==================== design 1
**Design 1: routed metal, one color a layer**

Bar = 50 um. Only two layers are drawn.
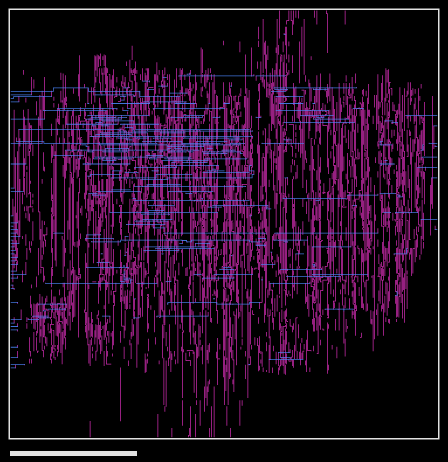
**Design 1: clock wires, drivers and flops**

Bar = 50 um.
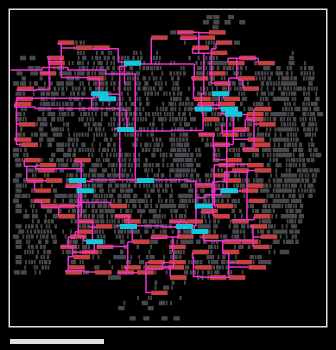
### src/rtl/alu_pkg.sv
// Shared encodings, flag indices, FSM states and op decode for the sequential ALU.
package alu_pkg;

  // Register-form {opcode, opext} encodings.
  localparam logic [7:0] ENC_AND    = 8'b0000_0001;
  localparam logic [7:0] ENC_OR     = 8'b0000_0010;
  localparam logic [7:0] ENC_XOR    = 8'b0000_0011;
  localparam logic [7:0] ENC_ADD    = 8'b0000_0101;
  localparam logic [7:0] ENC_ADDU   = 8'b0000_0110;
  localparam logic [7:0] ENC_ADDC   = 8'b0000_0111;
  localparam logic [7:0] ENC_SUB    = 8'b0000_1001;
  localparam logic [7:0] ENC_CMP    = 8'b0000_1011;
  localparam logic [7:0] ENC_MOV    = 8'b0000_1101;
  localparam logic [7:0] ENC_RSH    = 8'b0000_1110;
  localparam logic [7:0] ENC_LSH    = 8'b1000_0100;
  localparam logic [7:0] ENC_CMPU   = 8'b1010_0010;
  localparam logic [7:0] ENC_NOT    = 8'b1010_0011;
  localparam logic [7:0] ENC_ARSH   = 8'b1010_0100;
  localparam logic [7:0] ENC_ADDCU  = 8'b1010_0101;
  localparam logic [7:0] ENC_ADDCUI = 8'b1010_0110;
  localparam logic [7:0] ENC_MUL    = 8'b1010_1000;

  // CLFZN bit positions.
  localparam int unsigned FLG_C = 4;
  localparam int unsigned FLG_L = 3;
  localparam int unsigned FLG_F = 2;
  localparam int unsigned FLG_Z = 1;
  localparam int unsigned FLG_N = 0;

  // Top-level FSM states.
  typedef logic [0:0] state_t;
  localparam state_t StIdle = 1'b0;
  localparam state_t StExec = 1'b1;

  typedef enum logic [3:0] {
    OpNone, OpAdd, OpAddu, OpAddc, OpAddcu, OpSub, OpCmp, OpAnd,
    OpOr, OpXor, OpNot, OpMov, OpLsh, OpRsh, OpArsh, OpMul
  } op_e;

  typedef enum logic [1:0] {IterLsh, IterRsh, IterArsh, IterMul} iter_mode_e;

  // Exact encodings are listed before the immediate wildcards; LSH overlaps LSHI harmlessly.
  function automatic op_e decode_op(input logic [7:0] enc);
    op_e op;
    op = OpNone;
    casez (enc)
      ENC_ADD,   8'b0101_????: op = OpAdd;
      ENC_ADDU,  8'b0110_????: op = OpAddu;
      ENC_ADDC,  8'b0111_????: op = OpAddc;
      ENC_ADDCU, ENC_ADDCUI:   op = OpAddcu;
      ENC_SUB,   8'b1001_????: op = OpSub;
      ENC_CMP,   ENC_CMPU,
      8'b1011_????:            op = OpCmp;
      ENC_AND,   8'b0001_????: op = OpAnd;
      ENC_OR,    8'b0010_????: op = OpOr;
      ENC_XOR,   8'b0011_????: op = OpXor;
      ENC_NOT:                 op = OpNot;
      ENC_MOV,   8'b1101_????: op = OpMov;
      ENC_LSH,   8'b1000_????: op = OpLsh;
      ENC_RSH,   8'b1110_????: op = OpRsh;
      ENC_ARSH:                op = OpArsh;
      ENC_MUL:                 op = OpMul;
      default:                 op = OpNone;
    endcase
    return op;
  endfunction

endpackage

### src/rtl/alu_iter_unit.sv
// Iterative datapath shared by multi-bit shifts and shift-add multiply: one bit per step.
module alu_iter_unit
  import alu_pkg::*;
#(
  parameter int unsigned WIDTH = 16
) (
  input  logic                     clk,
  input  logic                     rst_n,
  input  logic                     load_i,
  input  logic                     step_i,
  input  iter_mode_e               mode_i,
  input  logic [WIDTH-1:0]         a_i,
  input  logic [WIDTH-1:0]         b_i,
  input  logic [$clog2(WIDTH)-1:0] n_i,
  output logic                     last_o,
  output logic [WIDTH-1:0]         res_o
);

  localparam int unsigned CW = $clog2(WIDTH) + 1;

  iter_mode_e       mode_q, mode_d;
  logic [WIDTH-1:0] acc_q, acc_d;
  logic [WIDTH-1:0] mc_q, mc_d;
  logic [WIDTH-1:0] mp_q, mp_d;
  logic [CW-1:0]    cnt_q, cnt_d;
  logic [WIDTH-1:0] step_res;

  // Value the accumulator takes after one more step.
  always_comb begin
    step_res = acc_q;
    case (mode_q)
      IterLsh:  step_res = {acc_q[WIDTH-2:0], 1'b0};
      IterRsh:  step_res = {1'b0, acc_q[WIDTH-1:1]};
      IterArsh: step_res = {acc_q[WIDTH-1], acc_q[WIDTH-1:1]};
      IterMul:  step_res = acc_q + (mp_q[0] ? mc_q : '0);
      default:  step_res = acc_q;
    endcase
  end

  // Load operands or advance one iteration.
  always_comb begin
    mode_d = mode_q;
    acc_d  = acc_q;
    mc_d   = mc_q;
    mp_d   = mp_q;
    cnt_d  = cnt_q;
    if (load_i) begin
      mode_d = mode_i;
      acc_d  = (mode_i == IterMul) ? '0 : a_i;
      mc_d   = a_i;
      mp_d   = b_i;
      cnt_d  = (mode_i == IterMul) ? CW'(WIDTH) : CW'(n_i);
    end else if (step_i) begin
      acc_d = step_res;
      mc_d  = {mc_q[WIDTH-2:0], 1'b0};
      mp_d  = {1'b0, mp_q[WIDTH-1:1]};
      cnt_d = cnt_q - CW'(1);
    end
  end

  // Iteration state registers.
  always_ff @(posedge clk or negedge rst_n) begin
    if (!rst_n) begin
      mode_q <= IterLsh;
      acc_q  <= '0;
      mc_q   <= '0;
      mp_q   <= '0;
      cnt_q  <= '0;
    end else begin
      mode_q <= mode_d;
      acc_q  <= acc_d;
      mc_q   <= mc_d;
      mp_q   <= mp_d;
      cnt_q  <= cnt_d;
    end
  end

  // The step taken while the counter reads 1 is the final one.
  assign last_o = (cnt_q == CW'(1));
  assign res_o  = step_res;

endmodule

### src/rtl/alu_seq.sv
// Registered CR16-style ALU: latches a request, executes single-cycle ops directly and hands
// shifts (n>0) and MUL to the iterative unit, holding result and CLFZN flags internally.
module alu_seq
  import alu_pkg::*;
#(
  parameter int unsigned WIDTH = 16
) (
  input  logic             clk,
  input  logic             rst_n,
  input  logic             start,
  input  logic [3:0]       opcode,
  input  logic [3:0]       opext,
  input  logic [WIDTH-1:0] A,
  input  logic [WIDTH-1:0] B,
  output logic             busy,
  output logic             done,
  output logic [WIDTH-1:0] S,
  output logic [4:0]       CLFZN
);

  localparam int unsigned SHW = $clog2(WIDTH);
  localparam int unsigned MSB = WIDTH - 1;

  state_t           state_q, state_d;
  logic             pend_q, pend_d;
  op_e              op_q, op_d;
  logic [WIDTH-1:0] a_q, a_d, b_q, b_d;
  logic             busy_q, busy_d;
  logic             done_q, done_d;
  logic [WIDTH-1:0] s_q, s_d;
  logic [4:0]       flags_q, flags_d;

  logic             accept, exec, is_shift, is_multi, iter_load, iter_step, iter_last, finish;
  logic [SHW-1:0]   n_w;
  logic             cin_w;
  logic [WIDTH:0]   sum_w;
  logic [WIDTH-1:0] diff_w, res_s, iter_res;
  logic [4:0]       flg_s;
  iter_mode_e       iter_mode;

  // Request acceptance and classification of the latched op.
  always_comb begin
    accept    = start & ~busy_q;
    exec      = pend_q & (state_q == StIdle);
    n_w       = b_q[SHW-1:0];
    is_shift  = op_q inside {OpLsh, OpRsh, OpArsh};
    is_multi  = (op_q == OpMul) | (is_shift & (n_w != '0));
    iter_load = exec & is_multi;
    iter_step = (state_q == StExec);
    finish    = iter_step & iter_last;
    case (op_q)
      OpLsh:   iter_mode = IterLsh;
      OpRsh:   iter_mode = IterRsh;
      OpArsh:  iter_mode = IterArsh;
      default: iter_mode = IterMul;
    endcase
  end

  // Single-cycle arithmetic and flag update.
  always_comb begin
    cin_w  = (op_q inside {OpAddc, OpAddcu}) ? flags_q[FLG_C] : 1'b0;
    sum_w  = {1'b0, a_q} + {1'b0, b_q} + {{WIDTH{1'b0}}, cin_w};
    diff_w = a_q - b_q;
    res_s  = s_q;
    flg_s  = flags_q;
    case (op_q)
      OpAdd, OpAddc: begin
        res_s        = sum_w[MSB:0];
        flg_s[FLG_C] = sum_w[WIDTH];
        flg_s[FLG_F] = (a_q[MSB] == b_q[MSB]) && (sum_w[MSB] != a_q[MSB]);
      end
      OpAddu, OpAddcu: begin
        res_s        = sum_w[MSB:0];
        flg_s[FLG_C] = sum_w[WIDTH];
        flg_s[FLG_F] = sum_w[WIDTH];
      end
      OpSub: begin
        res_s        = diff_w;
        flg_s[FLG_C] = (a_q < b_q);
        flg_s[FLG_F] = (a_q[MSB] != b_q[MSB]) && (diff_w[MSB] == b_q[MSB]);
      end
      OpCmp: begin
        flg_s[FLG_C] = 1'b0;
        flg_s[FLG_F] = 1'b0;
        flg_s[FLG_L] = (a_q > b_q);
        flg_s[FLG_Z] = (a_q == b_q);
        flg_s[FLG_N] = ($signed(a_q) > $signed(b_q));
      end
      OpAnd:                res_s = a_q & b_q;
      OpOr:                 res_s = a_q | b_q;
      OpXor:                res_s = a_q ^ b_q;
      OpNot:                res_s = ~a_q;
      OpMov:                res_s = a_q;
      // Only reached here with n=0; longer shifts go through the iterative unit.
      OpLsh, OpRsh, OpArsh: res_s = a_q;
      // MUL is iterative; undefined encodings leave S and flags as they are.
      default:              res_s = s_q;
    endcase
  end

  // Next-state for the request latch, FSM and result registers.
  always_comb begin
    pend_d  = pend_q;
    op_d    = op_q;
    a_d     = a_q;
    b_d     = b_q;
    state_d = state_q;
    busy_d  = busy_q;
    done_d  = 1'b0;
    s_d     = s_q;
    flags_d = flags_q;
    if (exec) pend_d = 1'b0;
    if (accept) begin
      pend_d = 1'b1;
      op_d   = decode_op({opcode, opext});
      a_d    = A;
      b_d    = B;
    end
    if (exec && !is_multi) begin
      s_d     = res_s;
      flags_d = flg_s;
      done_d  = 1'b1;
    end
    if (iter_load) begin
      state_d = StExec;
      busy_d  = 1'b1;
    end
    if (finish) begin
      state_d = StIdle;
      busy_d  = 1'b0;
      s_d     = iter_res;
      done_d  = 1'b1;
    end
  end

  // State registers; reset aborts any operation in flight without a done pulse.
  always_ff @(posedge clk or negedge rst_n) begin
    if (!rst_n) begin
      state_q <= StIdle;
      pend_q  <= 1'b0;
      op_q    <= OpNone;
      a_q     <= '0;
      b_q     <= '0;
      busy_q  <= 1'b0;
      done_q  <= 1'b0;
      s_q     <= '0;
      flags_q <= '0;
    end else begin
      state_q <= state_d;
      pend_q  <= pend_d;
      op_q    <= op_d;
      a_q     <= a_d;
      b_q     <= b_d;
      busy_q  <= busy_d;
      done_q  <= done_d;
      s_q     <= s_d;
      flags_q <= flags_d;
    end
  end

  alu_iter_unit #(
    .WIDTH (WIDTH)
  ) u_iter (
    .clk    (clk),
    .rst_n  (rst_n),
    .load_i (iter_load),
    .step_i (iter_step),
    .mode_i (iter_mode),
    .a_i    (a_q),
    .b_i    (b_q),
    .n_i    (n_w),
    .last_o (iter_last),
    .res_o  (iter_res)
  );

  assign busy  = busy_q;
  assign done  = done_q;
  assign S     = s_q;
  assign CLFZN = flags_q;

endmodule

### config.mk
export PLATFORM = sky130hd
export DESIGN_NAME = alu_seq
export DESIGN_NICKNAME = d
export VERILOG_FILES = /design/src/rtl/alu_pkg.sv /design/src/rtl/alu_iter_unit.sv /design/src/rtl/alu_seq.sv
export SDC_FILE = /design/constraint.sdc
export NUM_CORES = 1
export LEC_CHECK = 0
export ABC_AREA = 1
export CORE_UTILIZATION = 35
export CTS_CLUSTER_SIZE = 28
export DETAILED_ROUTE_END_ITERATION = 8
export GPL_ROUTABILITY_DRIVEN = 0
export PLACE_DENSITY = 0.62
export SKIP_LAST_GASP = 1
export SYNTH_ARGS = -nofsm -noshare
export SYNTH_HDL_FRONTEND = slang
export SYNTH_HIERARCHICAL = 1
export SYNTH_SLANG_ARGS = --single-unit
### constraint.sdc
create_clock -name clk -period 2.5 [get_ports clk]
set_clock_uncertainty 0.15 [all_clocks]
set_input_delay 0.25 -clock clk [delete_from_list [all_inputs] [get_ports clk]]
set_output_delay 0.25 -clock clk [all_outputs]
set_load 0.02 [all_outputs]
==> flow_summary.toml <==
# generated from flow reports
[layout]
final_cell_mix = "nand2_1, inv_1, buf_4, dfrtp_1, nor2_1"
area_growth_pct = 32.8
layout.nonclk_buf_frac = 0.148
final-clk-cell-share = 0.0473
antenna_cells = 0

[cts]
cts_root_buf = "clkbuf_16"
ctsLongestPathBuffers = 2
path_clk_slew_ns = 0.07

[detailed_routing]
wl_met3_um = 2650
first_pass_iters = 5

[critical_path]
critPathTopFamily = "simple AND/OR/NAND/NOR gates"
startpoint_type = "register"
crit_end = "S[14]"
path_buffers = 4

[sta]
fin_tns_setup_ns = 0

[synth]
top_cells_by_count = "nand2_1, inv_1, dfrtp_1, nor2_1, nand3_1"
ys_types = 50
synth_area_per_cell_sq_um = 6.51
ys_chip_area_sq_mm = 0.00969
fp_nets = 1599

[floorplan]
num_tap_cells = 341
chipArea_sq_mm = 0.0283
fp_util = 0.358

[pwr]
irDropWorstVdd_uv = 760
power_density_mw_per_mm2 = 1550
p_sw_uw = 10400
p_leak_uw = 0.00655

[outcome]
status = "complete, no violations"

[flow_run]
cap_viol_max_count = 0
stage_log_warnings = 62

[global_route]
grt_pass1_vias = 10200
track_usage = 0.247
## Picture notes: 'routed metal, one color a layer' of design 1
- magenta: M2 (wire length 16100 um)
- blue: M3 (wire length 2650 um)
final WL: 35100 um
DR vias: 10.8k

## Picture notes: 'clock wires, drivers and flops' of design 1
- cyan: clock-net drivers (count 17)
- magenta: clock wires (length 2000 um)
- red: flip-flops (count 115)
- flops lie: widely spread
Clk pwr share: 0.130
Late-Pin Clk Latency: 0.44 ns
clk pwr: 2590 uW

power by group through the flow:
stage	sequential [uW]	clock (uW)	combinational [uW]
floorplan	3500	0	7410
global placement	3400	0	12600
detailed placement	3410	0	12700
CTS	3380	2610	12900
global route	3540	2690	15200
finish	3450	2590	13900
timing repair:
action | in CTS | in global routing
hold endpoints to repair | 33 | 0
hold buffers | 1 | 0
setup buffers | 7 | 8
setup endpoints to repair | 12 | 22
pin swaps | 5 | 44
gates resized | 15 | 93
cloned | 0 | 1

==================== design 2
**Design 2: clock wires, drivers and flops**

Bar = 20 um.
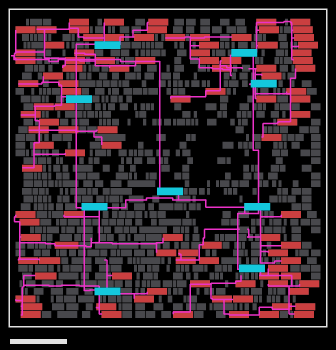
**Design 2: cell classes on the final placement**

Fill, decap, tap and diode cells in gray.
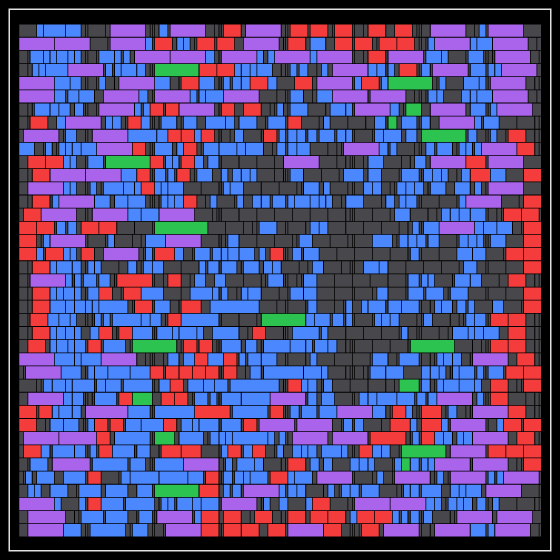
===== src/rtl/m_seaquence_checker.sv =====
// m_seaquence_checker: combinational run detector for a ROWS x COLS occupancy
// bitboard. Cell (r, c) is bit r*COLS+c. o_detected is high when SEAQUENCE
// consecutive set cells exist horizontally, vertically or on either diagonal.
module m_seaquence_checker #(
  parameter int ROWS      = 6,
  parameter int COLS      = 7,
  parameter int SEAQUENCE = 4
) (
  input  logic [ROWS*COLS-1:0] i_field,
  output logic                 o_detected
);

  localparam int N = ROWS * COLS;

  // Mask of the run starting at (r, c) in direction d:
  // 0 = right, 1 = down, 2 = down-right, 3 = down-left. Zero if it leaves the board.
  function automatic logic [N-1:0] f_mask(input int r, input int c, input int d);
    logic [N-1:0] m;
    logic         ok;
    int           rr;
    int           cc;
    m  = '0;
    ok = 1'b1;
    for (int k = 0; k < SEAQUENCE; k++) begin
      rr = (d == 0) ? r : r + k;
      cc = (d == 1) ? c : ((d == 3) ? c - k : c + k);
      if (rr >= ROWS || cc < 0 || cc >= COLS) begin
        ok = 1'b0;
      end else begin
        m = m | (N'(1) << (rr * COLS + cc));
      end
    end
    return ok ? m : '0;
  endfunction

  logic [4*N-1:0] w_runs;

  for (genvar gd = 0; gd < 4; gd++) begin : g_dir
    for (genvar gp = 0; gp < N; gp++) begin : g_pos
      localparam logic [N-1:0] MASK = f_mask(gp / COLS, gp % COLS, gd);
      assign w_runs[gd*N+gp] = (MASK != '0) && ((i_field & MASK) == MASK);
    end
  end

  assign o_detected = |w_runs;

endmodule


===== src/rtl/m_drop_game_ctrl.sv =====
// m_drop_game_ctrl: turn sequencer for the two-player drop game. Owns both
// players' bitboards, applies gravity to each column drop, checks the mover's
// board with one shared m_seaquence_checker and reports PLACED/REJECT/WIN/DRAW.
// Geometry macros normally come from config.vh; the defaults below apply only
// when that file has not been read ahead of this one.
`ifndef COL_COUNT
`define COL_COUNT 7
`endif
`ifndef FIELD_SIZE
`define FIELD_SIZE 42
`endif

module m_drop_game_ctrl #(
  parameter int SEAQUENCE = 4
) (
  input  logic                          i_clk,
  input  logic                          i_rst_n,
  input  logic                          i_move_valid,
  input  logic [$clog2(`COL_COUNT)-1:0] i_move_col,
  output logic                          o_move_ready,
  input  logic                          i_restart,
  output logic                          o_resp_valid,
  output logic [1:0]                    o_resp_status,
  output logic                          o_turn,
  output logic                          o_winner,
  output logic                          o_over,
  output logic [`FIELD_SIZE-1:0]        o_field_p0,
  output logic [`FIELD_SIZE-1:0]        o_field_p1
);

  localparam int COLS = `COL_COUNT;
  localparam int N    = `FIELD_SIZE;
  localparam int ROWS = N / COLS;
  localparam int CW   = $clog2(COLS);
  localparam int RW   = (ROWS > 1) ? $clog2(ROWS) : 1;
  localparam int IW   = (N > 1) ? $clog2(N) : 1;
  localparam int MW   = $clog2(N + 1);

  localparam logic [1:0] ST_PLACED = 2'd0;
  localparam logic [1:0] ST_REJECT = 2'd1;
  localparam logic [1:0] ST_WIN    = 2'd2;
  localparam logic [1:0] ST_DRAW   = 2'd3;

  typedef enum logic [2:0] {
    S_IDLE,
    S_SCAN,
    S_PLACE,
    S_CHECK,
    S_RESOLVE,
    S_OVER
  } state_t;

  state_t          r_state;
  state_t          w_state_nxt;
  logic [CW-1:0]   r_col;
  logic            r_mover;
  logic [RW-1:0]   r_row;
  logic            r_reject;
  logic            r_hit;
  logic [MW-1:0]   r_cnt;
  logic [N-1:0]    r_field_p0;
  logic [N-1:0]    r_field_p1;
  logic            r_turn;
  logic            r_over;
  logic            r_winner;

  logic [N-1:0]    w_occ;
  logic [IW-1:0]   w_idx;
  logic            w_cell;
  logic [N-1:0]    w_bit;
  logic [N-1:0]    w_chk_field;
  logic            w_detected;
  logic            w_col_ok;
  logic            w_clear;
  logic [1:0]      w_status;

  // Gravity scan looks at the union of both boards; the row pointer walks up
  // from the bottom, so the first empty cell found is the landing cell.
  assign w_occ       = r_field_p0 | r_field_p1;
  assign w_idx       = IW'(int'(r_row) * COLS + int'(r_col));
  assign w_cell      = w_occ[w_idx];
  assign w_bit       = N'(1) << w_idx;
  assign w_col_ok    = (int'(i_move_col) < COLS);
  assign w_chk_field = r_mover ? r_field_p1 : r_field_p0;
  assign w_clear     = i_restart && ((r_state == S_IDLE) || (r_state == S_OVER));

  m_seaquence_checker #(
    .ROWS      (ROWS),
    .COLS      (COLS),
    .SEAQUENCE (SEAQUENCE)
  ) u_checker (
    .i_field    (w_chk_field),
    .o_detected (w_detected)
  );

  // State register.
  always_ff @(posedge i_clk) begin
    if (!i_rst_n) begin
      r_state <= S_IDLE;
    end else begin
      r_state <= w_state_nxt;
    end
  end

  // Next-state, handshake outputs and response status (REJECT > WIN > DRAW > PLACED).
  always_comb begin
    w_state_nxt   = r_state;
    w_status      = ST_PLACED;
    o_move_ready  = 1'b0;
    o_resp_valid  = 1'b0;
    o_resp_status = ST_PLACED;
    if (r_reject) begin
      w_status = ST_REJECT;
    end else if (r_hit) begin
      w_status = ST_WIN;
    end else if (r_cnt == MW'(N)) begin
      w_status = ST_DRAW;
    end
    case (r_state)
      S_IDLE: begin
        o_move_ready = 1'b1;
        if (!i_restart && i_move_valid) begin
          w_state_nxt = w_col_ok ? S_SCAN : S_RESOLVE;
        end
      end
      S_SCAN: begin
        if (!w_cell) begin
          w_state_nxt = S_PLACE;
        end else if (r_row == '0) begin
          w_state_nxt = S_RESOLVE;
        end
      end
      S_PLACE: w_state_nxt = S_CHECK;
      S_CHECK: w_state_nxt = S_RESOLVE;
      S_RESOLVE: begin
        o_resp_valid  = 1'b1;
        o_resp_status = w_status;
        w_state_nxt   = ((w_status == ST_WIN) || (w_status == ST_DRAW)) ? S_OVER : S_IDLE;
      end
      S_OVER: begin
        if (i_restart) begin
          w_state_nxt = S_IDLE;
        end
      end
      default: w_state_nxt = S_IDLE;
    endcase
  end

  // Move bookkeeping: latch request, scan, place piece, capture hit, resolve turn/game end.
  always_ff @(posedge i_clk) begin
    if (!i_rst_n) begin
      r_col      <= '0;
      r_mover    <= 1'b0;
      r_row      <= '0;
      r_reject   <= 1'b0;
      r_hit      <= 1'b0;
      r_cnt      <= '0;
      r_field_p0 <= '0;
      r_field_p1 <= '0;
      r_turn     <= 1'b0;
      r_over     <= 1'b0;
      r_winner   <= 1'b0;
    end else if (w_clear) begin
      r_reject   <= 1'b0;
      r_hit      <= 1'b0;
      r_cnt      <= '0;
      r_field_p0 <= '0;
      r_field_p1 <= '0;
      r_turn     <= 1'b0;
      r_over     <= 1'b0;
      r_winner   <= 1'b0;
    end else begin
      case (r_state)
        S_IDLE: begin
          if (i_move_valid) begin
            r_col    <= i_move_col;
            r_mover  <= r_turn;
            r_row    <= RW'(ROWS - 1);
            r_reject <= !w_col_ok;
            r_hit    <= 1'b0;
          end
        end
        S_SCAN: begin
          if (w_cell) begin
            if (r_row == '0) begin
              r_reject <= 1'b1;
            end else begin
              r_row <= r_row - RW'(1);
            end
          end
        end
        S_PLACE: begin
          if (r_mover) begin
            r_field_p1 <= r_field_p1 | w_bit;
          end else begin
            r_field_p0 <= r_field_p0 | w_bit;
          end
          r_cnt <= r_cnt + MW'(1);
        end
        S_CHECK: r_hit <= w_detected;
        S_RESOLVE: begin
          case (w_status)
            ST_PLACED: r_turn <= ~r_turn;
            ST_WIN: begin
              r_over   <= 1'b1;
              r_winner <= r_mover;
            end
            ST_DRAW: r_over <= 1'b1;
            default: ;
          endcase
        end
        default: ;
      endcase
    end
  end

  assign o_turn     = r_turn;
  assign o_over     = r_over;
  assign o_winner   = r_winner;
  assign o_field_p0 = r_field_p0;
  assign o_field_p1 = r_field_p1;

endmodule

===== config.mk =====
export PLATFORM = sky130hd
export DESIGN_NAME = m_drop_game_ctrl
export DESIGN_NICKNAME = d
export VERILOG_FILES = /design/src/rtl/m_seaquence_checker.sv /design/src/rtl/m_drop_game_ctrl.sv
export SDC_FILE = /design/constraint.sdc
export NUM_CORES = 1
export LEC_CHECK = 0
export CAP_MARGIN = 20
export CORE_MARGIN = 1.5
export CORE_UTILIZATION = 48
export DETAILED_ROUTE_END_ITERATION = 16
export PLACE_DENSITY = 0.75
export SYNTH_ARGS = -nofsm -noshare
export SYNTH_HDL_FRONTEND = slang
export SYNTH_SLANG_ARGS = --single-unit

===== constraint.sdc =====
create_clock -name i_clk -period 3.29 [get_ports i_clk]
set_input_delay 0.658 -clock i_clk [delete_from_list [all_inputs] [get_ports i_clk]]
set_output_delay 0.658 -clock i_clk [all_outputs]
set_load 0.01 [all_outputs]

==> flow_summary.toml <==
# generated from flow reports
[critical_path]
cp_data_required_time_ns = 3.54
crit_path_end_kind = "register"

[pwr]
p_seq_uw = 1420
p_sw_frac = 0.435

[hold_path]
hold_path.class = "register to register"
whs_path_depth = 2

[layout]
antenna_cells = 0
seq_cells = 105
final-clk-cell-share = 0.0384
area_growth_pct = 41.4

[sta]
setup_ws_ns = -0.273
final-setup-viol-count = 49
period_used_share = 1.08
tightestPinTransition_ns = 0.628

[place]
dp_slack_ns = -0.454
port_buffers = 97

[synth]
aoi_share = 0.246
synth.top_cell.area_share = 0.371
synth_area_per_cell_sq_um = 7.79
ys_cells = 728

[outcome]
status = "complete, but fails checks"
violations = "setup timing"

[global_route]
grt_pass1_wl_um = 34600
use_met1 = 0.472
grt.met3_usage = 0.0544

[detailed_routing]
ant_nets = 0

[cts]
holdBufCountCts = 0
clkLatencyLatePin_ns = 0.37
path_clk_slew_ns = 0.07
cts.repair.resized = 15
numCtsBuffers = 9

[floorplan]
die_w_um = 112
## Picture notes: 'clock wires, drivers and flops' of design 2
- cyan: clock-net drivers (count 9)
- magenta: clock wires (length 1290 um)
- red: flip-flops (count 105)
- flops lie: widely spread
Clk pwr share: 0.212
Max Clock Skew: 0.00835 ns
clk pwr: 1140 uW

## Picture notes: 'cell classes on the final placement' of design 2
- purple: registers (cells 105)
- green: clock drivers and dummy loads (cells 16)
- red: remaining buffers and delay cells (cells 167)
- blue: remaining logic cells (cells 588)
design area: 0.00802 sq mm
Cell Rows: 39
Seq/total area: 0.263

-- worst max-delay path, cell delays in order, from the launching register on --
cell      delay (ns)
dfxtp_4         0.35
fa_1            0.49
fa_1            0.55
fa_2            0.51
buf_4           0.20
nand2_2         0.05
a211oi_1        0.04
a311oi_1        0.30
nand4_1         0.18
a41o_2          0.29
and4_4          0.20
o41a_1          0.30
-- state kept, by name (all words and copies together), names as in the netlist --
register,count
o_turn,1
r_cnt,6
r_hit,1
o_field_p1,42
r_mover,1
r_state,3
r_row,3
o_winner,1
r_col,3
r_reject,1
o_field_p0,42
o_over,1

==================== design 3
===== config.mk =====
export PLATFORM = sky130hd
export DESIGN_NAME = timer_bank
export DESIGN_NICKNAME = d
export VERILOG_FILES = /design/src/rtl/timer_bank.sv
export SDC_FILE = /design/constraint.sdc
export NUM_CORES = 1
export LEC_CHECK = 0
export CORE_ASPECT_RATIO = 0.9
export CORE_MARGIN = 5
export CORE_UTILIZATION = 40
export CTS_BUF_LIST = sky130_fd_sc_hd__clkbuf_8
export DETAILED_ROUTE_END_ITERATION = 10
export PLACE_DENSITY = 0.72
export SYNTH_ARGS = -nofsm -noshare
export SYNTH_HDL_FRONTEND = slang
export SYNTH_SLANG_ARGS = --single-unit

===== constraint.sdc =====
create_clock -name clk -period 2.5 [get_ports clk]
set_clock_uncertainty 0.1 [all_clocks]
set_input_delay 0.25 -clock clk [delete_from_list [all_inputs] [get_ports clk]]
set_output_delay 0.25 -clock clk [all_outputs]
set_load 0.02 [all_outputs]

===== src/rtl/timer_bank.sv =====
// Bank of NCH down-counting timers sharing one programmable prescaler.
// Each channel runs periodic (auto-reload) or one-shot and raises a one-cycle expiry pulse.
//
// state   | meaning
// --------+--------------------------------------------------------------
// ST_RUN  | armed; counts down on enabled ticks, expires at terminal count 0
// ST_DONE | one-shot expired; counter holds at 0 until the next load
module timer_bank #(
    parameter int NCH = 4,
    parameter int W   = 8,
    parameter int PW  = 8
) (
    input  logic             clk,
    input  logic             reset_n,
    input  logic [PW-1:0]    prescale,
    input  logic [NCH*W-1:0] load_value,
    input  logic [NCH-1:0]   load,
    input  logic [NCH-1:0]   count_en,
    input  logic [NCH-1:0]   mode,
    output logic [NCH-1:0]   out,
    output logic [NCH-1:0]   running,
    output logic [NCH*W-1:0] cur_count
);

    localparam logic ST_RUN  = 1'b0;
    localparam logic ST_DONE = 1'b1;

    logic [PW-1:0] pre_cnt;
    logic          tick;

    // >= rather than == so a prescale shrunk below pre_cnt ticks at once instead of wrapping
    assign tick = (pre_cnt >= prescale);

    always_ff @(posedge clk or negedge reset_n) begin
        if (!reset_n) begin
            pre_cnt <= '0;
        end else if (tick) begin
            pre_cnt <= '0;
        end else begin
            pre_cnt <= pre_cnt + PW'(1);
        end
    end

    for (genvar g = 0; g < NCH; g++) begin : g_ch
        logic [W-1:0] cur;
        logic         state;
        logic         step;
        logic         expire;

        assign step   = (state == ST_RUN) && count_en[g] && tick && !load[g];
        assign expire = step && (cur == '0);

        always_ff @(posedge clk or negedge reset_n) begin
            if (!reset_n) begin
                cur   <= '0;
                state <= ST_RUN;
            end else if (load[g]) begin
                cur   <= load_value[g*W +: W];
                state <= ST_RUN;
            end else if (expire) begin
                if (mode[g]) begin
                    state <= ST_DONE;
                end else begin
                    cur <= load_value[g*W +: W];
                end
            end else if (step) begin
                cur <= cur - W'(1);
            end
        end

        // Gated by reset_n so the pulse drops the moment reset asserts, even with cur=0 in RUN
        assign out[g]               = expire && reset_n;
        assign running[g]           = (state == ST_RUN) && count_en[g];
        assign cur_count[g*W +: W]  = cur;
    end

endmodule


**Design 3: cell classes on the final placement**

Fill, decap, tap and diode cells in gray.
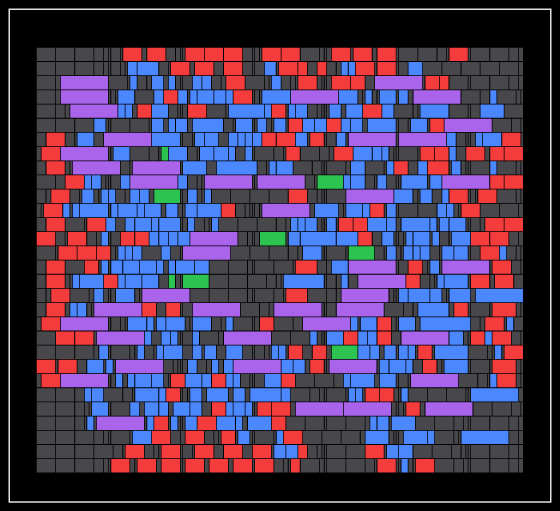
- purple: registers (cells 44)
- red: remaining buffers and delay cells (cells 150)
- blue: remaining logic cells (cells 294)
- green: clock drivers and dummy loads (cells 8)
Cell Rows: 30
Seq/total area: 0.235
design area: 0.00469 sq mm

**Design 3: clock wiring as the flow saved it**

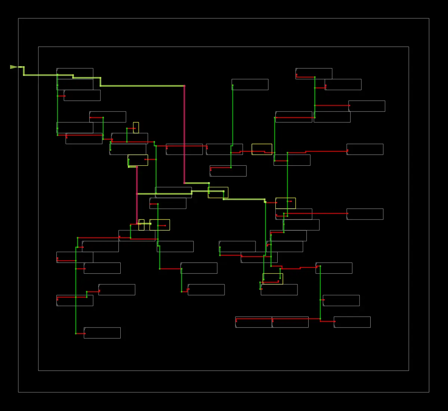
TritonCTS buffer count: 5
clk pwr: 462 uW
Clock buffer cells: 6
clock sink count: 44

==> flow_summary.toml <==
# generated from flow reports
[outcome]
status = "complete, no violations"

[sta]
rsz0062_at_grt = "yes"
hold_slack_ns = 0.211
max_freq_mhz = 406
hold_viol = 0
final-setup-viol-count = 0

[synth]
ys_types = 73
ys_seq_elements = 44
topCellsByArea = "dfrtp_1, ha_1, inv_1, nor2_1, nand2_1"
ys_cells = 350
synth_area_per_cell_sq_um = 9.00

[place]
hpwlAfterDp_um = 7350
gp_congestion = 0.877

[flow_run]
cap_viol_max_count = 0

[critical_path]
crit_path_start = "prescale[7]"
regToRegSetupSlack_ns = 0.05
crit_path_end_kind = "register"
critPathMaxFanout = 5
r2r_cells = 8

[global_route]
grt.met2_usage = 0.307
grt.met3_usage = 0.0351
track_usage = 0.190
use_met1 = 0.267

[pwr]
irDropWorstVdd_uv = 215

[layout]
multiInputGateArea_sq_mm = 0.00190
seq_cells = 44
fin_cells = 592
num-fill-cells = 663
buffers_excl_clock = 150
final-clk-cell-share = 0.0192

[cts]
cts_root_buf = "clkbuf_8"
cts_setup_buffers = 0
clkLatencyLatePin_ns = 0.30

[floorplan]
fp_util = 0.413
## kinds of logic after synthesis
| group | count (synthesis) | share of synthesized area |
|---|---|---|
| simple gates | 140 | 0.251 |
| compound gates | 84 | 0.213 |
| buf+inv | 47 | 0.0659 |
| flops | 44 | 0.349 |
| mux | 13 | 0.0441 |
| fa+ha+maj | 13 | 0.0516 |
| xor+xnor | 9 | 0.0250 |
## state kept, by name (all words and copies together), names as in the netlist
signal and cells:
pre_cnt 8, g_ch.state 4, g_ch.cur 32
## power by group
group / internal (uW) / switching (uW)
Sequential: 851 / 136
Combinational: 741 / 702
Clock: 218 / 244
Total: 1810 / 1080

==================== design 4
**Design 4: clock wires, drivers and flops**

Bar = 50 um.
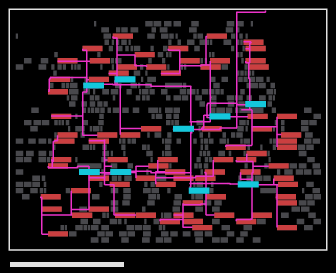
**Design 4: routed metal, one color a layer**

Bar = 50 um. Only two layers are drawn.
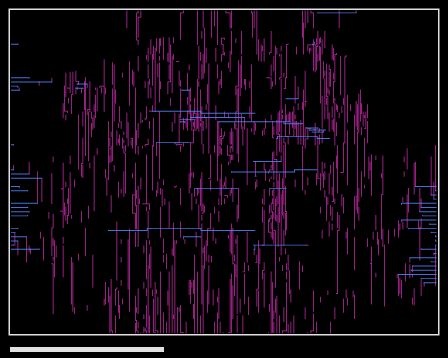
$ cat src/rtl/spram_access_ctrl.sv
// spram_access_ctrl: single-master front end for the 128 KiB byte-wide SPRAM
// bank wrapper. A boot-time stream loader fills the ROM image; a host port
// serves the emulator core afterwards. All memory-side signals are registered
// and the read address is held through the data-return cycle so the wrapper's
// combinational bank mux selects the right byte.
// Optional feature: define SPRAM_LOAD_CHECKSUM_EN to add the load_sum output.
module spram_access_ctrl #(
  parameter int MEM_BYTES = 131072,
  parameter int ADDR_W    = 17
) (
  input  logic              clk,
  input  logic              rst,
  input  logic              load_start,
  input  logic [17:0]       load_len,
  input  logic              s_valid,
  input  logic [7:0]        s_data,
  output logic              s_ready,
  output logic              load_busy,
  output logic              load_done,
  input  logic              host_req,
  input  logic              host_we,
  input  logic [ADDR_W-1:0] host_addr,
  input  logic [7:0]        host_wdata,
  output logic              host_ack,
  output logic              host_rvalid,
  output logic [7:0]        host_rdata,
  output logic [ADDR_W-1:0] mem_addr,
  output logic [7:0]        mem_din,
  output logic              mem_wren,
  output logic              mem_cs,
  output logic              mem_standby,
  output logic              mem_sleep,
  output logic              mem_poweroff_n,
  input  logic [7:0]        mem_dout
`ifdef SPRAM_LOAD_CHECKSUM_EN
  ,
  output logic [7:0]        load_sum
`endif
);

  localparam logic [17:0] MEM_LEN = 18'(MEM_BYTES);

  typedef enum logic {
    IDLE,
    LOAD
  } state_t;

  state_t      state_q, state_d;
  logic [17:0] len_q, len_d;
  logic [17:0] ptr_q, ptr_d;
  logic        done_d;
  logic        clear_sum;
  logic        s_fire;
  logic        rd_p1, rd_p2;
  logic        rd_block;

  assign mem_standby    = 1'b0;
  assign mem_sleep      = 1'b0;
  assign mem_poweroff_n = 1'b1;

  // Handshakes: loader is served only in LOAD, host only in IDLE and never in
  // the cycle right after a read was accepted (that read's address must still
  // be on the port when its data is captured).
  always_comb begin
    s_ready   = (state_q == LOAD);
    load_busy = (state_q == LOAD);
    s_fire    = s_valid & s_ready;
    rd_block  = rd_p1;
    host_ack  = host_req & (state_q == IDLE) & ~rd_block;
  end

  // Next-state logic for the loader: latch the saturated length on start,
  // advance the write pointer per accepted byte, finish on the last one.
  always_comb begin
    state_d   = state_q;
    len_d     = len_q;
    ptr_d     = ptr_q;
    done_d    = 1'b0;
    clear_sum = 1'b0;
    case (state_q)
      IDLE: begin
        if (load_start) begin
          clear_sum = 1'b1;
          if (load_len == 18'd0) begin
            done_d = 1'b1;
          end else begin
            state_d = LOAD;
            len_d   = (load_len > MEM_LEN) ? MEM_LEN : load_len;
            ptr_d   = 18'd0;
          end
        end
      end
      LOAD: begin
        if (s_valid) begin
          ptr_d = ptr_q + 18'd1;
          if (ptr_q == len_q - 18'd1) begin
            state_d = IDLE;
            done_d  = 1'b1;
          end
        end
      end
      default: state_d = IDLE;
    endcase
  end

  // Loader state register; load_done lines up with the final write on the port.
  always_ff @(posedge clk or posedge rst) begin
    if (rst) begin
      state_q   <= IDLE;
      len_q     <= 18'd0;
      ptr_q     <= 18'd0;
      load_done <= 1'b0;
    end else begin
      state_q   <= state_d;
      len_q     <= len_d;
      ptr_q     <= ptr_d;
      load_done <= done_d;
    end
  end

  // Registered memory port; address and data hold whenever chip select is low.
  always_ff @(posedge clk or posedge rst) begin
    if (rst) begin
      mem_cs   <= 1'b0;
      mem_wren <= 1'b0;
      mem_addr <= '0;
      mem_din  <= 8'd0;
    end else begin
      mem_cs   <= s_fire | host_ack;
      mem_wren <= s_fire | (host_ack & host_we);
      if (s_fire) begin
        mem_addr <= ptr_q[ADDR_W-1:0];
        mem_din  <= s_data;
      end else if (host_ack) begin
        mem_addr <= host_addr;
        if (host_we) begin
          mem_din <= host_wdata;
        end
      end
    end
  end

  // Read return pipeline: issue, capture dout while the address is held, strobe.
  always_ff @(posedge clk or posedge rst) begin
    if (rst) begin
      rd_p1       <= 1'b0;
      rd_p2       <= 1'b0;
      host_rvalid <= 1'b0;
      host_rdata  <= 8'd0;
    end else begin
      rd_p1       <= host_ack & ~host_we;
      rd_p2       <= rd_p1;
      host_rvalid <= rd_p2;
      if (rd_p2) begin
        host_rdata <= mem_dout;
      end
    end
  end

`ifdef SPRAM_LOAD_CHECKSUM_EN
  // Wrapping byte sum of the loaded image, cleared whenever a load is started.
  always_ff @(posedge clk or posedge rst) begin
    if (rst) begin
      load_sum <= 8'd0;
    end else if (clear_sum) begin
      load_sum <= 8'd0;
    end else if (s_fire) begin
      load_sum <= load_sum + s_data;
    end
  end
`else
  logic unused_clear_sum;
  assign unused_clear_sum = clear_sum;
`endif

endmodule
$ cat config.mk
export PLATFORM = sky130hd
export DESIGN_NAME = spram_access_ctrl
export DESIGN_NICKNAME = d
export VERILOG_FILES = /design/src/rtl/spram_access_ctrl.sv
export SDC_FILE = /design/constraint.sdc
export NUM_CORES = 1
export LEC_CHECK = 0
export ABC_AREA = 0
export CAP_MARGIN = 40
export CORE_ASPECT_RATIO = 0.75
export CORE_MARGIN = 2
export CORE_UTILIZATION = 30
export DETAILED_ROUTE_END_ITERATION = 8
export PLACE_DENSITY = 0.55
export SKIP_LAST_GASP = 1
export SYNTH_ARGS = -nofsm -noshare
export SYNTH_HDL_FRONTEND = slang
export SYNTH_SLANG_ARGS = --single-unit
export TNS_END_PERCENT = 20
$ cat constraint.sdc
create_clock -name clk -period 6.4 [get_ports clk]
set_clock_uncertainty 0.15 [all_clocks]
set_input_delay 1.92 -clock clk [delete_from_list [all_inputs] [get_ports clk]]
set_output_delay 1.92 -clock clk [all_outputs]
set_load 0.03 [all_outputs]
==> flow_summary.toml <==
# generated from flow reports
[synth]
ys_types = 58
syn_area_sq_mm = 0.00411

[outcome]
status = "complete, no violations"

[global_route]
overflow = 0

[critical_path]
critPathMaxFanout = 2
crit_path_start = "host_req"

[layout]
n_all_inverters = 9
fin_cells = 704
area_growth_pct = 36.8
nClkBuffers = 9

[flow_run]
stage_log_warnings = 26

[floorplan]
fp_util = 0.311
num_tap_cells = 171

[pwr]
comb-power_uw = 970

[place]
gp_congestion = 0.826
port_buffers = 104

[cts]
numCtsBuffers = 9

[hold_path]
whs_path_depth = 0
## Picture notes: 'clock wires, drivers and flops' of design 4
- red: flip-flops (count 76)
- cyan: clock-net drivers (count 9)
- magenta: clock wires (length 1090 um)
- routed clock nets: 10
- flops lie: widely spread
Clk pwr share: 0.238
Late-Pin Clk Latency: 0.34 ns

## Picture notes: 'routed metal, one color a layer' of design 4
- blue: M3 (wire length 490 um)
- magenta: M2 (wire length 4580 um)
All-Layer GR Usage: 0.153
final WL: 10800 um
WL/cell: 15.3 um

cells by family after synthesis:
logic type | after synthesis
compound gates | 79
flops | 76
simple gates | 171
other cells | 2
fa+ha+maj | 2
mux | 33
buf+inv | 42
xor+xnor | 32
per-layer routing:
layer,GRT usage,part of all wire
met3,0.0432,0.045
met4,0.0404,0.015
met2,0.224,0.42
met5,0,0
met1,0.221,0.51
cells in the final DEF, fill, tap and decap left out, types with 9 or more instances in the layout:
master           count
dfrtp_1             76
nand3_1             16
nand2_1             63
xnor2_1             13
clkdlybuf4s50_1    104
mux2i_1             25
nor2_1              25
clkbuf_16            9
xor2_1              19
o21ai_0             45

==================== design 5
**Design 5: cell classes on the final placement**

Fill, decap, tap and diode cells in gray.
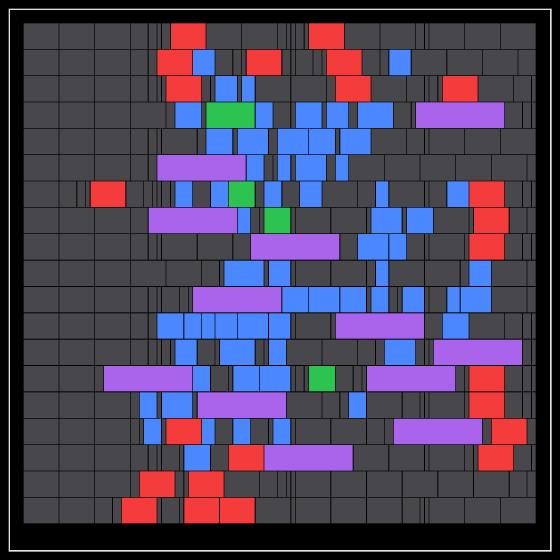
**Design 5: where the registers sit**

Bar = 20 um. Other sequential cells in the stronger gray, the rest of the logic in the fainter gray.
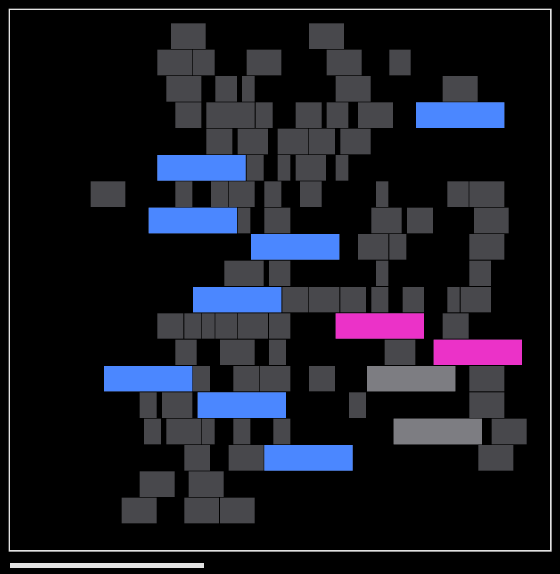
--- config.mk ---
export PLATFORM = sky130hd
export DESIGN_NAME = bcd_countdown
export DESIGN_NICKNAME = d
export VERILOG_FILES = /design/src/rtl/bcd_countdown.sv
export SDC_FILE = /design/constraint.sdc
export NUM_CORES = 1
export LEC_CHECK = 0
export CAP_MARGIN = 20
export CORE_UTILIZATION = 25
export DETAILED_ROUTE_END_ITERATION = 8
export PLACE_DENSITY = 0.46
export SETUP_SLACK_MARGIN = 0.1
export SLEW_MARGIN = 10
export SYNTH_ARGS = -nofsm -noshare
export SYNTH_HDL_FRONTEND = slang
export SYNTH_SLANG_ARGS = --single-unit
--- constraint.sdc ---
create_clock -name clock -period 4.08 [get_ports clock]
set_input_delay 0.816 -clock clock [delete_from_list [all_inputs] [get_ports clock]]
set_output_delay 0.816 -clock clock [all_outputs]
set_load 0.02 [all_outputs]
--- src/rtl/bcd_countdown.sv ---
// Multi-digit BCD countdown timer: load, start/pause/resume, one decrement per PRESCALE cycles.
// All outputs registered except zero; done pulses for one cycle on reaching 0.
module bcd_countdown #(
  parameter int DIGITS   = 2,
  parameter int PRESCALE = 1
) (
  input  logic                clock,
  input  logic                reset_n,
  input  logic                load,
  input  logic [4*DIGITS-1:0] load_value,
  input  logic                start,
  input  logic                pause,
  output logic [4*DIGITS-1:0] cnt,
  output logic                running,
  output logic                zero,
  output logic                done
);

  localparam int W  = 4 * DIGITS;
  localparam int PW = (PRESCALE > 1) ? $clog2(PRESCALE) : 1;
  localparam logic [PW-1:0] PRE_MAX = PW'(PRESCALE - 1);

  typedef enum logic [1:0] {IDLE, RUN, PAUSED, DONE} state_t;

  state_t         state_q, state_d;
  logic [W-1:0]   cnt_q, cnt_d;
  logic [PW-1:0]  pre_q, pre_d;
  logic           done_q, done_d;
  logic           running_q, running_d;

  function automatic logic [W-1:0] bcd_sanitise(input logic [W-1:0] v);
    logic [W-1:0] r;
    r = v;
    for (int i = 0; i < DIGITS; i++) begin
      if (v[4*i +: 4] > 4'd9) r[4*i +: 4] = 4'd9;
    end
    return r;
  endfunction

  // Borrow ripples upward through zero digits, which become 9.
  function automatic logic [W-1:0] bcd_dec(input logic [W-1:0] v);
    logic [W-1:0] r;
    logic         borrow;
    r      = v;
    borrow = 1'b1;
    for (int i = 0; i < DIGITS; i++) begin
      if (borrow) begin
        if (v[4*i +: 4] == 4'd0) begin
          r[4*i +: 4] = 4'd9;
        end else begin
          r[4*i +: 4] = v[4*i +: 4] - 4'd1;
          borrow      = 1'b0;
        end
      end
    end
    return r;
  endfunction

  always_comb begin
    state_d = state_q;
    cnt_d   = cnt_q;
    pre_d   = pre_q;
    done_d  = 1'b0;
    if (load) begin
      cnt_d   = bcd_sanitise(load_value);
      pre_d   = '0;
      state_d = IDLE;
    end else begin
      case (state_q)
        IDLE: begin
          if (start && (cnt_q != '0)) begin
            state_d = RUN;
            pre_d   = '0;
          end
        end
        RUN: begin
          if (pause) begin
            state_d = PAUSED;
          end else if (pre_q == PRE_MAX) begin
            pre_d = '0;
            cnt_d = bcd_dec(cnt_q);
            if (cnt_q == W'(1)) begin
              state_d = DONE;
              done_d  = 1'b1;
            end
          end else begin
            pre_d = pre_q + PW'(1);
          end
        end
        PAUSED: begin
          if (start && !pause) state_d = RUN;
        end
        default: ;
      endcase
    end
    running_d = (state_d == RUN);
  end

  always_ff @(posedge clock or negedge reset_n) begin
    if (!reset_n) begin
      state_q   <= IDLE;
      cnt_q     <= '0;
      pre_q     <= '0;
      done_q    <= 1'b0;
      running_q <= 1'b0;
    end else begin
      state_q   <= state_d;
      cnt_q     <= cnt_d;
      pre_q     <= pre_d;
      done_q    <= done_d;
      running_q <= running_d;
    end
  end

  assign cnt     = cnt_q;
  assign running = running_q;
  assign done    = done_q;
  assign zero    = (cnt_q == '0);

endmodule

==> flow_summary.toml <==
# generated from flow reports
[detailed_routing]
drt_iter0_drc = 27
first_pass_iters = 4

[global_route]
grt.met2_usage = 0.220
overflow = 0

[critical_path]
cp.arrival_ns = 2.12
cp_slowest_cell = "or4_4"
cpPeakStageDelay_ns = 0.61
cp_data_required_time_ns = 3.26

[floorplan]
fp_util = 0.264

[layout]
antenna_cells = 0

[synth]
ys_chip_area_sq_um = 722
largest_area_cell = "dfrtp_1"

[outcome]
status = "complete, no violations"

[pwr]
power.group.top = "registers"

[sta]
max_freq_mhz = 340
Notes on 'cell classes on the final placement' of design 5 above:
- red: remaining buffers and delay cells (cells 23)
- purple: registers (cells 12)
- blue: remaining logic cells (cells 62)
- green: clock drivers and dummy loads (cells 4)
Seq/total area: 0.298
Core ar.: 0.00273 sq mm

Notes on 'where the registers sit' of design 5 above:
- blue: cnt (flops 8)
- magenta: state_q (flops 2)
- not colored: 2
final core utilization: 0.369
Seq power: 146 uW
Flop area: 300 sq um

final cells by class:
cell class              count  share of cell area
clock buffers               4              0.0360
inverters                   4              0.0149
repair buffers             23               0.228
multi-input cells          58               0.385
well taps                  31              0.0385
flip-flops and latches     12               0.298
cell families after synthesis:
group	synth area share
buf+inv	0.0468
flops	0.416
compound gates	0.250
xor+xnor	0.0121
simple gates	0.276
through the flow:
step                hold WS, ns  instances   util
CTS                       0.622        132  0.369
floorplan                 0.520         77      -
finish                    0.618        132  0.369
detailed placement        0.610        128  0.356
global placement          0.612        128  0.356
global route              0.672        132  0.369

==================== design 6
### src/rtl/snn_pkg.sv
// Shared SNN definitions: FSM states, default sizes
// and the saturating membrane adder.
package snn_pkg;

    typedef enum logic [1:0] {
        ACCUM = 2'd0,
        FIRE  = 2'd1,
        DONE  = 2'd2
    } state_e;

    localparam int PSUM_WIDTH    = 12;
    localparam int MEM_WIDTH     = 16;
    localparam int FILTER_SIZE   = 3;
    localparam int NUM_NEURONS   = 9;
    localparam int NUM_TIMESTEPS = 10;
    localparam int THRESHOLD     = 64;

    // Unsigned add clamped to all-ones on carry-out.
    function automatic logic [MEM_WIDTH-1:0] sat_add(
        input logic [MEM_WIDTH-1:0] a,
        input logic [MEM_WIDTH-1:0] b
    );
        logic [MEM_WIDTH:0] s;
        s = {1'b0, a} + {1'b0, b};
        return s[MEM_WIDTH] ? {MEM_WIDTH{1'b1}} : s[MEM_WIDTH-1:0];
    endfunction

endpackage

### src/rtl/membrane_fire_logic.sv
// Combinational integrate-and-fire step.
// Ports: vmem_old, row_sum in; vmem_new, fire out.
module membrane_fire_logic
    import snn_pkg::*;
#(
    parameter int THRESH = THRESHOLD
) (
    input  logic [MEM_WIDTH-1:0] vmem_old,
    input  logic [MEM_WIDTH-1:0] row_sum,
    output logic [MEM_WIDTH-1:0] vmem_new,
    output logic                 fire
);

    localparam logic [MEM_WIDTH-1:0] TH = MEM_WIDTH'(THRESH);

    logic [MEM_WIDTH-1:0] sum;

    always_comb begin
        sum = sat_add(vmem_old, row_sum);
        fire = (sum >= TH);
        // Reset by subtraction keeps the overshoot as residual.
        vmem_new = fire ? (sum - TH) : sum;
    end

endmodule

### src/rtl/psum_membrane_unit.sv
// Row-psum accumulator, membrane integrator and spike emitter.
// Ports: psum valid/ready in, spike valid/ready out, ts_done/all_done.
module psum_membrane_unit
    import snn_pkg::*;
#(
    parameter int N_NEUR = NUM_NEURONS,
    parameter int N_TS   = NUM_TIMESTEPS,
    parameter int FSIZE  = FILTER_SIZE,
    parameter int THRESH = THRESHOLD
) (
    input  logic                      clk,
    input  logic                      rst_n,
    input  logic                      psum_valid,
    output logic                      psum_ready,
    input  logic [PSUM_WIDTH-1:0]     psum_data,
    output logic                      spike_valid,
    input  logic                      spike_ready,
    output logic                      spike_data,
    output logic [$clog2(N_NEUR)-1:0] spike_addr,
    output logic                      spike_last,
    output logic                      ts_done,
    output logic                      all_done
);

    localparam int RW = (FSIZE > 1) ? $clog2(FSIZE) : 1;
    localparam int NW = $clog2(N_NEUR);
    localparam int TW = (N_TS > 1) ? $clog2(N_TS) : 1;

    localparam logic [RW-1:0] ROW_LAST = RW'(FSIZE - 1);
    localparam logic [NW-1:0] N_LAST   = NW'(N_NEUR - 1);
    localparam logic [TW-1:0] TS_LAST  = TW'(N_TS - 1);

    state_e state_q, state_d;

    logic [MEM_WIDTH-1:0] acc_q;
    logic [RW-1:0]        row_cnt_q;
    logic [NW-1:0]        neuron_cnt_q;
    logic [TW-1:0]        ts_cnt_q;
    logic [MEM_WIDTH-1:0] vmem_q [N_NEUR];

    logic spike_valid_q, spike_data_q, spike_last_q;
    logic [NW-1:0] spike_addr_q;
    logic ts_done_q, all_done_q;

    logic psum_xfer, spike_xfer, row_done;
    logic last_neuron, last_ts;
    logic [MEM_WIDTH-1:0] row_sum, vmem_new;
    logic fire;

    assign psum_xfer   = psum_valid & psum_ready;
    assign spike_xfer  = spike_valid_q & spike_ready;
    assign row_done    = psum_xfer & (row_cnt_q == ROW_LAST);
    assign last_neuron = (neuron_cnt_q == N_LAST);
    assign last_ts     = (ts_cnt_q == TS_LAST);
    assign row_sum     = acc_q + MEM_WIDTH'(psum_data);

    membrane_fire_logic #(
        .THRESH (THRESH)
    ) u_fire (
        .vmem_old (vmem_q[neuron_cnt_q]),
        .row_sum  (row_sum),
        .vmem_new (vmem_new),
        .fire     (fire)
    );

    always_ff @(posedge clk or negedge rst_n) begin
        if (!rst_n) state_q <= ACCUM;
        else        state_q <= state_d;
    end

    always_comb begin
        state_d = state_q;
        unique case (state_q)
            ACCUM: if (row_done) state_d = FIRE;
            FIRE: begin
                if (spike_xfer)
                    state_d = (last_neuron && last_ts) ? DONE : ACCUM;
            end
            DONE:    state_d = DONE;
            default: state_d = ACCUM;
        endcase
    end

    always_comb begin
        psum_ready = (state_q == ACCUM);
    end

    always_ff @(posedge clk or negedge rst_n) begin
        if (!rst_n) begin
            acc_q         <= '0;
            row_cnt_q     <= '0;
            neuron_cnt_q  <= '0;
            ts_cnt_q      <= '0;
            spike_valid_q <= 1'b0;
            spike_data_q  <= 1'b0;
            spike_addr_q  <= '0;
            spike_last_q  <= 1'b0;
            ts_done_q     <= 1'b0;
            all_done_q    <= 1'b0;
            for (int i = 0; i < N_NEUR; i++) vmem_q[i] <= '0;
        end else begin
            ts_done_q <= 1'b0;
            if (row_done) begin
                vmem_q[neuron_cnt_q] <= vmem_new;
                spike_data_q  <= fire;
                spike_addr_q  <= neuron_cnt_q;
                spike_last_q  <= last_neuron;
                spike_valid_q <= 1'b1;
                acc_q         <= '0;
                row_cnt_q     <= '0;
            end else if (psum_xfer) begin
                acc_q     <= row_sum;
                row_cnt_q <= row_cnt_q + 1'b1;
            end
            if (state_q == FIRE && spike_xfer) begin
                spike_valid_q <= 1'b0;
                if (!last_neuron) begin
                    neuron_cnt_q <= neuron_cnt_q + 1'b1;
                end else begin
                    neuron_cnt_q <= '0;
                    ts_done_q    <= 1'b1;
                    if (last_ts) all_done_q <= 1'b1;
                    else         ts_cnt_q   <= ts_cnt_q + 1'b1;
                end
            end
        end
    end

    assign spike_valid = spike_valid_q;
    assign spike_data  = spike_data_q;
    assign spike_addr  = spike_addr_q;
    assign spike_last  = spike_last_q;
    assign ts_done     = ts_done_q;
    assign all_done    = all_done_q;

endmodule

### config.mk
export PLATFORM = sky130hd
export DESIGN_NAME = psum_membrane_unit
export DESIGN_NICKNAME = d
export VERILOG_FILES = /design/src/rtl/snn_pkg.sv /design/src/rtl/membrane_fire_logic.sv /design/src/rtl/psum_membrane_unit.sv
export SDC_FILE = /design/constraint.sdc
export NUM_CORES = 1
export LEC_CHECK = 0
export CAP_MARGIN = 0
export CORE_ASPECT_RATIO = 0.75
export CORE_UTILIZATION = 50
export DETAILED_ROUTE_END_ITERATION = 8
export PLACE_DENSITY_LB_ADDON = 0.2
export SLEW_MARGIN = 20
export SYNTH_ARGS = -nofsm -noshare
export SYNTH_HDL_FRONTEND = slang
export SYNTH_SLANG_ARGS = --single-unit
### constraint.sdc
create_clock -name clk -period 8.1 [get_ports clk]
set_input_delay 0.81 -clock clk [delete_from_list [all_inputs] [get_ports clk]]
set_output_delay 0.81 -clock clk [all_outputs]
set_load 0.05 [all_outputs]
**Design 6: clock wires, drivers and flops**

Bar = 50 um.
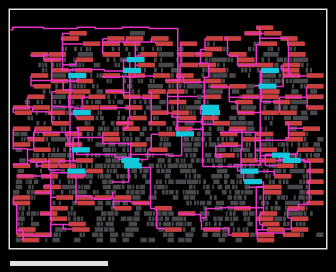
- magenta: clock wires (length 2300 um)
- red: flip-flops (count 181)
- cyan: clock-net drivers (count 17)
- flops lie: widely spread
Clk pwr share: 0.456
Max Clock Skew: 0.0132 ns
clk pwr: 817 uW
Late-Pin Clk Latency: 0.43 ns

**Design 6: cell classes on the final placement**

Fill, decap, tap and diode cells in gray.
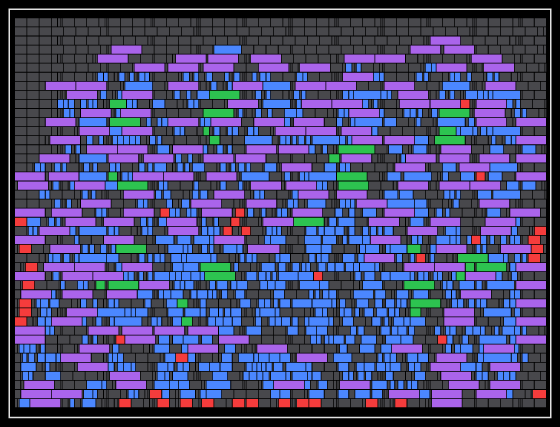
- purple: registers (cells 181)
- red: remaining buffers and delay cells (cells 37)
- green: clock drivers and dummy loads (cells 31)
- blue: remaining logic cells (cells 720)
design area: 0.0107 sq mm
final core utilization: 0.571
Cell Rows: 43

==> flow_summary.toml <==
# generated from flow reports
[synth]
synth-main-ff-cell = "dfrtp_1"
fp_nets = 1002
ys_seq_share = 0.472
synth_area_per_cell_sq_um = 10.1

[detailed_routing]
vias_per_cell = 5.83

[cts]
holdBufCountCts = 0
ctsLongestPathBuffers = 2
numCtsBuffers = 17

[floorplan]
num_tap_cells = 247
core_area_sq_mm = 0.0187
die_h_um = 122

[layout]
seq_cells = 181
largest_register_ffs = 144
comb.multi_input.count = 705
drive_gt1_frac = 0.135
num-fill-cells = 1595
buffers_excl_clock = 37

[pwr]
p_seq_uw = 903
p_leak_uw = 0.00484

[global_route]
grt_pass1_vias = 7012
grt_max_degree = 109
grt.met2_usage = 0.388

[sta]
finalMaxSlewViolations = 0

[outcome]
status = "complete, no violations"

[critical_path]
r2r-end = "vmem_q[89]"

[place]
gp_congestion = 0.899
**Design 6: clock wiring as the flow saved it**

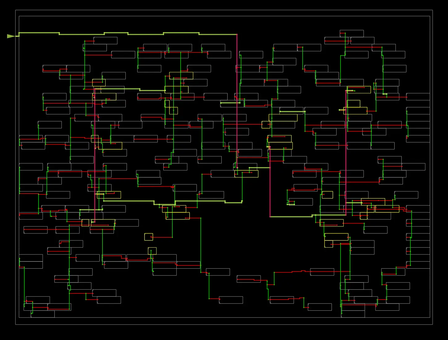
Clock buffer cells: 19
clock sink count: 181

## cells in the mapped netlist, drive strengths merged (2+ instances only)
cell type  count
a21boi         2
nand3         14
mux2          25
clkbuf        40
inv           15
o21ai        157
o2111ai        2
dfrtp        181
xnor2         27
a22o          11
a21o           9
nor2          50
xor2           8
or3            3
a21oi         63
nor3           7
o21a           3
o21bai         5
a31oi          4
ha            35
nand2        168
o22ai          5
buf            8
a211oi         3
nand2b         8
nand3b         3
o41ai          2
nand4          3
o221ai         2
or2            3
mux2i         24
fa             2
nor2b          6
mux4          29
and3           2
o211ai         3

==================== design 7
### config.mk
export PLATFORM = sky130hd
export DESIGN_NAME = fir_mac_sequencer_flat
export DESIGN_NICKNAME = d
export VERILOG_FILES = /design/src/rtl/fir_pkg.sv /design/src/rtl/fir_mac_sequencer_if.sv /design/src/rtl/fir_mac.sv /design/src/rtl/fir_mac_sequencer.sv /design/src/flat_wrapper.sv
export SDC_FILE = /design/constraint.sdc
export NUM_CORES = 1
export LEC_CHECK = 0
export ABC_AREA = 1
export CELL_PAD_IN_SITES_DETAIL_PLACEMENT = 2
export CELL_PAD_IN_SITES_GLOBAL_PLACEMENT = 2
export CORE_ASPECT_RATIO = 1.2
export CORE_MARGIN = 2
export CORE_UTILIZATION = 32
export CTS_BUF_LIST = sky130_fd_sc_hd__clkbuf_16
export CTS_CLUSTER_SIZE = 40
export DETAILED_ROUTE_END_ITERATION = 8
export PLACE_DENSITY_LB_ADDON = 0.1
export SKIP_CTS_REPAIR_TIMING = 1
export SLEW_MARGIN = 20
export SYNTH_ARGS = -nofsm -noshare
export SYNTH_HDL_FRONTEND = slang
export SYNTH_SLANG_ARGS = --single-unit
### constraint.sdc
create_clock -name clk -period 5.1 [get_ports clk]
set_clock_uncertainty 0.05 [all_clocks]
set_input_delay 1.02 -clock clk [delete_from_list [all_inputs] [get_ports clk]]
set_output_delay 1.02 -clock clk [all_outputs]
set_load 0.01 [all_outputs]
### src/rtl/fir_pkg.sv
// -----------------------------------------------------------------------------
// fir_pkg
// Shared constants, state encoding, tap index type and the output scaling
// helper for the 4-tap FIR MAC sequencer.
//
// Build option:
//   FIR_SAT_EN  defined   -> y_q = acc >>> SHIFT, clamped to the signed
//                            DATA_W range
//               undefined -> y_q = acc[SHIFT+DATA_W-1:SHIFT], wraps
// -----------------------------------------------------------------------------
package fir_pkg;

   localparam int DATA_W = 8;                     // sample / tap width
   localparam int COEF_W = 8;                     // coefficient width, Q1.7
   localparam int NTAPS  = 4;                     // tap count
   localparam int ACC_W  = DATA_W + COEF_W + 2;   // accumulator width
   localparam int SHIFT  = 7;                     // Q1.7 -> integer scaling
   localparam int TAP_W  = $clog2(NTAPS);

   typedef logic [TAP_W-1:0] tap_idx_t;

   // Sequencer states (plain constants so legacy code can share them)
   localparam logic [1:0] ST_IDLE = 2'd0;
   localparam logic [1:0] ST_MAC  = 2'd1;
   localparam logic [1:0] ST_DONE = 2'd2;

   typedef enum logic [1:0] {
      IDLE = ST_IDLE,
      MAC  = ST_MAC,
      DONE = ST_DONE
   } state_e;

   // Limits of the signed DATA_W output range, expressed at ACC_W
   localparam logic signed [ACC_W-1:0] Q_MAX = ACC_W'((2 ** (DATA_W - 1)) - 1);
   localparam logic signed [ACC_W-1:0] Q_MIN = ~Q_MAX;

   // Scale the full-precision sum down to DATA_W
   function automatic logic [DATA_W-1:0] scale_q(input logic signed [ACC_W-1:0] acc);
      logic signed [ACC_W-1:0] w_sh;
      w_sh = acc >>> SHIFT;
`ifdef FIR_SAT_EN
      if (w_sh > Q_MAX) begin
         scale_q = {1'b0, {(DATA_W - 1){1'b1}}};
      end else if (w_sh < Q_MIN) begin
         scale_q = {1'b1, {(DATA_W - 1){1'b0}}};
      end else begin
         scale_q = w_sh[DATA_W-1:0];
      end
`else
      // Low DATA_W bits of the shifted value == acc[SHIFT+DATA_W-1:SHIFT]
      scale_q = w_sh[DATA_W-1:0];
`endif
   endfunction

endpackage

### src/rtl/fir_mac_sequencer_if.sv
// -----------------------------------------------------------------------------
// fir_mac_sequencer_if
// Bundles the sample handshake, delay-line controls, coefficient write port
// and result handshake of the FIR MAC sequencer.
//   slave  : the sequencer view (drives in_ready, shift_en, tap_sel, results)
//   master : the surrounding I/O wrapper + delay line + tap mux view
// -----------------------------------------------------------------------------
interface fir_mac_sequencer_if;
   import fir_pkg::*;

   logic              in_valid;
   logic              in_ready;
   logic [DATA_W-1:0] in_data;
   logic [DATA_W-1:0] sample_out;
   logic              shift_en;
   tap_idx_t          tap_sel;
   logic [DATA_W-1:0] tap_data;
   logic              cfg_we;
   tap_idx_t          cfg_addr;
   logic [COEF_W-1:0] cfg_data;
   logic              cfg_ready;
   logic              out_valid;
   logic              out_ready;
   logic [ACC_W-1:0]  y_out;
   logic [DATA_W-1:0] y_q;

   modport slave (
      input  in_valid, in_data, tap_data, cfg_we, cfg_addr, cfg_data, out_ready,
      output in_ready, sample_out, shift_en, tap_sel, cfg_ready, out_valid,
             y_out, y_q
   );

   modport master (
      output in_valid, in_data, tap_data, cfg_we, cfg_addr, cfg_data, out_ready,
      input  in_ready, sample_out, shift_en, tap_sel, cfg_ready, out_valid,
             y_out, y_q
   );

endinterface

### src/rtl/fir_mac.sv
// -----------------------------------------------------------------------------
// fir_mac
// Signed multiply-accumulate with synchronous clear and enable.
// Ports:
//   clk, rst   clock, asynchronous active-high reset
//   i_clr      clear the accumulator at the next edge (wins over i_en)
//   i_en       add i_tap*i_coef at the next edge
//   i_tap      signed tap value
//   i_coef     signed coefficient
//   o_sum      accumulator plus the current product; this is the value the
//              accumulator takes when i_en is high, so the caller can capture
//              the final sum on the same edge as the last tap
// -----------------------------------------------------------------------------
module fir_mac
   import fir_pkg::*;
(
   input  logic                     clk,
   input  logic                     rst,
   input  logic                     i_clr,
   input  logic                     i_en,
   input  logic signed [DATA_W-1:0] i_tap,
   input  logic signed [COEF_W-1:0] i_coef,
   output logic signed [ACC_W-1:0]  o_sum
);

   logic signed [DATA_W+COEF_W-1:0] w_prod;
   logic signed [ACC_W-1:0]         w_prod_ext;
   logic signed [ACC_W-1:0]         r_acc;

   assign w_prod     = i_tap * i_coef;
   assign w_prod_ext = {{(ACC_W - DATA_W - COEF_W){w_prod[DATA_W+COEF_W-1]}}, w_prod};
   assign o_sum      = r_acc + w_prod_ext;

   // Accumulator register: clear on a new sample, accumulate one tap per enable
   always_ff @(posedge clk or posedge rst) begin
      if (rst) begin
         r_acc <= '0;
      end else if (i_clr) begin
         r_acc <= '0;
      end else if (i_en) begin
         r_acc <= o_sum;
      end
   end

endmodule

### src/rtl/fir_mac_sequencer.sv
// -----------------------------------------------------------------------------
// fir_mac_sequencer
// Time-multiplexed controller for a 4-tap FIR. Accepts one sample per
// handshake, strobes the external delay line, walks tap_sel over x[n]..x[n-3]
// through one shared multiplier and presents the sum on a valid/ready port.
// Also holds the programmable coefficient bank.
//
// Ports:
//   clk, rst     clock, asynchronous active-high reset
//   bus (slave)  in_valid/in_ready/in_data   sample handshake
//                sample_out/shift_en         delay-line input and strobe
//                tap_sel/tap_data            external tap mux
//                cfg_we/cfg_addr/cfg_data/cfg_ready   coefficient write port
//                out_valid/out_ready/y_out/y_q        result handshake
//
// Build option: FIR_SAT_EN selects saturating y_q (see fir_pkg::scale_q).
// -----------------------------------------------------------------------------
module fir_mac_sequencer
   import fir_pkg::*;
(
   input  logic               clk,
   input  logic               rst,
   fir_mac_sequencer_if.slave bus
);

   logic [1:0]               r_state;
   tap_idx_t                 r_tap_sel;
   logic signed [COEF_W-1:0] r_coef [NTAPS];
   logic [ACC_W-1:0]         r_y_out;
   logic [DATA_W-1:0]        r_y_q;
   logic                     r_out_valid;

   logic                     w_idle;
   logic                     w_mac;
   logic                     w_accept;
   logic                     w_last;
   logic                     w_cfg_wr;
   logic signed [ACC_W-1:0]  w_sum;

   assign w_idle   = (r_state == ST_IDLE);
   assign w_mac    = (r_state == ST_MAC);
   assign w_accept = bus.in_valid & w_idle;
   assign w_last   = w_mac & (r_tap_sel == tap_idx_t'(NTAPS - 1));
   // Writes are only honoured in IDLE so the bank is stable for a whole sample
   assign w_cfg_wr = bus.cfg_we & w_idle;

   assign bus.in_ready   = w_idle;
   assign bus.cfg_ready  = w_idle;
   assign bus.shift_en   = w_accept;
   assign bus.sample_out = bus.in_data;
   assign bus.tap_sel    = r_tap_sel;
   assign bus.out_valid  = r_out_valid;
   assign bus.y_out      = r_y_out;
   assign bus.y_q        = r_y_q;

   fir_mac u_mac (
      .clk    (clk),
      .rst    (rst),
      .i_clr  (w_accept),
      .i_en   (w_mac),
      .i_tap  (bus.tap_data),
      .i_coef (r_coef[r_tap_sel]),
      .o_sum  (w_sum)
   );

   // Sequencer state and tap walk
   always_ff @(posedge clk or posedge rst) begin
      if (rst) begin
         r_state   <= ST_IDLE;
         r_tap_sel <= '0;
      end else begin
         case (r_state)
            ST_IDLE: begin
               if (w_accept) begin
                  r_state   <= ST_MAC;
                  r_tap_sel <= '0;
               end
            end
            ST_MAC: begin
               if (w_last) begin
                  r_state   <= ST_DONE;
                  r_tap_sel <= '0;
               end else begin
                  r_tap_sel <= r_tap_sel + tap_idx_t'(1);
               end
            end
            ST_DONE: begin
               if (bus.out_ready) begin
                  r_state <= ST_IDLE;
               end
            end
            default: begin
               r_state   <= ST_IDLE;
               r_tap_sel <= '0;
            end
         endcase
      end
   end

   // Coefficient bank write port
   always_ff @(posedge clk or posedge rst) begin
      if (rst) begin
         for (int i = 0; i < NTAPS; i++) begin
            r_coef[i] <= '0;
         end
      end else if (w_cfg_wr) begin
         r_coef[bus.cfg_addr] <= bus.cfg_data;
      end
   end

   // Result registers: captured from the final sum on the last-tap edge and
   // held through DONE until the consumer takes them
   always_ff @(posedge clk or posedge rst) begin
      if (rst) begin
         r_y_out     <= '0;
         r_y_q       <= '0;
         r_out_valid <= 1'b0;
      end else if (w_last) begin
         r_y_out     <= w_sum;
         r_y_q       <= scale_q(w_sum);
         r_out_valid <= 1'b1;
      end else if (r_out_valid & bus.out_ready) begin
         r_out_valid <= 1'b0;
      end
   end

endmodule

### src/flat_wrapper.sv
// flat-port wrapper written by rule: the top's interface ports become plain ports
module fir_mac_sequencer_flat import fir_pkg::*;
  (clk, rst, bus_in_valid, bus_in_data, bus_tap_data, bus_cfg_we, bus_cfg_addr, bus_cfg_data, bus_out_ready, bus_in_ready, bus_sample_out, bus_shift_en, bus_tap_sel, bus_cfg_ready, bus_out_valid, bus_y_out, bus_y_q);
  fir_mac_sequencer_if bus_i ();
  input  logic clk;
  input  logic rst;
  input wire logic [$bits(bus_i.in_valid)-1:0] bus_in_valid;
  input wire logic [$bits(bus_i.in_data)-1:0] bus_in_data;
  input wire logic [$bits(bus_i.tap_data)-1:0] bus_tap_data;
  input wire logic [$bits(bus_i.cfg_we)-1:0] bus_cfg_we;
  input wire logic [$bits(bus_i.cfg_addr)-1:0] bus_cfg_addr;
  input wire logic [$bits(bus_i.cfg_data)-1:0] bus_cfg_data;
  input wire logic [$bits(bus_i.out_ready)-1:0] bus_out_ready;
  output wire logic [$bits(bus_i.in_ready)-1:0] bus_in_ready;
  output wire logic [$bits(bus_i.sample_out)-1:0] bus_sample_out;
  output wire logic [$bits(bus_i.shift_en)-1:0] bus_shift_en;
  output wire logic [$bits(bus_i.tap_sel)-1:0] bus_tap_sel;
  output wire logic [$bits(bus_i.cfg_ready)-1:0] bus_cfg_ready;
  output wire logic [$bits(bus_i.out_valid)-1:0] bus_out_valid;
  output wire logic [$bits(bus_i.y_out)-1:0] bus_y_out;
  output wire logic [$bits(bus_i.y_q)-1:0] bus_y_q;
  assign bus_i.in_valid = bus_in_valid;
  assign bus_i.in_data = bus_in_data;
  assign bus_i.tap_data = bus_tap_data;
  assign bus_i.cfg_we = bus_cfg_we;
  assign bus_i.cfg_addr = bus_cfg_addr;
  assign bus_i.cfg_data = bus_cfg_data;
  assign bus_i.out_ready = bus_out_ready;
  assign bus_in_ready = bus_i.in_ready;
  assign bus_sample_out = bus_i.sample_out;
  assign bus_shift_en = bus_i.shift_en;
  assign bus_tap_sel = bus_i.tap_sel;
  assign bus_cfg_ready = bus_i.cfg_ready;
  assign bus_out_valid = bus_i.out_valid;
  assign bus_y_out = bus_i.y_out;
  assign bus_y_q = bus_i.y_q;
  fir_mac_sequencer u_core (.clk(clk), .rst(rst), .bus(bus_i));
endmodule
**Design 7: where the registers sit**

Bar = 50 um. Other sequential cells in the stronger gray, the rest of the logic in the fainter gray.
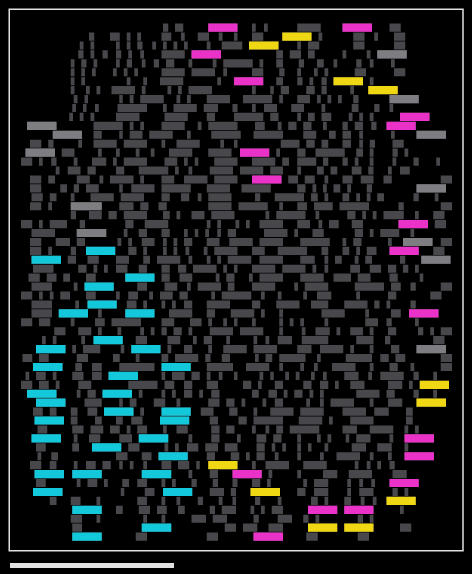
- cyan: u_core.r_coef (flops 32)
- magenta: u_core.u_mac.r_acc (flops 18)
- yellow: u_core.bus.y_out (flops 11)
- not colored: 12
Flop area: 0.00183 sq mm
Seq/total area: 0.198
final core utilization: 0.438

==> flow_summary.toml <==
# generated from flow reports
[outcome]
status = "complete, but fails checks"
violations = "setup timing"

[layout]
layout.nonclk_buf_frac = 0.142
drive_gt1_frac = 0.318
lay_top_count = "nand2_1"
top_area_cell_class = "combinational gates"
design_area_sq_mm = 0.00923
comb_share = 0.526

[sta]
final-setup-viol-count = 5
period_used_share = 1.02
setup_ws_ns = -0.0936

[floorplan]
die_h_um = 164
fp_util = 0.326

[cts]
ctsLongestPathBuffers = 2

[critical_path]
cp.arrival_ns = 5.39

[global_route]
overflow = 0
use_met1 = 0.245
grt_pass1_vias = 6771

[synth]
ys_types = 31
xor_area_frac = 0.0102
synth.top_cell.area_share = 0.266
syn_area_sq_mm = 0.00687
## layer usage
metal / vias to the layer above / share of wire
met1: 2988 / 0.40
li1: 2679 / -
met4: 0 / 0.026
met3: 33 / 0.020
met2: 62 / 0.56
met5: - / 0

==================== design 8
**Design 8: where the registers sit**

Bar = 50 um. Other sequential cells in the stronger gray, the rest of the logic in the fainter gray.
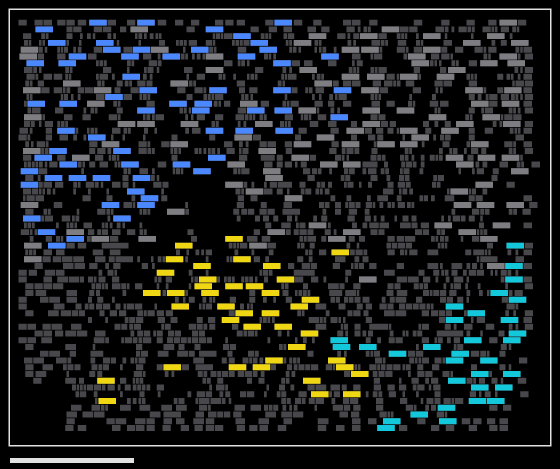
File: src/rtl/irb_pkg.sv
// Purpose: shared op codes, FSM states and per-op address/length tables for the DMA engine.
// Latency: n/a (types and constants only).
// Backpressure: n/a.
package irb_pkg;

  typedef enum logic [2:0] {
    OP_INF = 3'd0,
    OP_FMI = 3'd1,
    OP_KEX = 3'd2,
    OP_KPW = 3'd3,
    OP_KDW = 3'd4,
    OP_FMO = 3'd5
  } op_e;

  typedef enum logic [2:0] {
    IDLE    = 3'd0,
    FETCH   = 3'd1,
    ISSUE   = 3'd2,
    WAIT_RD = 3'd3,
    DONE    = 3'd4
  } state_e;

  // Indexed by op code; entries 7 and 6 are the illegal ops and stay zero.
  localparam logic [7:0][31:0] OP_BASE = {
    32'h0000_0000, 32'h0000_0000,
    32'h0000_5000, 32'h0000_4000, 32'h0000_3000,
    32'h0000_2000, 32'h0000_1000, 32'h0000_0000
  };

  localparam logic [7:0][15:0] OP_WORDS = {
    16'd0, 16'd0,
    16'd32, 16'd9, 16'd16,
    16'd32, 16'd64, 16'd2
  };

  // Transfer descriptor captured when a start pulse is accepted.
  typedef struct packed {
    logic [2:0]  op;
    logic [31:0] base;
    logic [15:0] words;
  } desc_t;

  function automatic logic op_is_read(input logic [2:0] op);
    return op <= OP_KDW;
  endfunction

endpackage

File: src/rtl/dma_engine.sv
// Purpose: moves fixed-length word blocks between external memory and on-chip buffers / the layer config register.
// Latency: all outputs registered; each word raises ext_req one cycle after entering ISSUE, f_dma pulses the cycle after DONE.
// Backpressure: one external transaction outstanding; ext_req holds until ext_gnt, reads stall in WAIT_RD until ext_rvalid.
//
// Ports:
//   clk, rst                       - clock, synchronous active-high reset
//   s_dma, dma_op, dma_info1/2,
//   dma_mem_info1/2                - start pulse, op code and descriptors from the controller
//   f_dma                          - one-cycle done pulse
//   op_err                         - sticky flag, set by an illegal op (6/7), cleared only by rst
//   inf_conv                       - 64-bit layer configuration register (op INF)
//   ext_req/we/addr/wdata,
//   ext_gnt/rvalid/rdata           - external memory request/grant, read return
//   buf_sel/we/addr/wdata/rdata    - on-chip buffer port, buf_rdata valid one cycle after buf_addr
module dma_engine
  import irb_pkg::*;
(
  input  logic        clk,
  input  logic        rst,
  input  logic        s_dma,
  input  logic [2:0]  dma_op,
  input  logic [31:0] dma_info1,
  input  logic [31:0] dma_info2,
  input  logic [31:0] dma_mem_info1,
  input  logic [31:0] dma_mem_info2,
  output logic        f_dma,
  output logic        op_err,
  output logic [63:0] inf_conv,
  output logic        ext_req,
  output logic        ext_we,
  output logic [31:0] ext_addr,
  output logic [31:0] ext_wdata,
  input  logic        ext_gnt,
  input  logic        ext_rvalid,
  input  logic [31:0] ext_rdata,
  output logic [2:0]  buf_sel,
  output logic        buf_we,
  output logic [15:0] buf_addr,
  output logic [31:0] buf_wdata,
  input  logic [31:0] buf_rdata
);

  state_e      state, state_nxt;
  desc_t       desc;
  logic [15:0] cnt, cnt_nxt;
  logic        is_write;
  logic        last;
  logic        gnt_ok;
  logic        rd_done;
  logic        start;

  // This engine derives everything from op and mem_info; the extra descriptor words are not needed.
  logic        info_unused;
  assign info_unused = ^{dma_info1, dma_info2};

  assign is_write = (desc.op == OP_FMO);
  assign last     = ((cnt + 16'd1) == desc.words);
  // A grant only counts once the request is actually on the wire.
  assign gnt_ok   = (state == ISSUE) && ext_req && ext_gnt;
  assign rd_done  = (state == WAIT_RD) && ext_rvalid;
  assign start    = (state == IDLE) && s_dma;

  always_ff @(posedge clk) begin
    if (rst) begin
      state <= IDLE;
    end else begin
      state <= state_nxt;
    end
  end

  always_comb begin
    state_nxt = state;
    cnt_nxt   = cnt;
    unique case (state)
      IDLE: begin
        if (s_dma) begin
          cnt_nxt = '0;
          if (dma_op == OP_FMO)       state_nxt = FETCH;
          else if (op_is_read(dma_op)) state_nxt = ISSUE;
          else                         state_nxt = DONE;
        end
      end
      FETCH: state_nxt = ISSUE;
      ISSUE: begin
        if (gnt_ok) begin
          if (is_write) begin
            cnt_nxt   = cnt + 16'd1;
            state_nxt = last ? DONE : FETCH;
          end else begin
            state_nxt = WAIT_RD;
          end
        end
      end
      WAIT_RD: begin
        if (ext_rvalid) begin
          cnt_nxt   = cnt + 16'd1;
          state_nxt = last ? DONE : ISSUE;
        end
      end
      DONE:    state_nxt = IDLE;
      default: state_nxt = IDLE;
    endcase
  end

  always_ff @(posedge clk) begin
    if (rst) begin
      desc      <= '0;
      cnt       <= '0;
      f_dma     <= 1'b0;
      op_err    <= 1'b0;
      inf_conv  <= '0;
      ext_req   <= 1'b0;
      ext_we    <= 1'b0;
      ext_addr  <= '0;
      ext_wdata <= '0;
      buf_sel   <= '0;
      buf_we    <= 1'b0;
      buf_addr  <= '0;
      buf_wdata <= '0;
    end else begin
      cnt    <= cnt_nxt;
      f_dma  <= (state == DONE);
      buf_we <= 1'b0;

      if (start) begin
        desc.op    <= dma_op;
        desc.base  <= OP_BASE[dma_op] + dma_mem_info1 + dma_mem_info2;
        desc.words <= OP_WORDS[dma_op];
        if (!op_is_read(dma_op) && (dma_op != OP_FMO)) begin
          op_err <= 1'b1;
        end
      end

      // Buffer address is loaded on entry so it is stable for the whole FETCH cycle;
      // the word then shows up on buf_rdata during the first ISSUE cycle.
      if (state_nxt == FETCH) begin
        buf_sel  <= OP_FMO;
        buf_addr <= cnt_nxt;
      end

      // First ISSUE cycle is a setup cycle: capture the fetched word, then raise the request.
      if (state == ISSUE) begin
        if (gnt_ok) begin
          ext_req <= 1'b0;
          ext_we  <= 1'b0;
        end else if (!ext_req) begin
          ext_req  <= 1'b1;
          ext_we   <= is_write;
          ext_addr <= desc.base + {16'h0000, cnt};
          if (is_write) begin
            ext_wdata <= buf_rdata;
          end
        end
      end

      if (rd_done) begin
        if (desc.op == OP_INF) begin
          if (cnt[0]) inf_conv[63:32] <= ext_rdata;
          else        inf_conv[31:0]  <= ext_rdata;
        end else begin
          buf_we    <= 1'b1;
          buf_sel   <= desc.op;
          buf_addr  <= cnt;
          buf_wdata <= ext_rdata;
        end
      end
    end
  end

endmodule

File: config.mk
export PLATFORM = sky130hd
export DESIGN_NAME = dma_engine
export DESIGN_NICKNAME = d
export VERILOG_FILES = /design/src/rtl/irb_pkg.sv /design/src/rtl/dma_engine.sv
export SDC_FILE = /design/constraint.sdc
export NUM_CORES = 1
export LEC_CHECK = 0
export CELL_PAD_IN_SITES_DETAIL_PLACEMENT = 0
export CELL_PAD_IN_SITES_GLOBAL_PLACEMENT = 1
export CORE_ASPECT_RATIO = 0.8
export CORE_MARGIN = 3
export CORE_UTILIZATION = 35
export CTS_BUF_LIST = sky130_fd_sc_hd__clkbuf_4
export CTS_CLUSTER_SIZE = 25
export DETAILED_ROUTE_END_ITERATION = 10
export PLACE_DENSITY_LB_ADDON = 0.05
export SKIP_LAST_GASP = 1
export SYNTH_ARGS = -nofsm -noshare
export SYNTH_HDL_FRONTEND = slang
export SYNTH_SLANG_ARGS = --single-unit
export TNS_END_PERCENT = 30
File: constraint.sdc
create_clock -name clk -period 4.4 [get_ports clk]
set_input_delay 0.88 -clock clk [delete_from_list [all_inputs] [get_ports clk]]
set_output_delay 0.88 -clock clk [all_outputs]
set_load 0.01 [all_outputs]
==> flow_summary.toml <==
# generated from flow reports
[outcome]
status = "complete, no violations"

[synth]
ys_seq_elements = 243
ys_cells = 1567
ys_types = 82
ys_warn_count = 0
topCellsByArea = "dfxtp_1, nand2_1, a21oi_1, ha_1, nor2_1"
synth-async-reset-ratio = 0
ys_seq_share = 0.389

[place]
placed_cells = 2293

[global_route]
use_met1 = 0.323
grt_pass1_vias = 11700

[sta]
finalCriticalPeriod_ns = 3.83
tightestPinTransition_ns = 0.855
fin_tns_setup_ns = 0

[critical_path]
cp_data_required_time_ns = 4.99
r2r_cells = 11

[layout]
comb.multi_input.count = 1199
largest_register = "inf_conv"
layout.nonclk_buf_frac = 0.203

[cts]
numCtsBuffers = 72

[pwr]
p_seq_frac = 0.431
p_leak_uw = 0.00623
p_sw_uw = 1570

[detailed_routing]
wire_per_inst_um = 17.9
drt_iter0_drc = 839

[floorplan]
die_h_um = 175
About 'where the registers sit' of design 8:
- blue: inf_conv (flops 64)
- yellow: desc (flops 40)
- cyan: ext_addr (flops 32; where lower right)
- not colored: 107
final core utilization: 0.489
Seq power: 2350 uW
Flop area: 0.00486 sq mm
Seq/total area: 0.285

-- cell families after synthesis --
group | share of synthesized area
adder cells (fa/ha/maj) | 0.0830
buffers and inverters | 0.0408
XOR/XNOR | 0.0287
AND/OR/NAND/NOR | 0.234
multiplexers | 0.00160
flip-flops | 0.389
AND-OR/OR-AND | 0.223
-- routing by layer --
metal	part of all wire	wire (um)
met2	0.42	18000
met1	0.49	21000
met3	0.083	3600
met4	0.014	596
met5	0	0

==================== design 9
## src/rtl/uart_tx_frame.sv

```systemverilog
// UART serial transmitter: start, DATA_BITS data LSB-first, optional parity, STOP_BITS stop bits.
// Parity bit is present only when UART_TX_PARITY_EN is defined; default build has no parity.
module uart_tx_frame #(
    parameter int CLK_FREQ_HZ = 50_000_000,
    parameter int BAUD_RATE   = 9600,
    parameter int DATA_BITS   = 8,
    parameter int STOP_BITS   = 1,
    parameter int PARITY_ODD  = 0
) (
    input  logic                 clk,
    input  logic                 rst_n,
    input  logic [DATA_BITS-1:0] data_in,
    input  logic                 valid,
    output logic                 ready,
    output logic                 tx,
    output logic                 busy,
    output logic                 done
);

    localparam int CLKS_PER_BIT = CLK_FREQ_HZ / BAUD_RATE;
    localparam int BAUD_W       = (CLKS_PER_BIT > 1) ? $clog2(CLKS_PER_BIT) : 1;
    localparam int BIT_W        = $clog2(DATA_BITS + 1);

    localparam logic [BAUD_W-1:0] BAUD_LAST = BAUD_W'(CLKS_PER_BIT - 1);
    localparam logic [BIT_W-1:0]  DATA_LAST = BIT_W'(DATA_BITS - 1);
    localparam logic [BIT_W-1:0]  STOP_LAST = BIT_W'(STOP_BITS - 1);

    // Elaboration-time guard against illegal parameter combinations.
    if (CLKS_PER_BIT < 2) begin : g_bad_baud
        $error("uart_tx_frame: CLK_FREQ_HZ/BAUD_RATE must be >= 2");
    end
    if (DATA_BITS < 5 || DATA_BITS > 9) begin : g_bad_data
        $error("uart_tx_frame: DATA_BITS must be 5..9");
    end
    if (STOP_BITS < 1 || STOP_BITS > 2) begin : g_bad_stop
        $error("uart_tx_frame: STOP_BITS must be 1 or 2");
    end
    if (PARITY_ODD < 0 || PARITY_ODD > 1) begin : g_bad_par
        $error("uart_tx_frame: PARITY_ODD must be 0 or 1");
    end

`ifdef UART_TX_PARITY_EN
    typedef enum logic [2:0] {
        S_IDLE,
        S_START,
        S_DATA,
        S_PARITY,
        S_STOP
    } state_t;
`else
    typedef enum logic [1:0] {
        S_IDLE,
        S_START,
        S_DATA,
        S_STOP
    } state_t;
`endif

    state_t               state, state_nx;
    logic [BAUD_W-1:0]    baud_cnt, baud_nx;
    logic [BIT_W-1:0]     bit_cnt, bit_nx;
    logic [DATA_BITS-1:0] shift_reg, shift_nx;
    logic                 tx_nx;
    logic                 bit_end;

`ifdef UART_TX_PARITY_EN
    // Parity comes from a copy of the accepted word, since shift_reg is consumed during DATA.
    logic [DATA_BITS-1:0] data_q, data_nx;
    logic                 par_bit;

    assign par_bit = (^data_q) ^ 1'(PARITY_ODD);

    always_ff @(posedge clk or negedge rst_n) begin
        if (!rst_n) begin
            data_q <= '0;
        end else begin
            data_q <= data_nx;
        end
    end
`endif

    always_ff @(posedge clk or negedge rst_n) begin
        if (!rst_n) begin
            state     <= S_IDLE;
            baud_cnt  <= '0;
            bit_cnt   <= '0;
            shift_reg <= '0;
            tx        <= 1'b1;
        end else begin
            state     <= state_nx;
            baud_cnt  <= baud_nx;
            bit_cnt   <= bit_nx;
            shift_reg <= shift_nx;
            tx        <= tx_nx;
        end
    end

    always_comb begin
        state_nx = state;
        baud_nx  = baud_cnt;
        bit_nx   = bit_cnt;
        shift_nx = shift_reg;
        done     = 1'b0;
        bit_end  = (baud_cnt == BAUD_LAST);
`ifdef UART_TX_PARITY_EN
        data_nx  = data_q;
`endif

        if (state != S_IDLE) begin
            baud_nx = bit_end ? '0 : baud_cnt + 1'b1;
        end

        unique case (state)
            S_IDLE: begin
                if (valid) begin
                    state_nx = S_START;
                    baud_nx  = '0;
                    shift_nx = data_in;
`ifdef UART_TX_PARITY_EN
                    data_nx  = data_in;
`endif
                end
            end
            S_START: begin
                if (bit_end) begin
                    state_nx = S_DATA;
                    bit_nx   = '0;
                end
            end
            S_DATA: begin
                if (bit_end) begin
                    shift_nx = shift_reg >> 1;
                    if (bit_cnt == DATA_LAST) begin
`ifdef UART_TX_PARITY_EN
                        state_nx = S_PARITY;
`else
                        state_nx = S_STOP;
`endif
                        bit_nx   = '0;
                    end else begin
                        bit_nx = bit_cnt + 1'b1;
                    end
                end
            end
`ifdef UART_TX_PARITY_EN
            S_PARITY: begin
                if (bit_end) begin
                    state_nx = S_STOP;
                    bit_nx   = '0;
                end
            end
`endif
            S_STOP: begin
                // bit_cnt counts stop bits here; done marks the final cycle of the frame.
                if (bit_end) begin
                    if (bit_cnt == STOP_LAST) begin
                        state_nx = S_IDLE;
                        done     = 1'b1;
                    end else begin
                        bit_nx = bit_cnt + 1'b1;
                    end
                end
            end
            default: begin
                state_nx = S_IDLE;
            end
        endcase
    end

    // tx is registered from the next state so the start bit begins on the accepting edge.
    always_comb begin
        tx_nx = 1'b1;
        unique case (state_nx)
            S_START:  tx_nx = 1'b0;
            S_DATA:   tx_nx = shift_nx[0];
`ifdef UART_TX_PARITY_EN
            S_PARITY: tx_nx = par_bit;
`endif
            default:  tx_nx = 1'b1;
        endcase
    end

    assign ready = (state == S_IDLE);
    assign busy  = (state != S_IDLE);

endmodule

```

## config.mk

```make
export PLATFORM = sky130hd
export DESIGN_NAME = uart_tx_frame
export DESIGN_NICKNAME = d
export VERILOG_FILES = /design/src/rtl/uart_tx_frame.sv
export SDC_FILE = /design/constraint.sdc
export NUM_CORES = 1
export LEC_CHECK = 0
export CORE_ASPECT_RATIO = 1.75
export CORE_MARGIN = 4
export CORE_UTILIZATION = 29
export DETAILED_ROUTE_END_ITERATION = 16
export MAX_ROUTING_LAYER = met4
export PLACE_DENSITY = 0.55
export SYNTH_ARGS = -nofsm -noshare
export SYNTH_HDL_FRONTEND = slang
export SYNTH_SLANG_ARGS = --single-unit
```

## constraint.sdc

```tcl
create_clock -name clk -period 5.2 [get_ports clk]
set_clock_uncertainty 0.2 [all_clocks]
set_input_delay 1.04 -clock clk [delete_from_list [all_inputs] [get_ports clk]]
set_output_delay 1.04 -clock clk [all_outputs]
set_load 0.01 [all_outputs]
```

**Design 9: clock wires, drivers and flops**

Bar = 20 um.
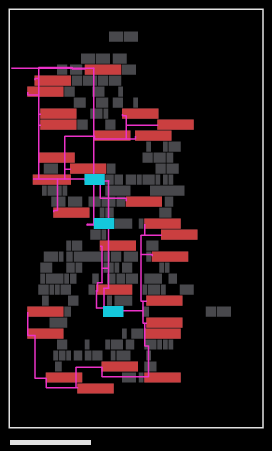
- cyan: clock-net drivers (count 3)
- red: flip-flops (count 28)
- magenta: clock wires (length 367 um)
- routed clock nets: 4
clk pwr: 120 uW
Clk pwr share: 0.335
Late-Pin Clk Latency: 0.27 ns

**Design 9: cell classes on the final placement**

Fill, decap, tap and diode cells in gray.
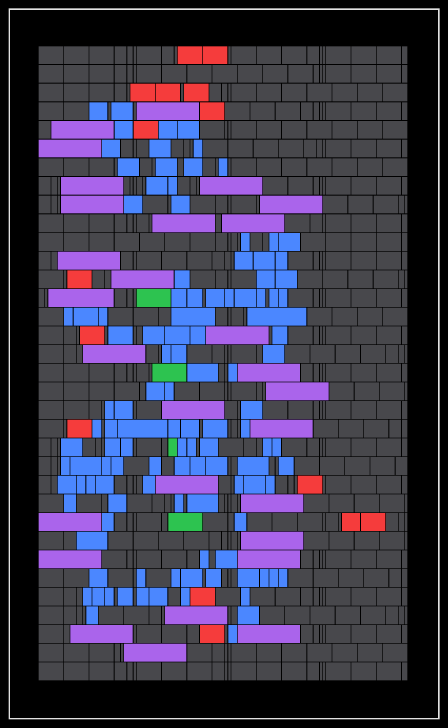
- purple: registers (cells 28)
- green: clock drivers and dummy loads (cells 4)
- red: remaining buffers and delay cells (cells 15)
- blue: remaining logic cells (cells 115)
Cell Rows: 34
design area: 0.00173 sq mm
Core ar.: 0.00498 sq mm
Seq/total area: 0.406

==> flow_summary.toml <==
# generated from flow reports
[layout]
multiInputGateArea_sq_um = 746
largest_register_ffs = 13
antenna_cells = 0
final_cell_mix = "dfrtp_1, nor2_1, nand2_1, clkdlybuf4s50_1, nand3_1"
nNetsFinal = 177
layout.nonclk_buf_frac = 0.0853
lay_top_count = "dfrtp_1"

[flow_run]
stage_log_warnings = 27

[critical_path]
cp_data_required_time_ns = 3.96
cp.depth = 6
cp.arrival_ns = 2.13
critPathMaxFanout = 5
r2r-end = "shift_reg[4]"
r2r-start = "baud_cnt[0]"
path_buffers = 2

[sta]
relSlewSlack = 0.435
hold_viol = 0
final-setup-viol-count = 0
max_freq_mhz = 297

[place]
gp_congestion = 0.797
placed_area_sq_mm = 0.00169
dp_slack_ns = 2.15

[pwr]
p_comb_frac = 0.046

[hold_path]
min_from = "shift_reg[2]"
hold_path.class = "register to register"

[synth]
ys_warn_count = 0
ys_cells = 148
topCellsByArea = "dfrtp_1, nor2_1, xor2_1, nand2_1, a22o_1"
edf_count = 0
synth-async-reset-ratio = 1.00

[detailed_routing]
drt_iter0_drc = 13
wire_per_inst_um = 14.6

[outcome]
status = "complete, no violations"

[cts]
cts_tree = "yes"

[global_route]
overflow = 0
grt_max_degree = 29

[floorplan]
die_h_um = 103
-- per-layer routing --
layer / part of all wire / GRT usage / routed length, um / vias to the layer above
met5: 0 / - / 0 / -
met4: 0.021 / 0.0458 / 65 / 0
met3: 0.015 / 0.0142 / 46 / 5
met2: 0.56 / 0.200 / 1760 / 17
met1: 0.41 / 0.122 / 1290 / 557
li1: - / - / - / 550
-- kinds of logic after synthesis --
logic type / synth area share
simple gates: 0.263
flops: 0.468
compound gates: 0.132
xor+xnor: 0.0642
buf+inv: 0.0350
fa+ha+maj: 0.0250
mux: 0.0133

==================== design 10
**Design 10: clock wiring as the flow saved it**

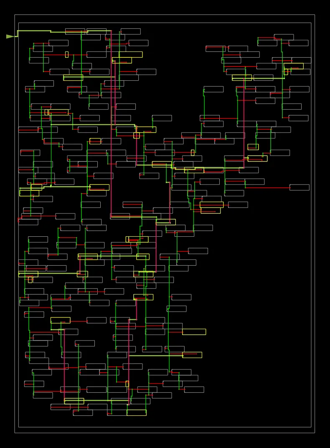
$ cat config.mk
export PLATFORM = sky130hd
export DESIGN_NAME = apb_alu_engine_flat
export DESIGN_NICKNAME = d
export VERILOG_FILES = /design/src/rtl/apb_alu_engine_if.sv /design/src/rtl/apb_alu_engine.sv /design/src/flat_wrapper.sv
export SDC_FILE = /design/constraint.sdc
export NUM_CORES = 1
export LEC_CHECK = 0
export CAP_MARGIN = 20
export CORE_ASPECT_RATIO = 1.4
export CORE_MARGIN = 1.5
export CORE_UTILIZATION = 42
export DETAILED_ROUTE_END_ITERATION = 12
export GPL_TIMING_DRIVEN = 0
export PLACE_DENSITY_LB_ADDON = 0.05
export SYNTH_ARGS = -nofsm -noshare
export SYNTH_HDL_FRONTEND = slang
export SYNTH_SLANG_ARGS = --single-unit
$ cat constraint.sdc
create_clock -name clk -period 5.7 [get_ports clk]
set_input_delay 0.57 -clock clk [delete_from_list [all_inputs] [get_ports clk]]
set_output_delay 0.57 -clock clk [all_outputs]
set_load 0.005 [all_outputs]
$ cat src/rtl/apb_alu_engine_if.sv
// APB3 bus bundle between a CPU-side master and the ALU engine slave.
// Latency: none; wires only.
// Backpressure: none; the slave always completes with zero wait states.
interface apb_alu_engine_if;
   logic        psel;
   logic        penable;
   logic        pwrite;
   logic [11:0] paddr;
   logic [31:0] pwdata;
   logic [31:0] prdata;
   logic        pready;
   logic        pslverr;

   modport master (
      output psel, penable, pwrite, paddr, pwdata,
      input  prdata, pready, pslverr
   );

   modport slave (
      input  psel, penable, pwrite, paddr, pwdata,
      output prdata, pready, pslverr
   );
endinterface

$ cat src/rtl/apb_alu_engine.sv
// APB3 slave ALU: operands A/B, a command word, NUM_RES result registers, sticky status.
// Latency: command accepted at access cycle T, result readable from T+3; APB has zero wait states.
// Backpressure: none on APB; a CMD issued while busy is rejected with pslverr and STATUS.err.
// Build option: define ALU_IRQ_EN to add a level interrupt output irq = done | err.
module apb_alu_engine #(
   parameter int DATA_W  = 8,
   parameter int NUM_RES = 16
) (
   input  logic               clk,
   input  logic               reset_n,
   apb_alu_engine_if.slave    apb,
   output logic               busy
`ifdef ALU_IRQ_EN
   ,
   output logic               irq
`endif
);

   localparam int RW    = DATA_W + 1;
   localparam int IDX_W = (NUM_RES > 1) ? $clog2(NUM_RES) : 1;

   typedef enum logic [1:0] {S_IDLE, S_EXEC, S_WB} state_t;

   state_t            state;
   logic [DATA_W-1:0] opa_q, opb_q;
   logic [DATA_W-1:0] a_q, b_q;
   logic [3:0]        op_q;
   logic [4:0]        sh_q;
   logic [IDX_W-1:0]  dest_q;
   logic [RW-1:0]     r_q;
   logic [RW-1:0]     alu_r;
   logic [RW-1:0]     res_mem [2**IDX_W];
   logic              done_q, err_q;

   logic              access, wr_acc;
   logic [9:0]        word;
   logic [5:0]        ridx;
   logic              sel_cmd, sel_opa, sel_opb, sel_stat, res_hit;
   logic [3:0]        cmd_op;
   logic [4:0]        cmd_sh;
   logic [5:0]        cmd_dest;
   logic              op_ok, dest_ok, cmd_wr, cmd_rej, cmd_go, stat_wr;
   logic [31:0]       rd_data;
   logic              err_c;

   // address decode and command qualification
   assign access   = apb.psel & apb.penable;
   assign wr_acc   = access & apb.pwrite;
   assign word     = apb.paddr[11:2];
   assign ridx     = apb.paddr[7:2];
   assign sel_cmd  = (word == 10'h000);
   assign sel_opa  = (word == 10'h001);
   assign sel_opb  = (word == 10'h002);
   assign sel_stat = (word == 10'h003);
   assign res_hit  = (apb.paddr[11:8] == 4'h1) && ({1'b0, ridx} < 7'(NUM_RES));
   assign cmd_op   = apb.pwdata[3:0];
   assign cmd_sh   = apb.pwdata[8:4];
   assign cmd_dest = apb.pwdata[21:16];
   assign op_ok    = (cmd_op >= 4'h1) && (cmd_op <= 4'hA);
   assign dest_ok  = ({1'b0, cmd_dest} < 7'(NUM_RES));
   assign cmd_wr   = wr_acc & sel_cmd;
   assign cmd_rej  = cmd_wr & (busy | ~op_ok | ~dest_ok);
   assign cmd_go   = cmd_wr & ~cmd_rej;
   assign stat_wr  = wr_acc & sel_stat;

   // bits of the bus that carry no meaning for this block
   logic unused_bits;
   assign unused_bits = &{1'b0, apb.paddr[1:0], apb.pwdata[31:22], apb.pwdata[15:9]};

   // zero-wait APB response; data and error only meaningful during the access cycle
   always_comb begin
      rd_data = '0;
      err_c   = 1'b0;
      if (sel_cmd)       err_c = apb.pwrite ? cmd_rej : 1'b1;
      else if (sel_opa)  rd_data = 32'(opa_q);
      else if (sel_opb)  rd_data = 32'(opb_q);
      else if (sel_stat) rd_data = 32'({err_q, done_q, busy});
      else if (res_hit) begin
         if (apb.pwrite) err_c = 1'b1;
         else            rd_data = 32'(res_mem[ridx[IDX_W-1:0]]);
      end
      else               err_c = 1'b1;
   end

   assign apb.pready  = access;
   assign apb.pslverr = access & err_c;
   assign apb.prdata  = (access & ~apb.pwrite & ~err_c) ? rd_data : 32'h0;

   // ALU datapath on the operands latched at command acceptance
   always_comb begin
      alu_r = '0;
      case (op_q)
         4'h1: alu_r = {1'b0, a_q} + {1'b0, b_q};
         4'h2: alu_r = {1'b0, a_q} - {1'b0, b_q};
         4'h3: alu_r = {1'b0, a_q} << sh_q;
         4'h4: alu_r = {1'b0, a_q >> sh_q};
         4'h5: alu_r = {1'b0, a_q & b_q};
         4'h6: alu_r = {1'b0, a_q | b_q};
         4'h7: alu_r = {1'b0, ~(a_q & b_q)};
         4'h8: alu_r = {1'b0, ~(a_q | b_q)};
         4'h9: alu_r = {1'b0, a_q ^ b_q};
         4'hA: begin
            if (a_q > b_q)      alu_r = RW'(1);
            else if (a_q < b_q) alu_r = RW'(2);
            else                alu_r = {1'b1, {DATA_W{1'b0}}};
         end
         default: alu_r = '0;
      endcase
   end

   // IDLE -> EXEC -> WB sequencer; owns the latched command and the result file
   always_ff @(posedge clk or negedge reset_n) begin
      if (!reset_n) begin
         state  <= S_IDLE;
         busy   <= 1'b0;
         a_q    <= '0;
         b_q    <= '0;
         op_q   <= '0;
         sh_q   <= '0;
         dest_q <= '0;
         r_q    <= '0;
         for (int i = 0; i < 2**IDX_W; i++) res_mem[i] <= '0;
      end else begin
         case (state)
            S_IDLE: begin
               if (cmd_go) begin
                  a_q    <= opa_q;
                  b_q    <= opb_q;
                  op_q   <= cmd_op;
                  sh_q   <= cmd_sh;
                  dest_q <= cmd_dest[IDX_W-1:0];
                  busy   <= 1'b1;
                  state  <= S_EXEC;
               end
            end
            S_EXEC: begin
               r_q   <= alu_r;
               state <= S_WB;
            end
            S_WB: begin
               res_mem[dest_q] <= r_q;
               busy            <= 1'b0;
               state           <= S_IDLE;
            end
            default: begin
               busy  <= 1'b0;
               state <= S_IDLE;
            end
         endcase
      end
   end

   // software-visible operand and sticky status registers; hardware set beats W1C
   always_ff @(posedge clk or negedge reset_n) begin
      if (!reset_n) begin
         opa_q  <= '0;
         opb_q  <= '0;
         done_q <= 1'b0;
         err_q  <= 1'b0;
      end else begin
         if (wr_acc && sel_opa) opa_q <= apb.pwdata[DATA_W-1:0];
         if (wr_acc && sel_opb) opb_q <= apb.pwdata[DATA_W-1:0];
         done_q <= (state == S_WB) | (done_q & ~(stat_wr & apb.pwdata[1]));
         err_q  <= cmd_rej         | (err_q  & ~(stat_wr & apb.pwdata[2]));
      end
   end

`ifdef ALU_IRQ_EN
   assign irq = done_q | err_q;
`endif

endmodule
$ cat src/flat_wrapper.sv
// flat-port wrapper written by rule: the top's interface ports become plain ports
module apb_alu_engine_flat 
#(
   parameter int DATA_W  = 8,
   parameter int NUM_RES = 16
)
  (clk, reset_n, busy, apb_psel, apb_penable, apb_pwrite, apb_paddr, apb_pwdata, apb_prdata, apb_pready, apb_pslverr);
  apb_alu_engine_if apb_i ();
  input  logic clk;
  input  logic reset_n;
  output logic busy;
  input wire logic [$bits(apb_i.psel)-1:0] apb_psel;
  input wire logic [$bits(apb_i.penable)-1:0] apb_penable;
  input wire logic [$bits(apb_i.pwrite)-1:0] apb_pwrite;
  input wire logic [$bits(apb_i.paddr)-1:0] apb_paddr;
  input wire logic [$bits(apb_i.pwdata)-1:0] apb_pwdata;
  output wire logic [$bits(apb_i.prdata)-1:0] apb_prdata;
  output wire logic [$bits(apb_i.pready)-1:0] apb_pready;
  output wire logic [$bits(apb_i.pslverr)-1:0] apb_pslverr;
  assign apb_i.psel = apb_psel;
  assign apb_i.penable = apb_penable;
  assign apb_i.pwrite = apb_pwrite;
  assign apb_i.paddr = apb_paddr;
  assign apb_i.pwdata = apb_pwdata;
  assign apb_prdata = apb_i.prdata;
  assign apb_pready = apb_i.pready;
  assign apb_pslverr = apb_i.pslverr;
  apb_alu_engine #(.DATA_W(DATA_W), .NUM_RES(NUM_RES)) u_core (.clk(clk), .reset_n(reset_n), .apb(apb_i), .busy(busy));
endmodule
==> flow_summary.toml <==
# generated from flow reports
[synth]
synth_area_per_cell_sq_um = 12.2
synth.top_cell.area_share = 0.450
netlist_instances = 926
syn_area_sq_mm = 0.0113
top_cells_by_count = "dfrtp_1, mux2_2, nand2_1, mux4_2, nor2_1"
synth.logic.top_family = "multiplexers"
top_cell = "dfrtp_1"
mux_share = 0.302

[pwr]
p_sw_uw = 651
power_density_mw_per_mm2 = 235
clockPowerShare = 0.485
p_leak_uw = 0.00598
p_seq_uw = 1440

[hold_path]
hold_path.class = "input port to async pin"

[critical_path]
cp_data_required_time_ns = 5.13
cp.depth = 7
crit_path_end_kind = "output pin"

[layout]
multiInputGateArea_sq_mm = 0.00573
nNetsFinal = 1088
top_regs = "u_core.res_mem x144, u_core.r_q x9"
fin_cells = 1351
area_growth_pct = 14.7
final_cell_mix = "dfrtp_1, mux2_2, nand2_1, mux4_2, nor2_1"
layout.nonclk_buf_frac = 0.0671
n_all_inverters = 31
antenna_cells = 0

[detailed_routing]
drc_errors = 0
drt_iter0_drc = 502
vias = 7853
ant_nets = 0
vias_per_cell = 5.81
wl_met3_um = 1180

[outcome]
status = "complete, no violations"

[place]
gp_congestion = 0.918

[cts]
cts_setup_buffers = 0

[flow_run]
stage_log_warnings = 63
cap_viol_max_count = 0

[global_route]
grt.met3_usage = 0.0262
Notes on 'clock wiring as the flow saved it' of design 10 above:
clock sink count: 203
TritonCTS buffer count: 22
registers: 203
Max Clock Skew: 0.0246 ns
clk pwr: 1470 uW

## metrics by stage
stage | cell area [sq um] | hold WS, ns | TNS (ns) | setup slack, ns | utilization
floorplan | 11400 | 0.274 | 0 | 2.95 | -
global placement | 12200 | 0.474 | -994.55 | -4.93 | 0.463
detailed placement | 12200 | 0.474 | 0 | 1.72 | 0.464
CTS | 12900 | 0.108 | 0 | 1.69 | 0.493
global route | 12900 | 0.133 | 0 | 1.52 | 0.493
finish | 12900 | 0.0793 | 0 | 1.70 | 0.493

==================== design 11
**Design 11: clock wiring as the flow saved it**

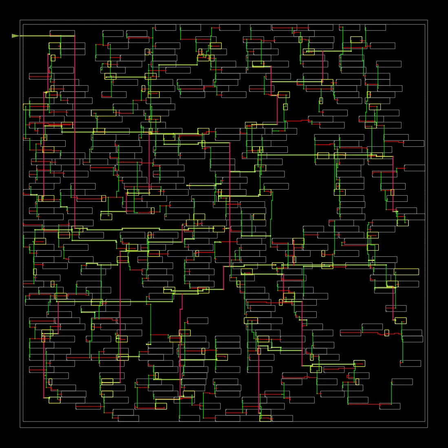
**Design 11: routed metal, one color a layer**

Bar = 50 um. Only two layers are drawn.
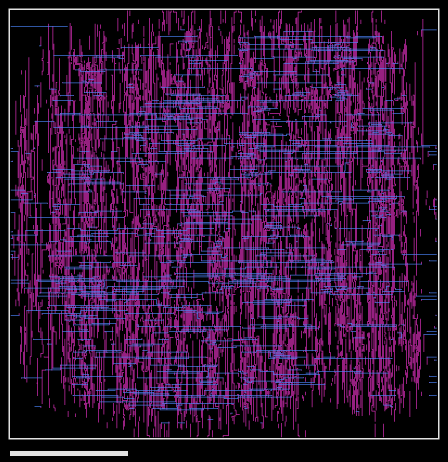
$ cat config.mk
export PLATFORM = sky130hd
export DESIGN_NAME = accum_buffer
export DESIGN_NICKNAME = d
export VERILOG_FILES = /design/src/rtl/accum_pkg.sv /design/src/rtl/accum_sat_add.sv /design/src/rtl/accum_buffer.sv
export SDC_FILE = /design/constraint.sdc
export NUM_CORES = 1
export LEC_CHECK = 0
export CAP_MARGIN = 20
export CORE_UTILIZATION = 64
export CTS_BUF_LIST = sky130_fd_sc_hd__clkbuf_8
export CTS_CLUSTER_SIZE = 24
export DETAILED_ROUTE_END_ITERATION = 12
export GPL_ROUTABILITY_DRIVEN = 0
export PLACE_DENSITY = 0.82
export SKIP_CTS_REPAIR_TIMING = 1
export SLEW_MARGIN = 10
export SYNTH_ARGS = -nofsm -noshare
export SYNTH_HDL_FRONTEND = slang
export SYNTH_SLANG_ARGS = --single-unit
$ cat constraint.sdc
create_clock -name clk -period 7.7 [get_ports clk]
set_input_delay 1.54 -clock clk [delete_from_list [all_inputs] [get_ports clk]]
set_output_delay 1.54 -clock clk [all_outputs]
set_load 0.02 [all_outputs]
$ cat src/rtl/accum_pkg.sv
// Shared types and constants for the accumulation buffer: FSM state encoding,
// default geometry, and the signed clamp bounds used when ACCUM_SATURATE_EN is set.
package accum_pkg;

  typedef enum logic [1:0] {
    ST_IDLE  = 2'd0,
    ST_FILL  = 2'd1,
    ST_DRAIN = 2'd2
  } state_t;

  localparam int DEF_DEPTH = 8;
  localparam int DEF_ACC_W = 20;

  function automatic logic signed [32:0] sat_max(input int w);
    return (33'sd1 <<< (w - 1)) - 33'sd1;
  endfunction

  function automatic logic signed [32:0] sat_min(input int w);
    return -(33'sd1 <<< (w - 1));
  endfunction

endpackage

$ cat src/rtl/accum_sat_add.sv
// Combinational W-bit signed adder; ACCUM_SATURATE_EN selects clamping to the
// W-bit signed range, otherwise the sum wraps in two's complement.
module accum_sat_add
  import accum_pkg::*;
#(
  parameter int W = DEF_ACC_W
) (
  input  logic signed [W-1:0] a,
  input  logic signed [W-1:0] b,
  output logic signed [W-1:0] sum
);

`ifdef ACCUM_SATURATE_EN
  localparam logic signed [32:0] MAXV = sat_max(W);
  localparam logic signed [32:0] MINV = sat_min(W);

  logic signed [W:0] sum_ext;

  always_comb begin
    sum_ext = {a[W-1], a} + {b[W-1], b};
    if (sum_ext > MAXV) begin
      sum = MAXV[W-1:0];
    end else if (sum_ext < MINV) begin
      sum = MINV[W-1:0];
    end else begin
      sum = sum_ext[W-1:0];
    end
  end
`else
  assign sum = a + b;
`endif

endmodule

$ cat src/rtl/accum_buffer.sv
// Row accumulation buffer: collects (col0,col1) rows with overwrite/accumulate, then
// drains them over a valid/ready stream. ACCUM_SATURATE_EN selects clamping over wrap.
module accum_buffer
  import accum_pkg::*;
#(
  parameter int DEPTH = DEF_DEPTH,
  parameter int ACC_W = DEF_ACC_W
) (
  input  logic                      clk,
  input  logic                      reset,
  input  logic                      clear,
  input  logic                      accumulate,
  input  logic                      wr_rewind,
  input  logic                      in_valid,
  input  logic signed [15:0]        in_col0,
  input  logic signed [15:0]        in_col1,
  input  logic                      drain,
  output logic                      out_valid,
  input  logic                      out_ready,
  output logic signed [ACC_W-1:0]   out_col0,
  output logic signed [ACC_W-1:0]   out_col1,
  output logic                      out_last,
  output logic [$clog2(DEPTH):0]    count,
  output logic                      busy,
  output logic                      overflow
);

  localparam int AW = $clog2(DEPTH);
  localparam int PW = AW + 1;

  typedef logic [PW-1:0] ptr_t;
  typedef logic signed [ACC_W-1:0] acc_t;

  state_t            state_q, state_d;
  ptr_t              wr_ptr_q, wr_ptr_d;
  ptr_t              count_q, count_d;
  logic [AW-1:0]     rd_ptr_q, rd_ptr_d;
  logic [DEPTH-1:0]  vld_q, vld_d;
  logic              ovf_q, ovf_d;
  logic              out_valid_q, out_valid_d;
  logic              out_last_q, out_last_d;
  acc_t              out0_q, out0_d;
  acc_t              out1_q, out1_d;

  acc_t              mem0_q [DEPTH];
  acc_t              mem1_q [DEPTH];

  ptr_t              wr_base, wr_nxt;
  logic              wr_full, wr_en;
  logic [AW-1:0]     wr_idx, nxt_a;
  acc_t              in0_ext, in1_ext, add_a0, add_a1, new0, new1, row0, row1;

  always_comb begin
    wr_base = wr_rewind ? '0 : wr_ptr_q;
    wr_nxt  = wr_base + ptr_t'(1);
    wr_full = (wr_base == ptr_t'(DEPTH));
    wr_en   = in_valid && !clear && (state_q != ST_DRAIN) && !wr_full;
    wr_idx  = wr_base[AW-1:0];
    in0_ext = {{(ACC_W-16){in_col0[15]}}, in_col0};
    in1_ext = {{(ACC_W-16){in_col1[15]}}, in_col1};
    // Entries not written since the last clear/drain count as zero.
    add_a0  = (accumulate && vld_q[wr_idx]) ? mem0_q[wr_idx] : '0;
    add_a1  = (accumulate && vld_q[wr_idx]) ? mem1_q[wr_idx] : '0;
  end

  accum_sat_add #(.W(ACC_W)) u_add0 (.a(add_a0), .b(in0_ext), .sum(new0));
  accum_sat_add #(.W(ACC_W)) u_add1 (.a(add_a1), .b(in1_ext), .sum(new1));

  // Row to present next; bypass covers a write landing in the drain-accept cycle.
  always_comb begin
    nxt_a = (state_q == ST_DRAIN) ? rd_ptr_q + 1'b1 : '0;
    if (wr_en && (wr_idx == nxt_a)) begin
      row0 = new0;
      row1 = new1;
    end else begin
      row0 = vld_q[nxt_a] ? mem0_q[nxt_a] : '0;
      row1 = vld_q[nxt_a] ? mem1_q[nxt_a] : '0;
    end
  end

  always_comb begin
    state_d     = state_q;
    wr_ptr_d    = wr_ptr_q;
    count_d     = count_q;
    rd_ptr_d    = rd_ptr_q;
    vld_d       = vld_q;
    ovf_d       = ovf_q;
    out_valid_d = out_valid_q;
    out_last_d  = out_last_q;
    out0_d      = out0_q;
    out1_d      = out1_q;

    if (clear) begin
      state_d     = ST_IDLE;
      wr_ptr_d    = '0;
      count_d     = '0;
      vld_d       = '0;
      ovf_d       = 1'b0;
      out_valid_d = 1'b0;
      out_last_d  = 1'b0;
    end else begin
      if (in_valid && !wr_en) begin
        ovf_d = 1'b1;
      end
      if (wr_rewind && (state_q != ST_DRAIN)) begin
        wr_ptr_d = '0;
      end
      if (wr_en) begin
        wr_ptr_d      = wr_nxt;
        vld_d[wr_idx] = 1'b1;
        if (wr_nxt > count_q) begin
          count_d = wr_nxt;
        end
      end

      case (state_q)
        ST_IDLE: begin
          if (wr_en) begin
            state_d = ST_FILL;
          end
        end
        ST_FILL: begin
          if (drain && (count_d != '0)) begin
            state_d     = ST_DRAIN;
            rd_ptr_d    = '0;
            out_valid_d = 1'b1;
            out0_d      = row0;
            out1_d      = row1;
            out_last_d  = ({1'b0, nxt_a} + ptr_t'(1)) == count_d;
          end
        end
        ST_DRAIN: begin
          if (out_valid_q && out_ready) begin
            if (out_last_q) begin
              state_d     = ST_IDLE;
              out_valid_d = 1'b0;
              out_last_d  = 1'b0;
              wr_ptr_d    = '0;
              count_d     = '0;
              vld_d       = '0;
            end else begin
              rd_ptr_d   = nxt_a;
              out0_d     = row0;
              out1_d     = row1;
              out_last_d = ({1'b0, nxt_a} + ptr_t'(1)) == count_d;
            end
          end
        end
        default: state_d = ST_IDLE;
      endcase
    end
  end

  always_ff @(posedge clk or posedge reset) begin
    if (reset) begin
      state_q     <= ST_IDLE;
      wr_ptr_q    <= '0;
      count_q     <= '0;
      rd_ptr_q    <= '0;
      vld_q       <= '0;
      ovf_q       <= 1'b0;
      out_valid_q <= 1'b0;
      out_last_q  <= 1'b0;
      out0_q      <= '0;
      out1_q      <= '0;
    end else begin
      state_q     <= state_d;
      wr_ptr_q    <= wr_ptr_d;
      count_q     <= count_d;
      rd_ptr_q    <= rd_ptr_d;
      vld_q       <= vld_d;
      ovf_q       <= ovf_d;
      out_valid_q <= out_valid_d;
      out_last_q  <= out_last_d;
      out0_q      <= out0_d;
      out1_q      <= out1_d;
    end
  end

  always_ff @(posedge clk) begin
    if (wr_en) begin
      mem0_q[wr_idx] <= new0;
      mem1_q[wr_idx] <= new1;
    end
  end

  assign out_valid = out_valid_q;
  assign out_last  = out_last_q;
  assign out_col0  = out0_q;
  assign out_col1  = out1_q;
  assign count     = count_q;
  assign busy      = (state_q != ST_IDLE);
  assign overflow  = ovf_q;

endmodule
==> flow_summary.toml <==
# generated from flow reports
[synth]
syn_area_sq_mm = 0.0206
synth.top_cell.area_share = 0.466
ys_warn_count = 0
edf_count = 320
largest_area_cell = "edfxtp_1"
top_cell = "nand2_1"
synth-main-ff-cell = "edfxtp_1"
ys_seq_share = 0.544

[cts]
cts_tree = "yes"

[place]
placed_area_sq_mm = 0.0217

[layout]
finalCoreUtilization = 0.727
antenna_cells = 0

[pwr]
p_sw_frac = 0.261
p_comb_frac = 0.134
power.group.top = "registers"

[floorplan]
core_area_sq_mm = 0.0316
fp_util = 0.652

[sta]
finalMaxSlewViolations = 0

[critical_path]
cp_data_required_time_ns = 8.04
critPathTopFamily = "simple AND/OR/NAND/NOR gates"
r2r-end = "mem1_q[2][16]"

[global_route]
grt_pass1_wl_um = 92900

[flow_run]
cap_viol_max_count = 0

[outcome]
status = "complete, no violations"
## Picture notes: 'clock wiring as the flow saved it' of design 11
clock sink count: 384
TritonCTS buffer count: 61
clk pwr: 1760 uW
registers: 384

## Picture notes: 'routed metal, one color a layer' of design 11
- blue: M3 (wire length 7310 um)
- magenta: M2 (wire length 27.4 mm)
final WL: 59500 um
WL/cell: 22.9 um
All-Layer GR Usage: 0.364
DR vias: 17.7k

[routing by layer]
| metal | vias to the layer above | track usage | wire [um] |
|---|---|---|---|
| met2 | 1337 | 0.578 | 27400 |
| met4 | 0 | 0.185 | 2720 |
| li1 | 7789 | - | - |
| met5 | - | 0 | 0 |
| met1 | 8294 | 0.481 | 22000 |
| met3 | 250 | 0.0684 | 7310 |
[cell families (layout without fill, tap and decap cells)]
family          count (synthesis)  after routing
buf+inv                       169            262
flops                         384            384
mux                            24             24
fa+ha+maj                      46             46
simple gates                 1069           1069
compound gates                371            371
xor+xnor                       35             35


==> notes/layouts.md <==
Pictures saved along the way, in no particular order.

Routed metal, one color a layer.
Plate I
Bar = 50 um. Only two layers are drawn.
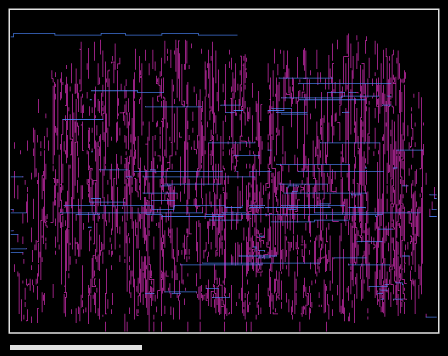
Plate II
Bar = 20 um. Only two layers are drawn.
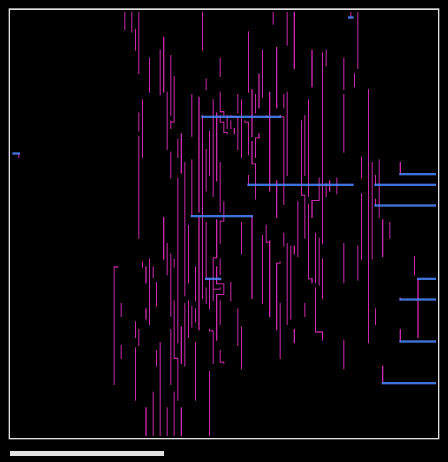
Plate III
Bar = 20 um. Only two layers are drawn.
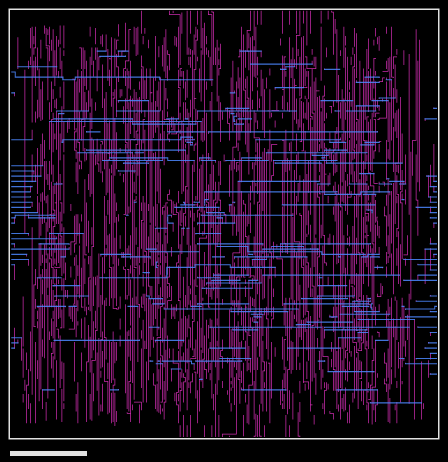
Plate IV
Bar = 50 um. Only two layers are drawn.
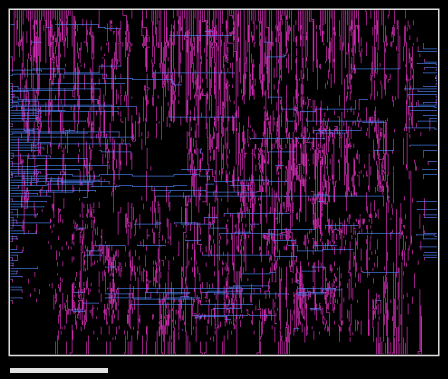
Plate V
Bar = 50 um. Only two layers are drawn.
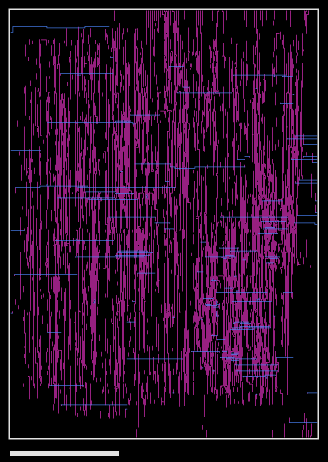
Plate VI
Bar = 50 um. Only two layers are drawn.
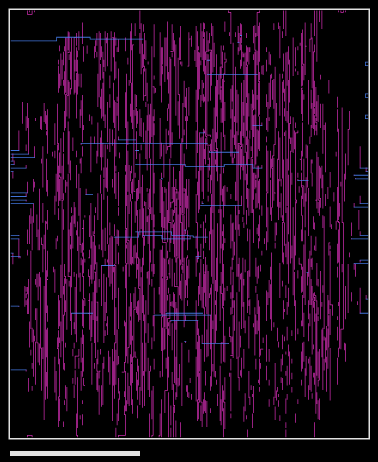
| from | picture |
|---|---|
| design 7 | Plate VI |
| design 2 | Plate III |
| design 6 | Plate I |
| design 10 | Plate V |
| design 5 | Plate II |
| design 8 | Plate IV |


## Gallery

Clock wiring as the flow saved it.
panel A
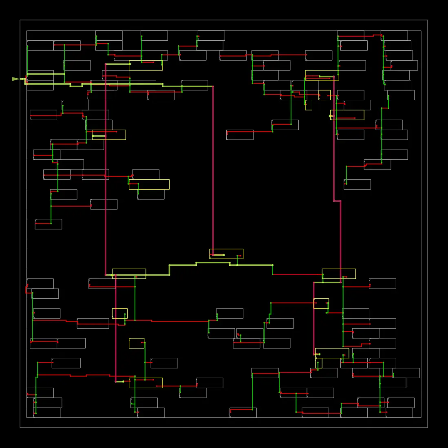
panel B
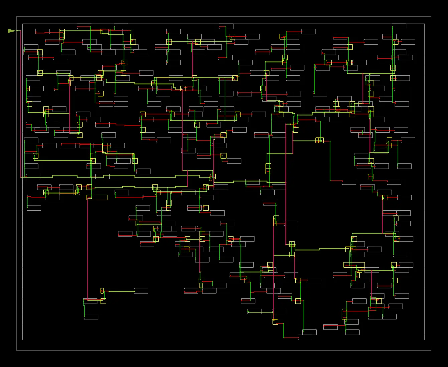
panel C
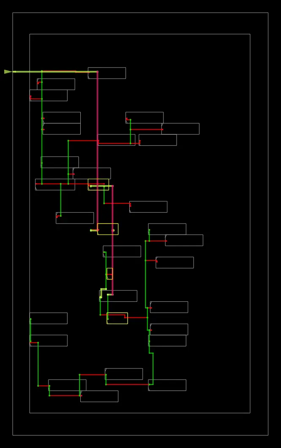
panel D
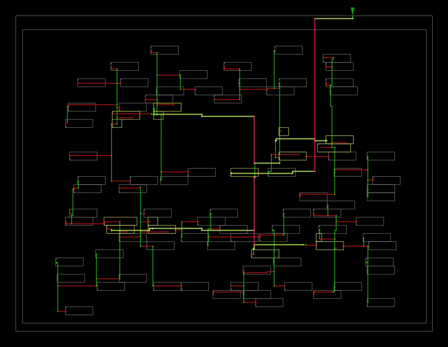
panel E
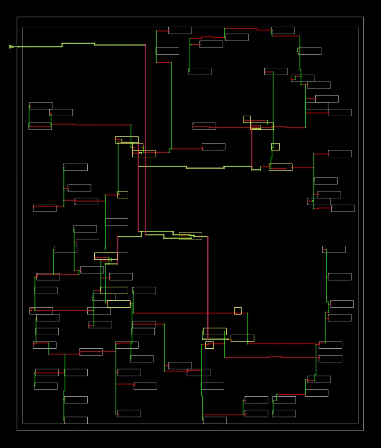
panel F
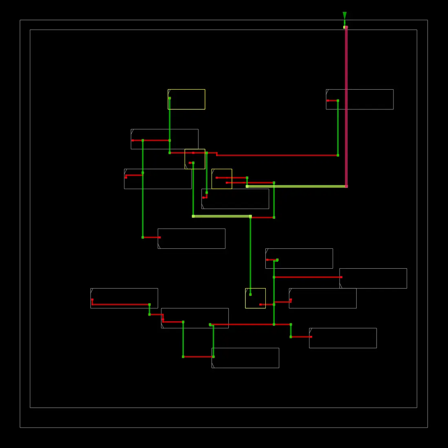
panel A -> design 2
panel E -> design 7
panel C -> design 9
panel B -> design 8
panel D -> design 4
panel F -> design 5
- most sequential cells: panel B
- fewest sequential cells: panel F

Power figures rest on the tool's default switching activity, not on a simulated workload.
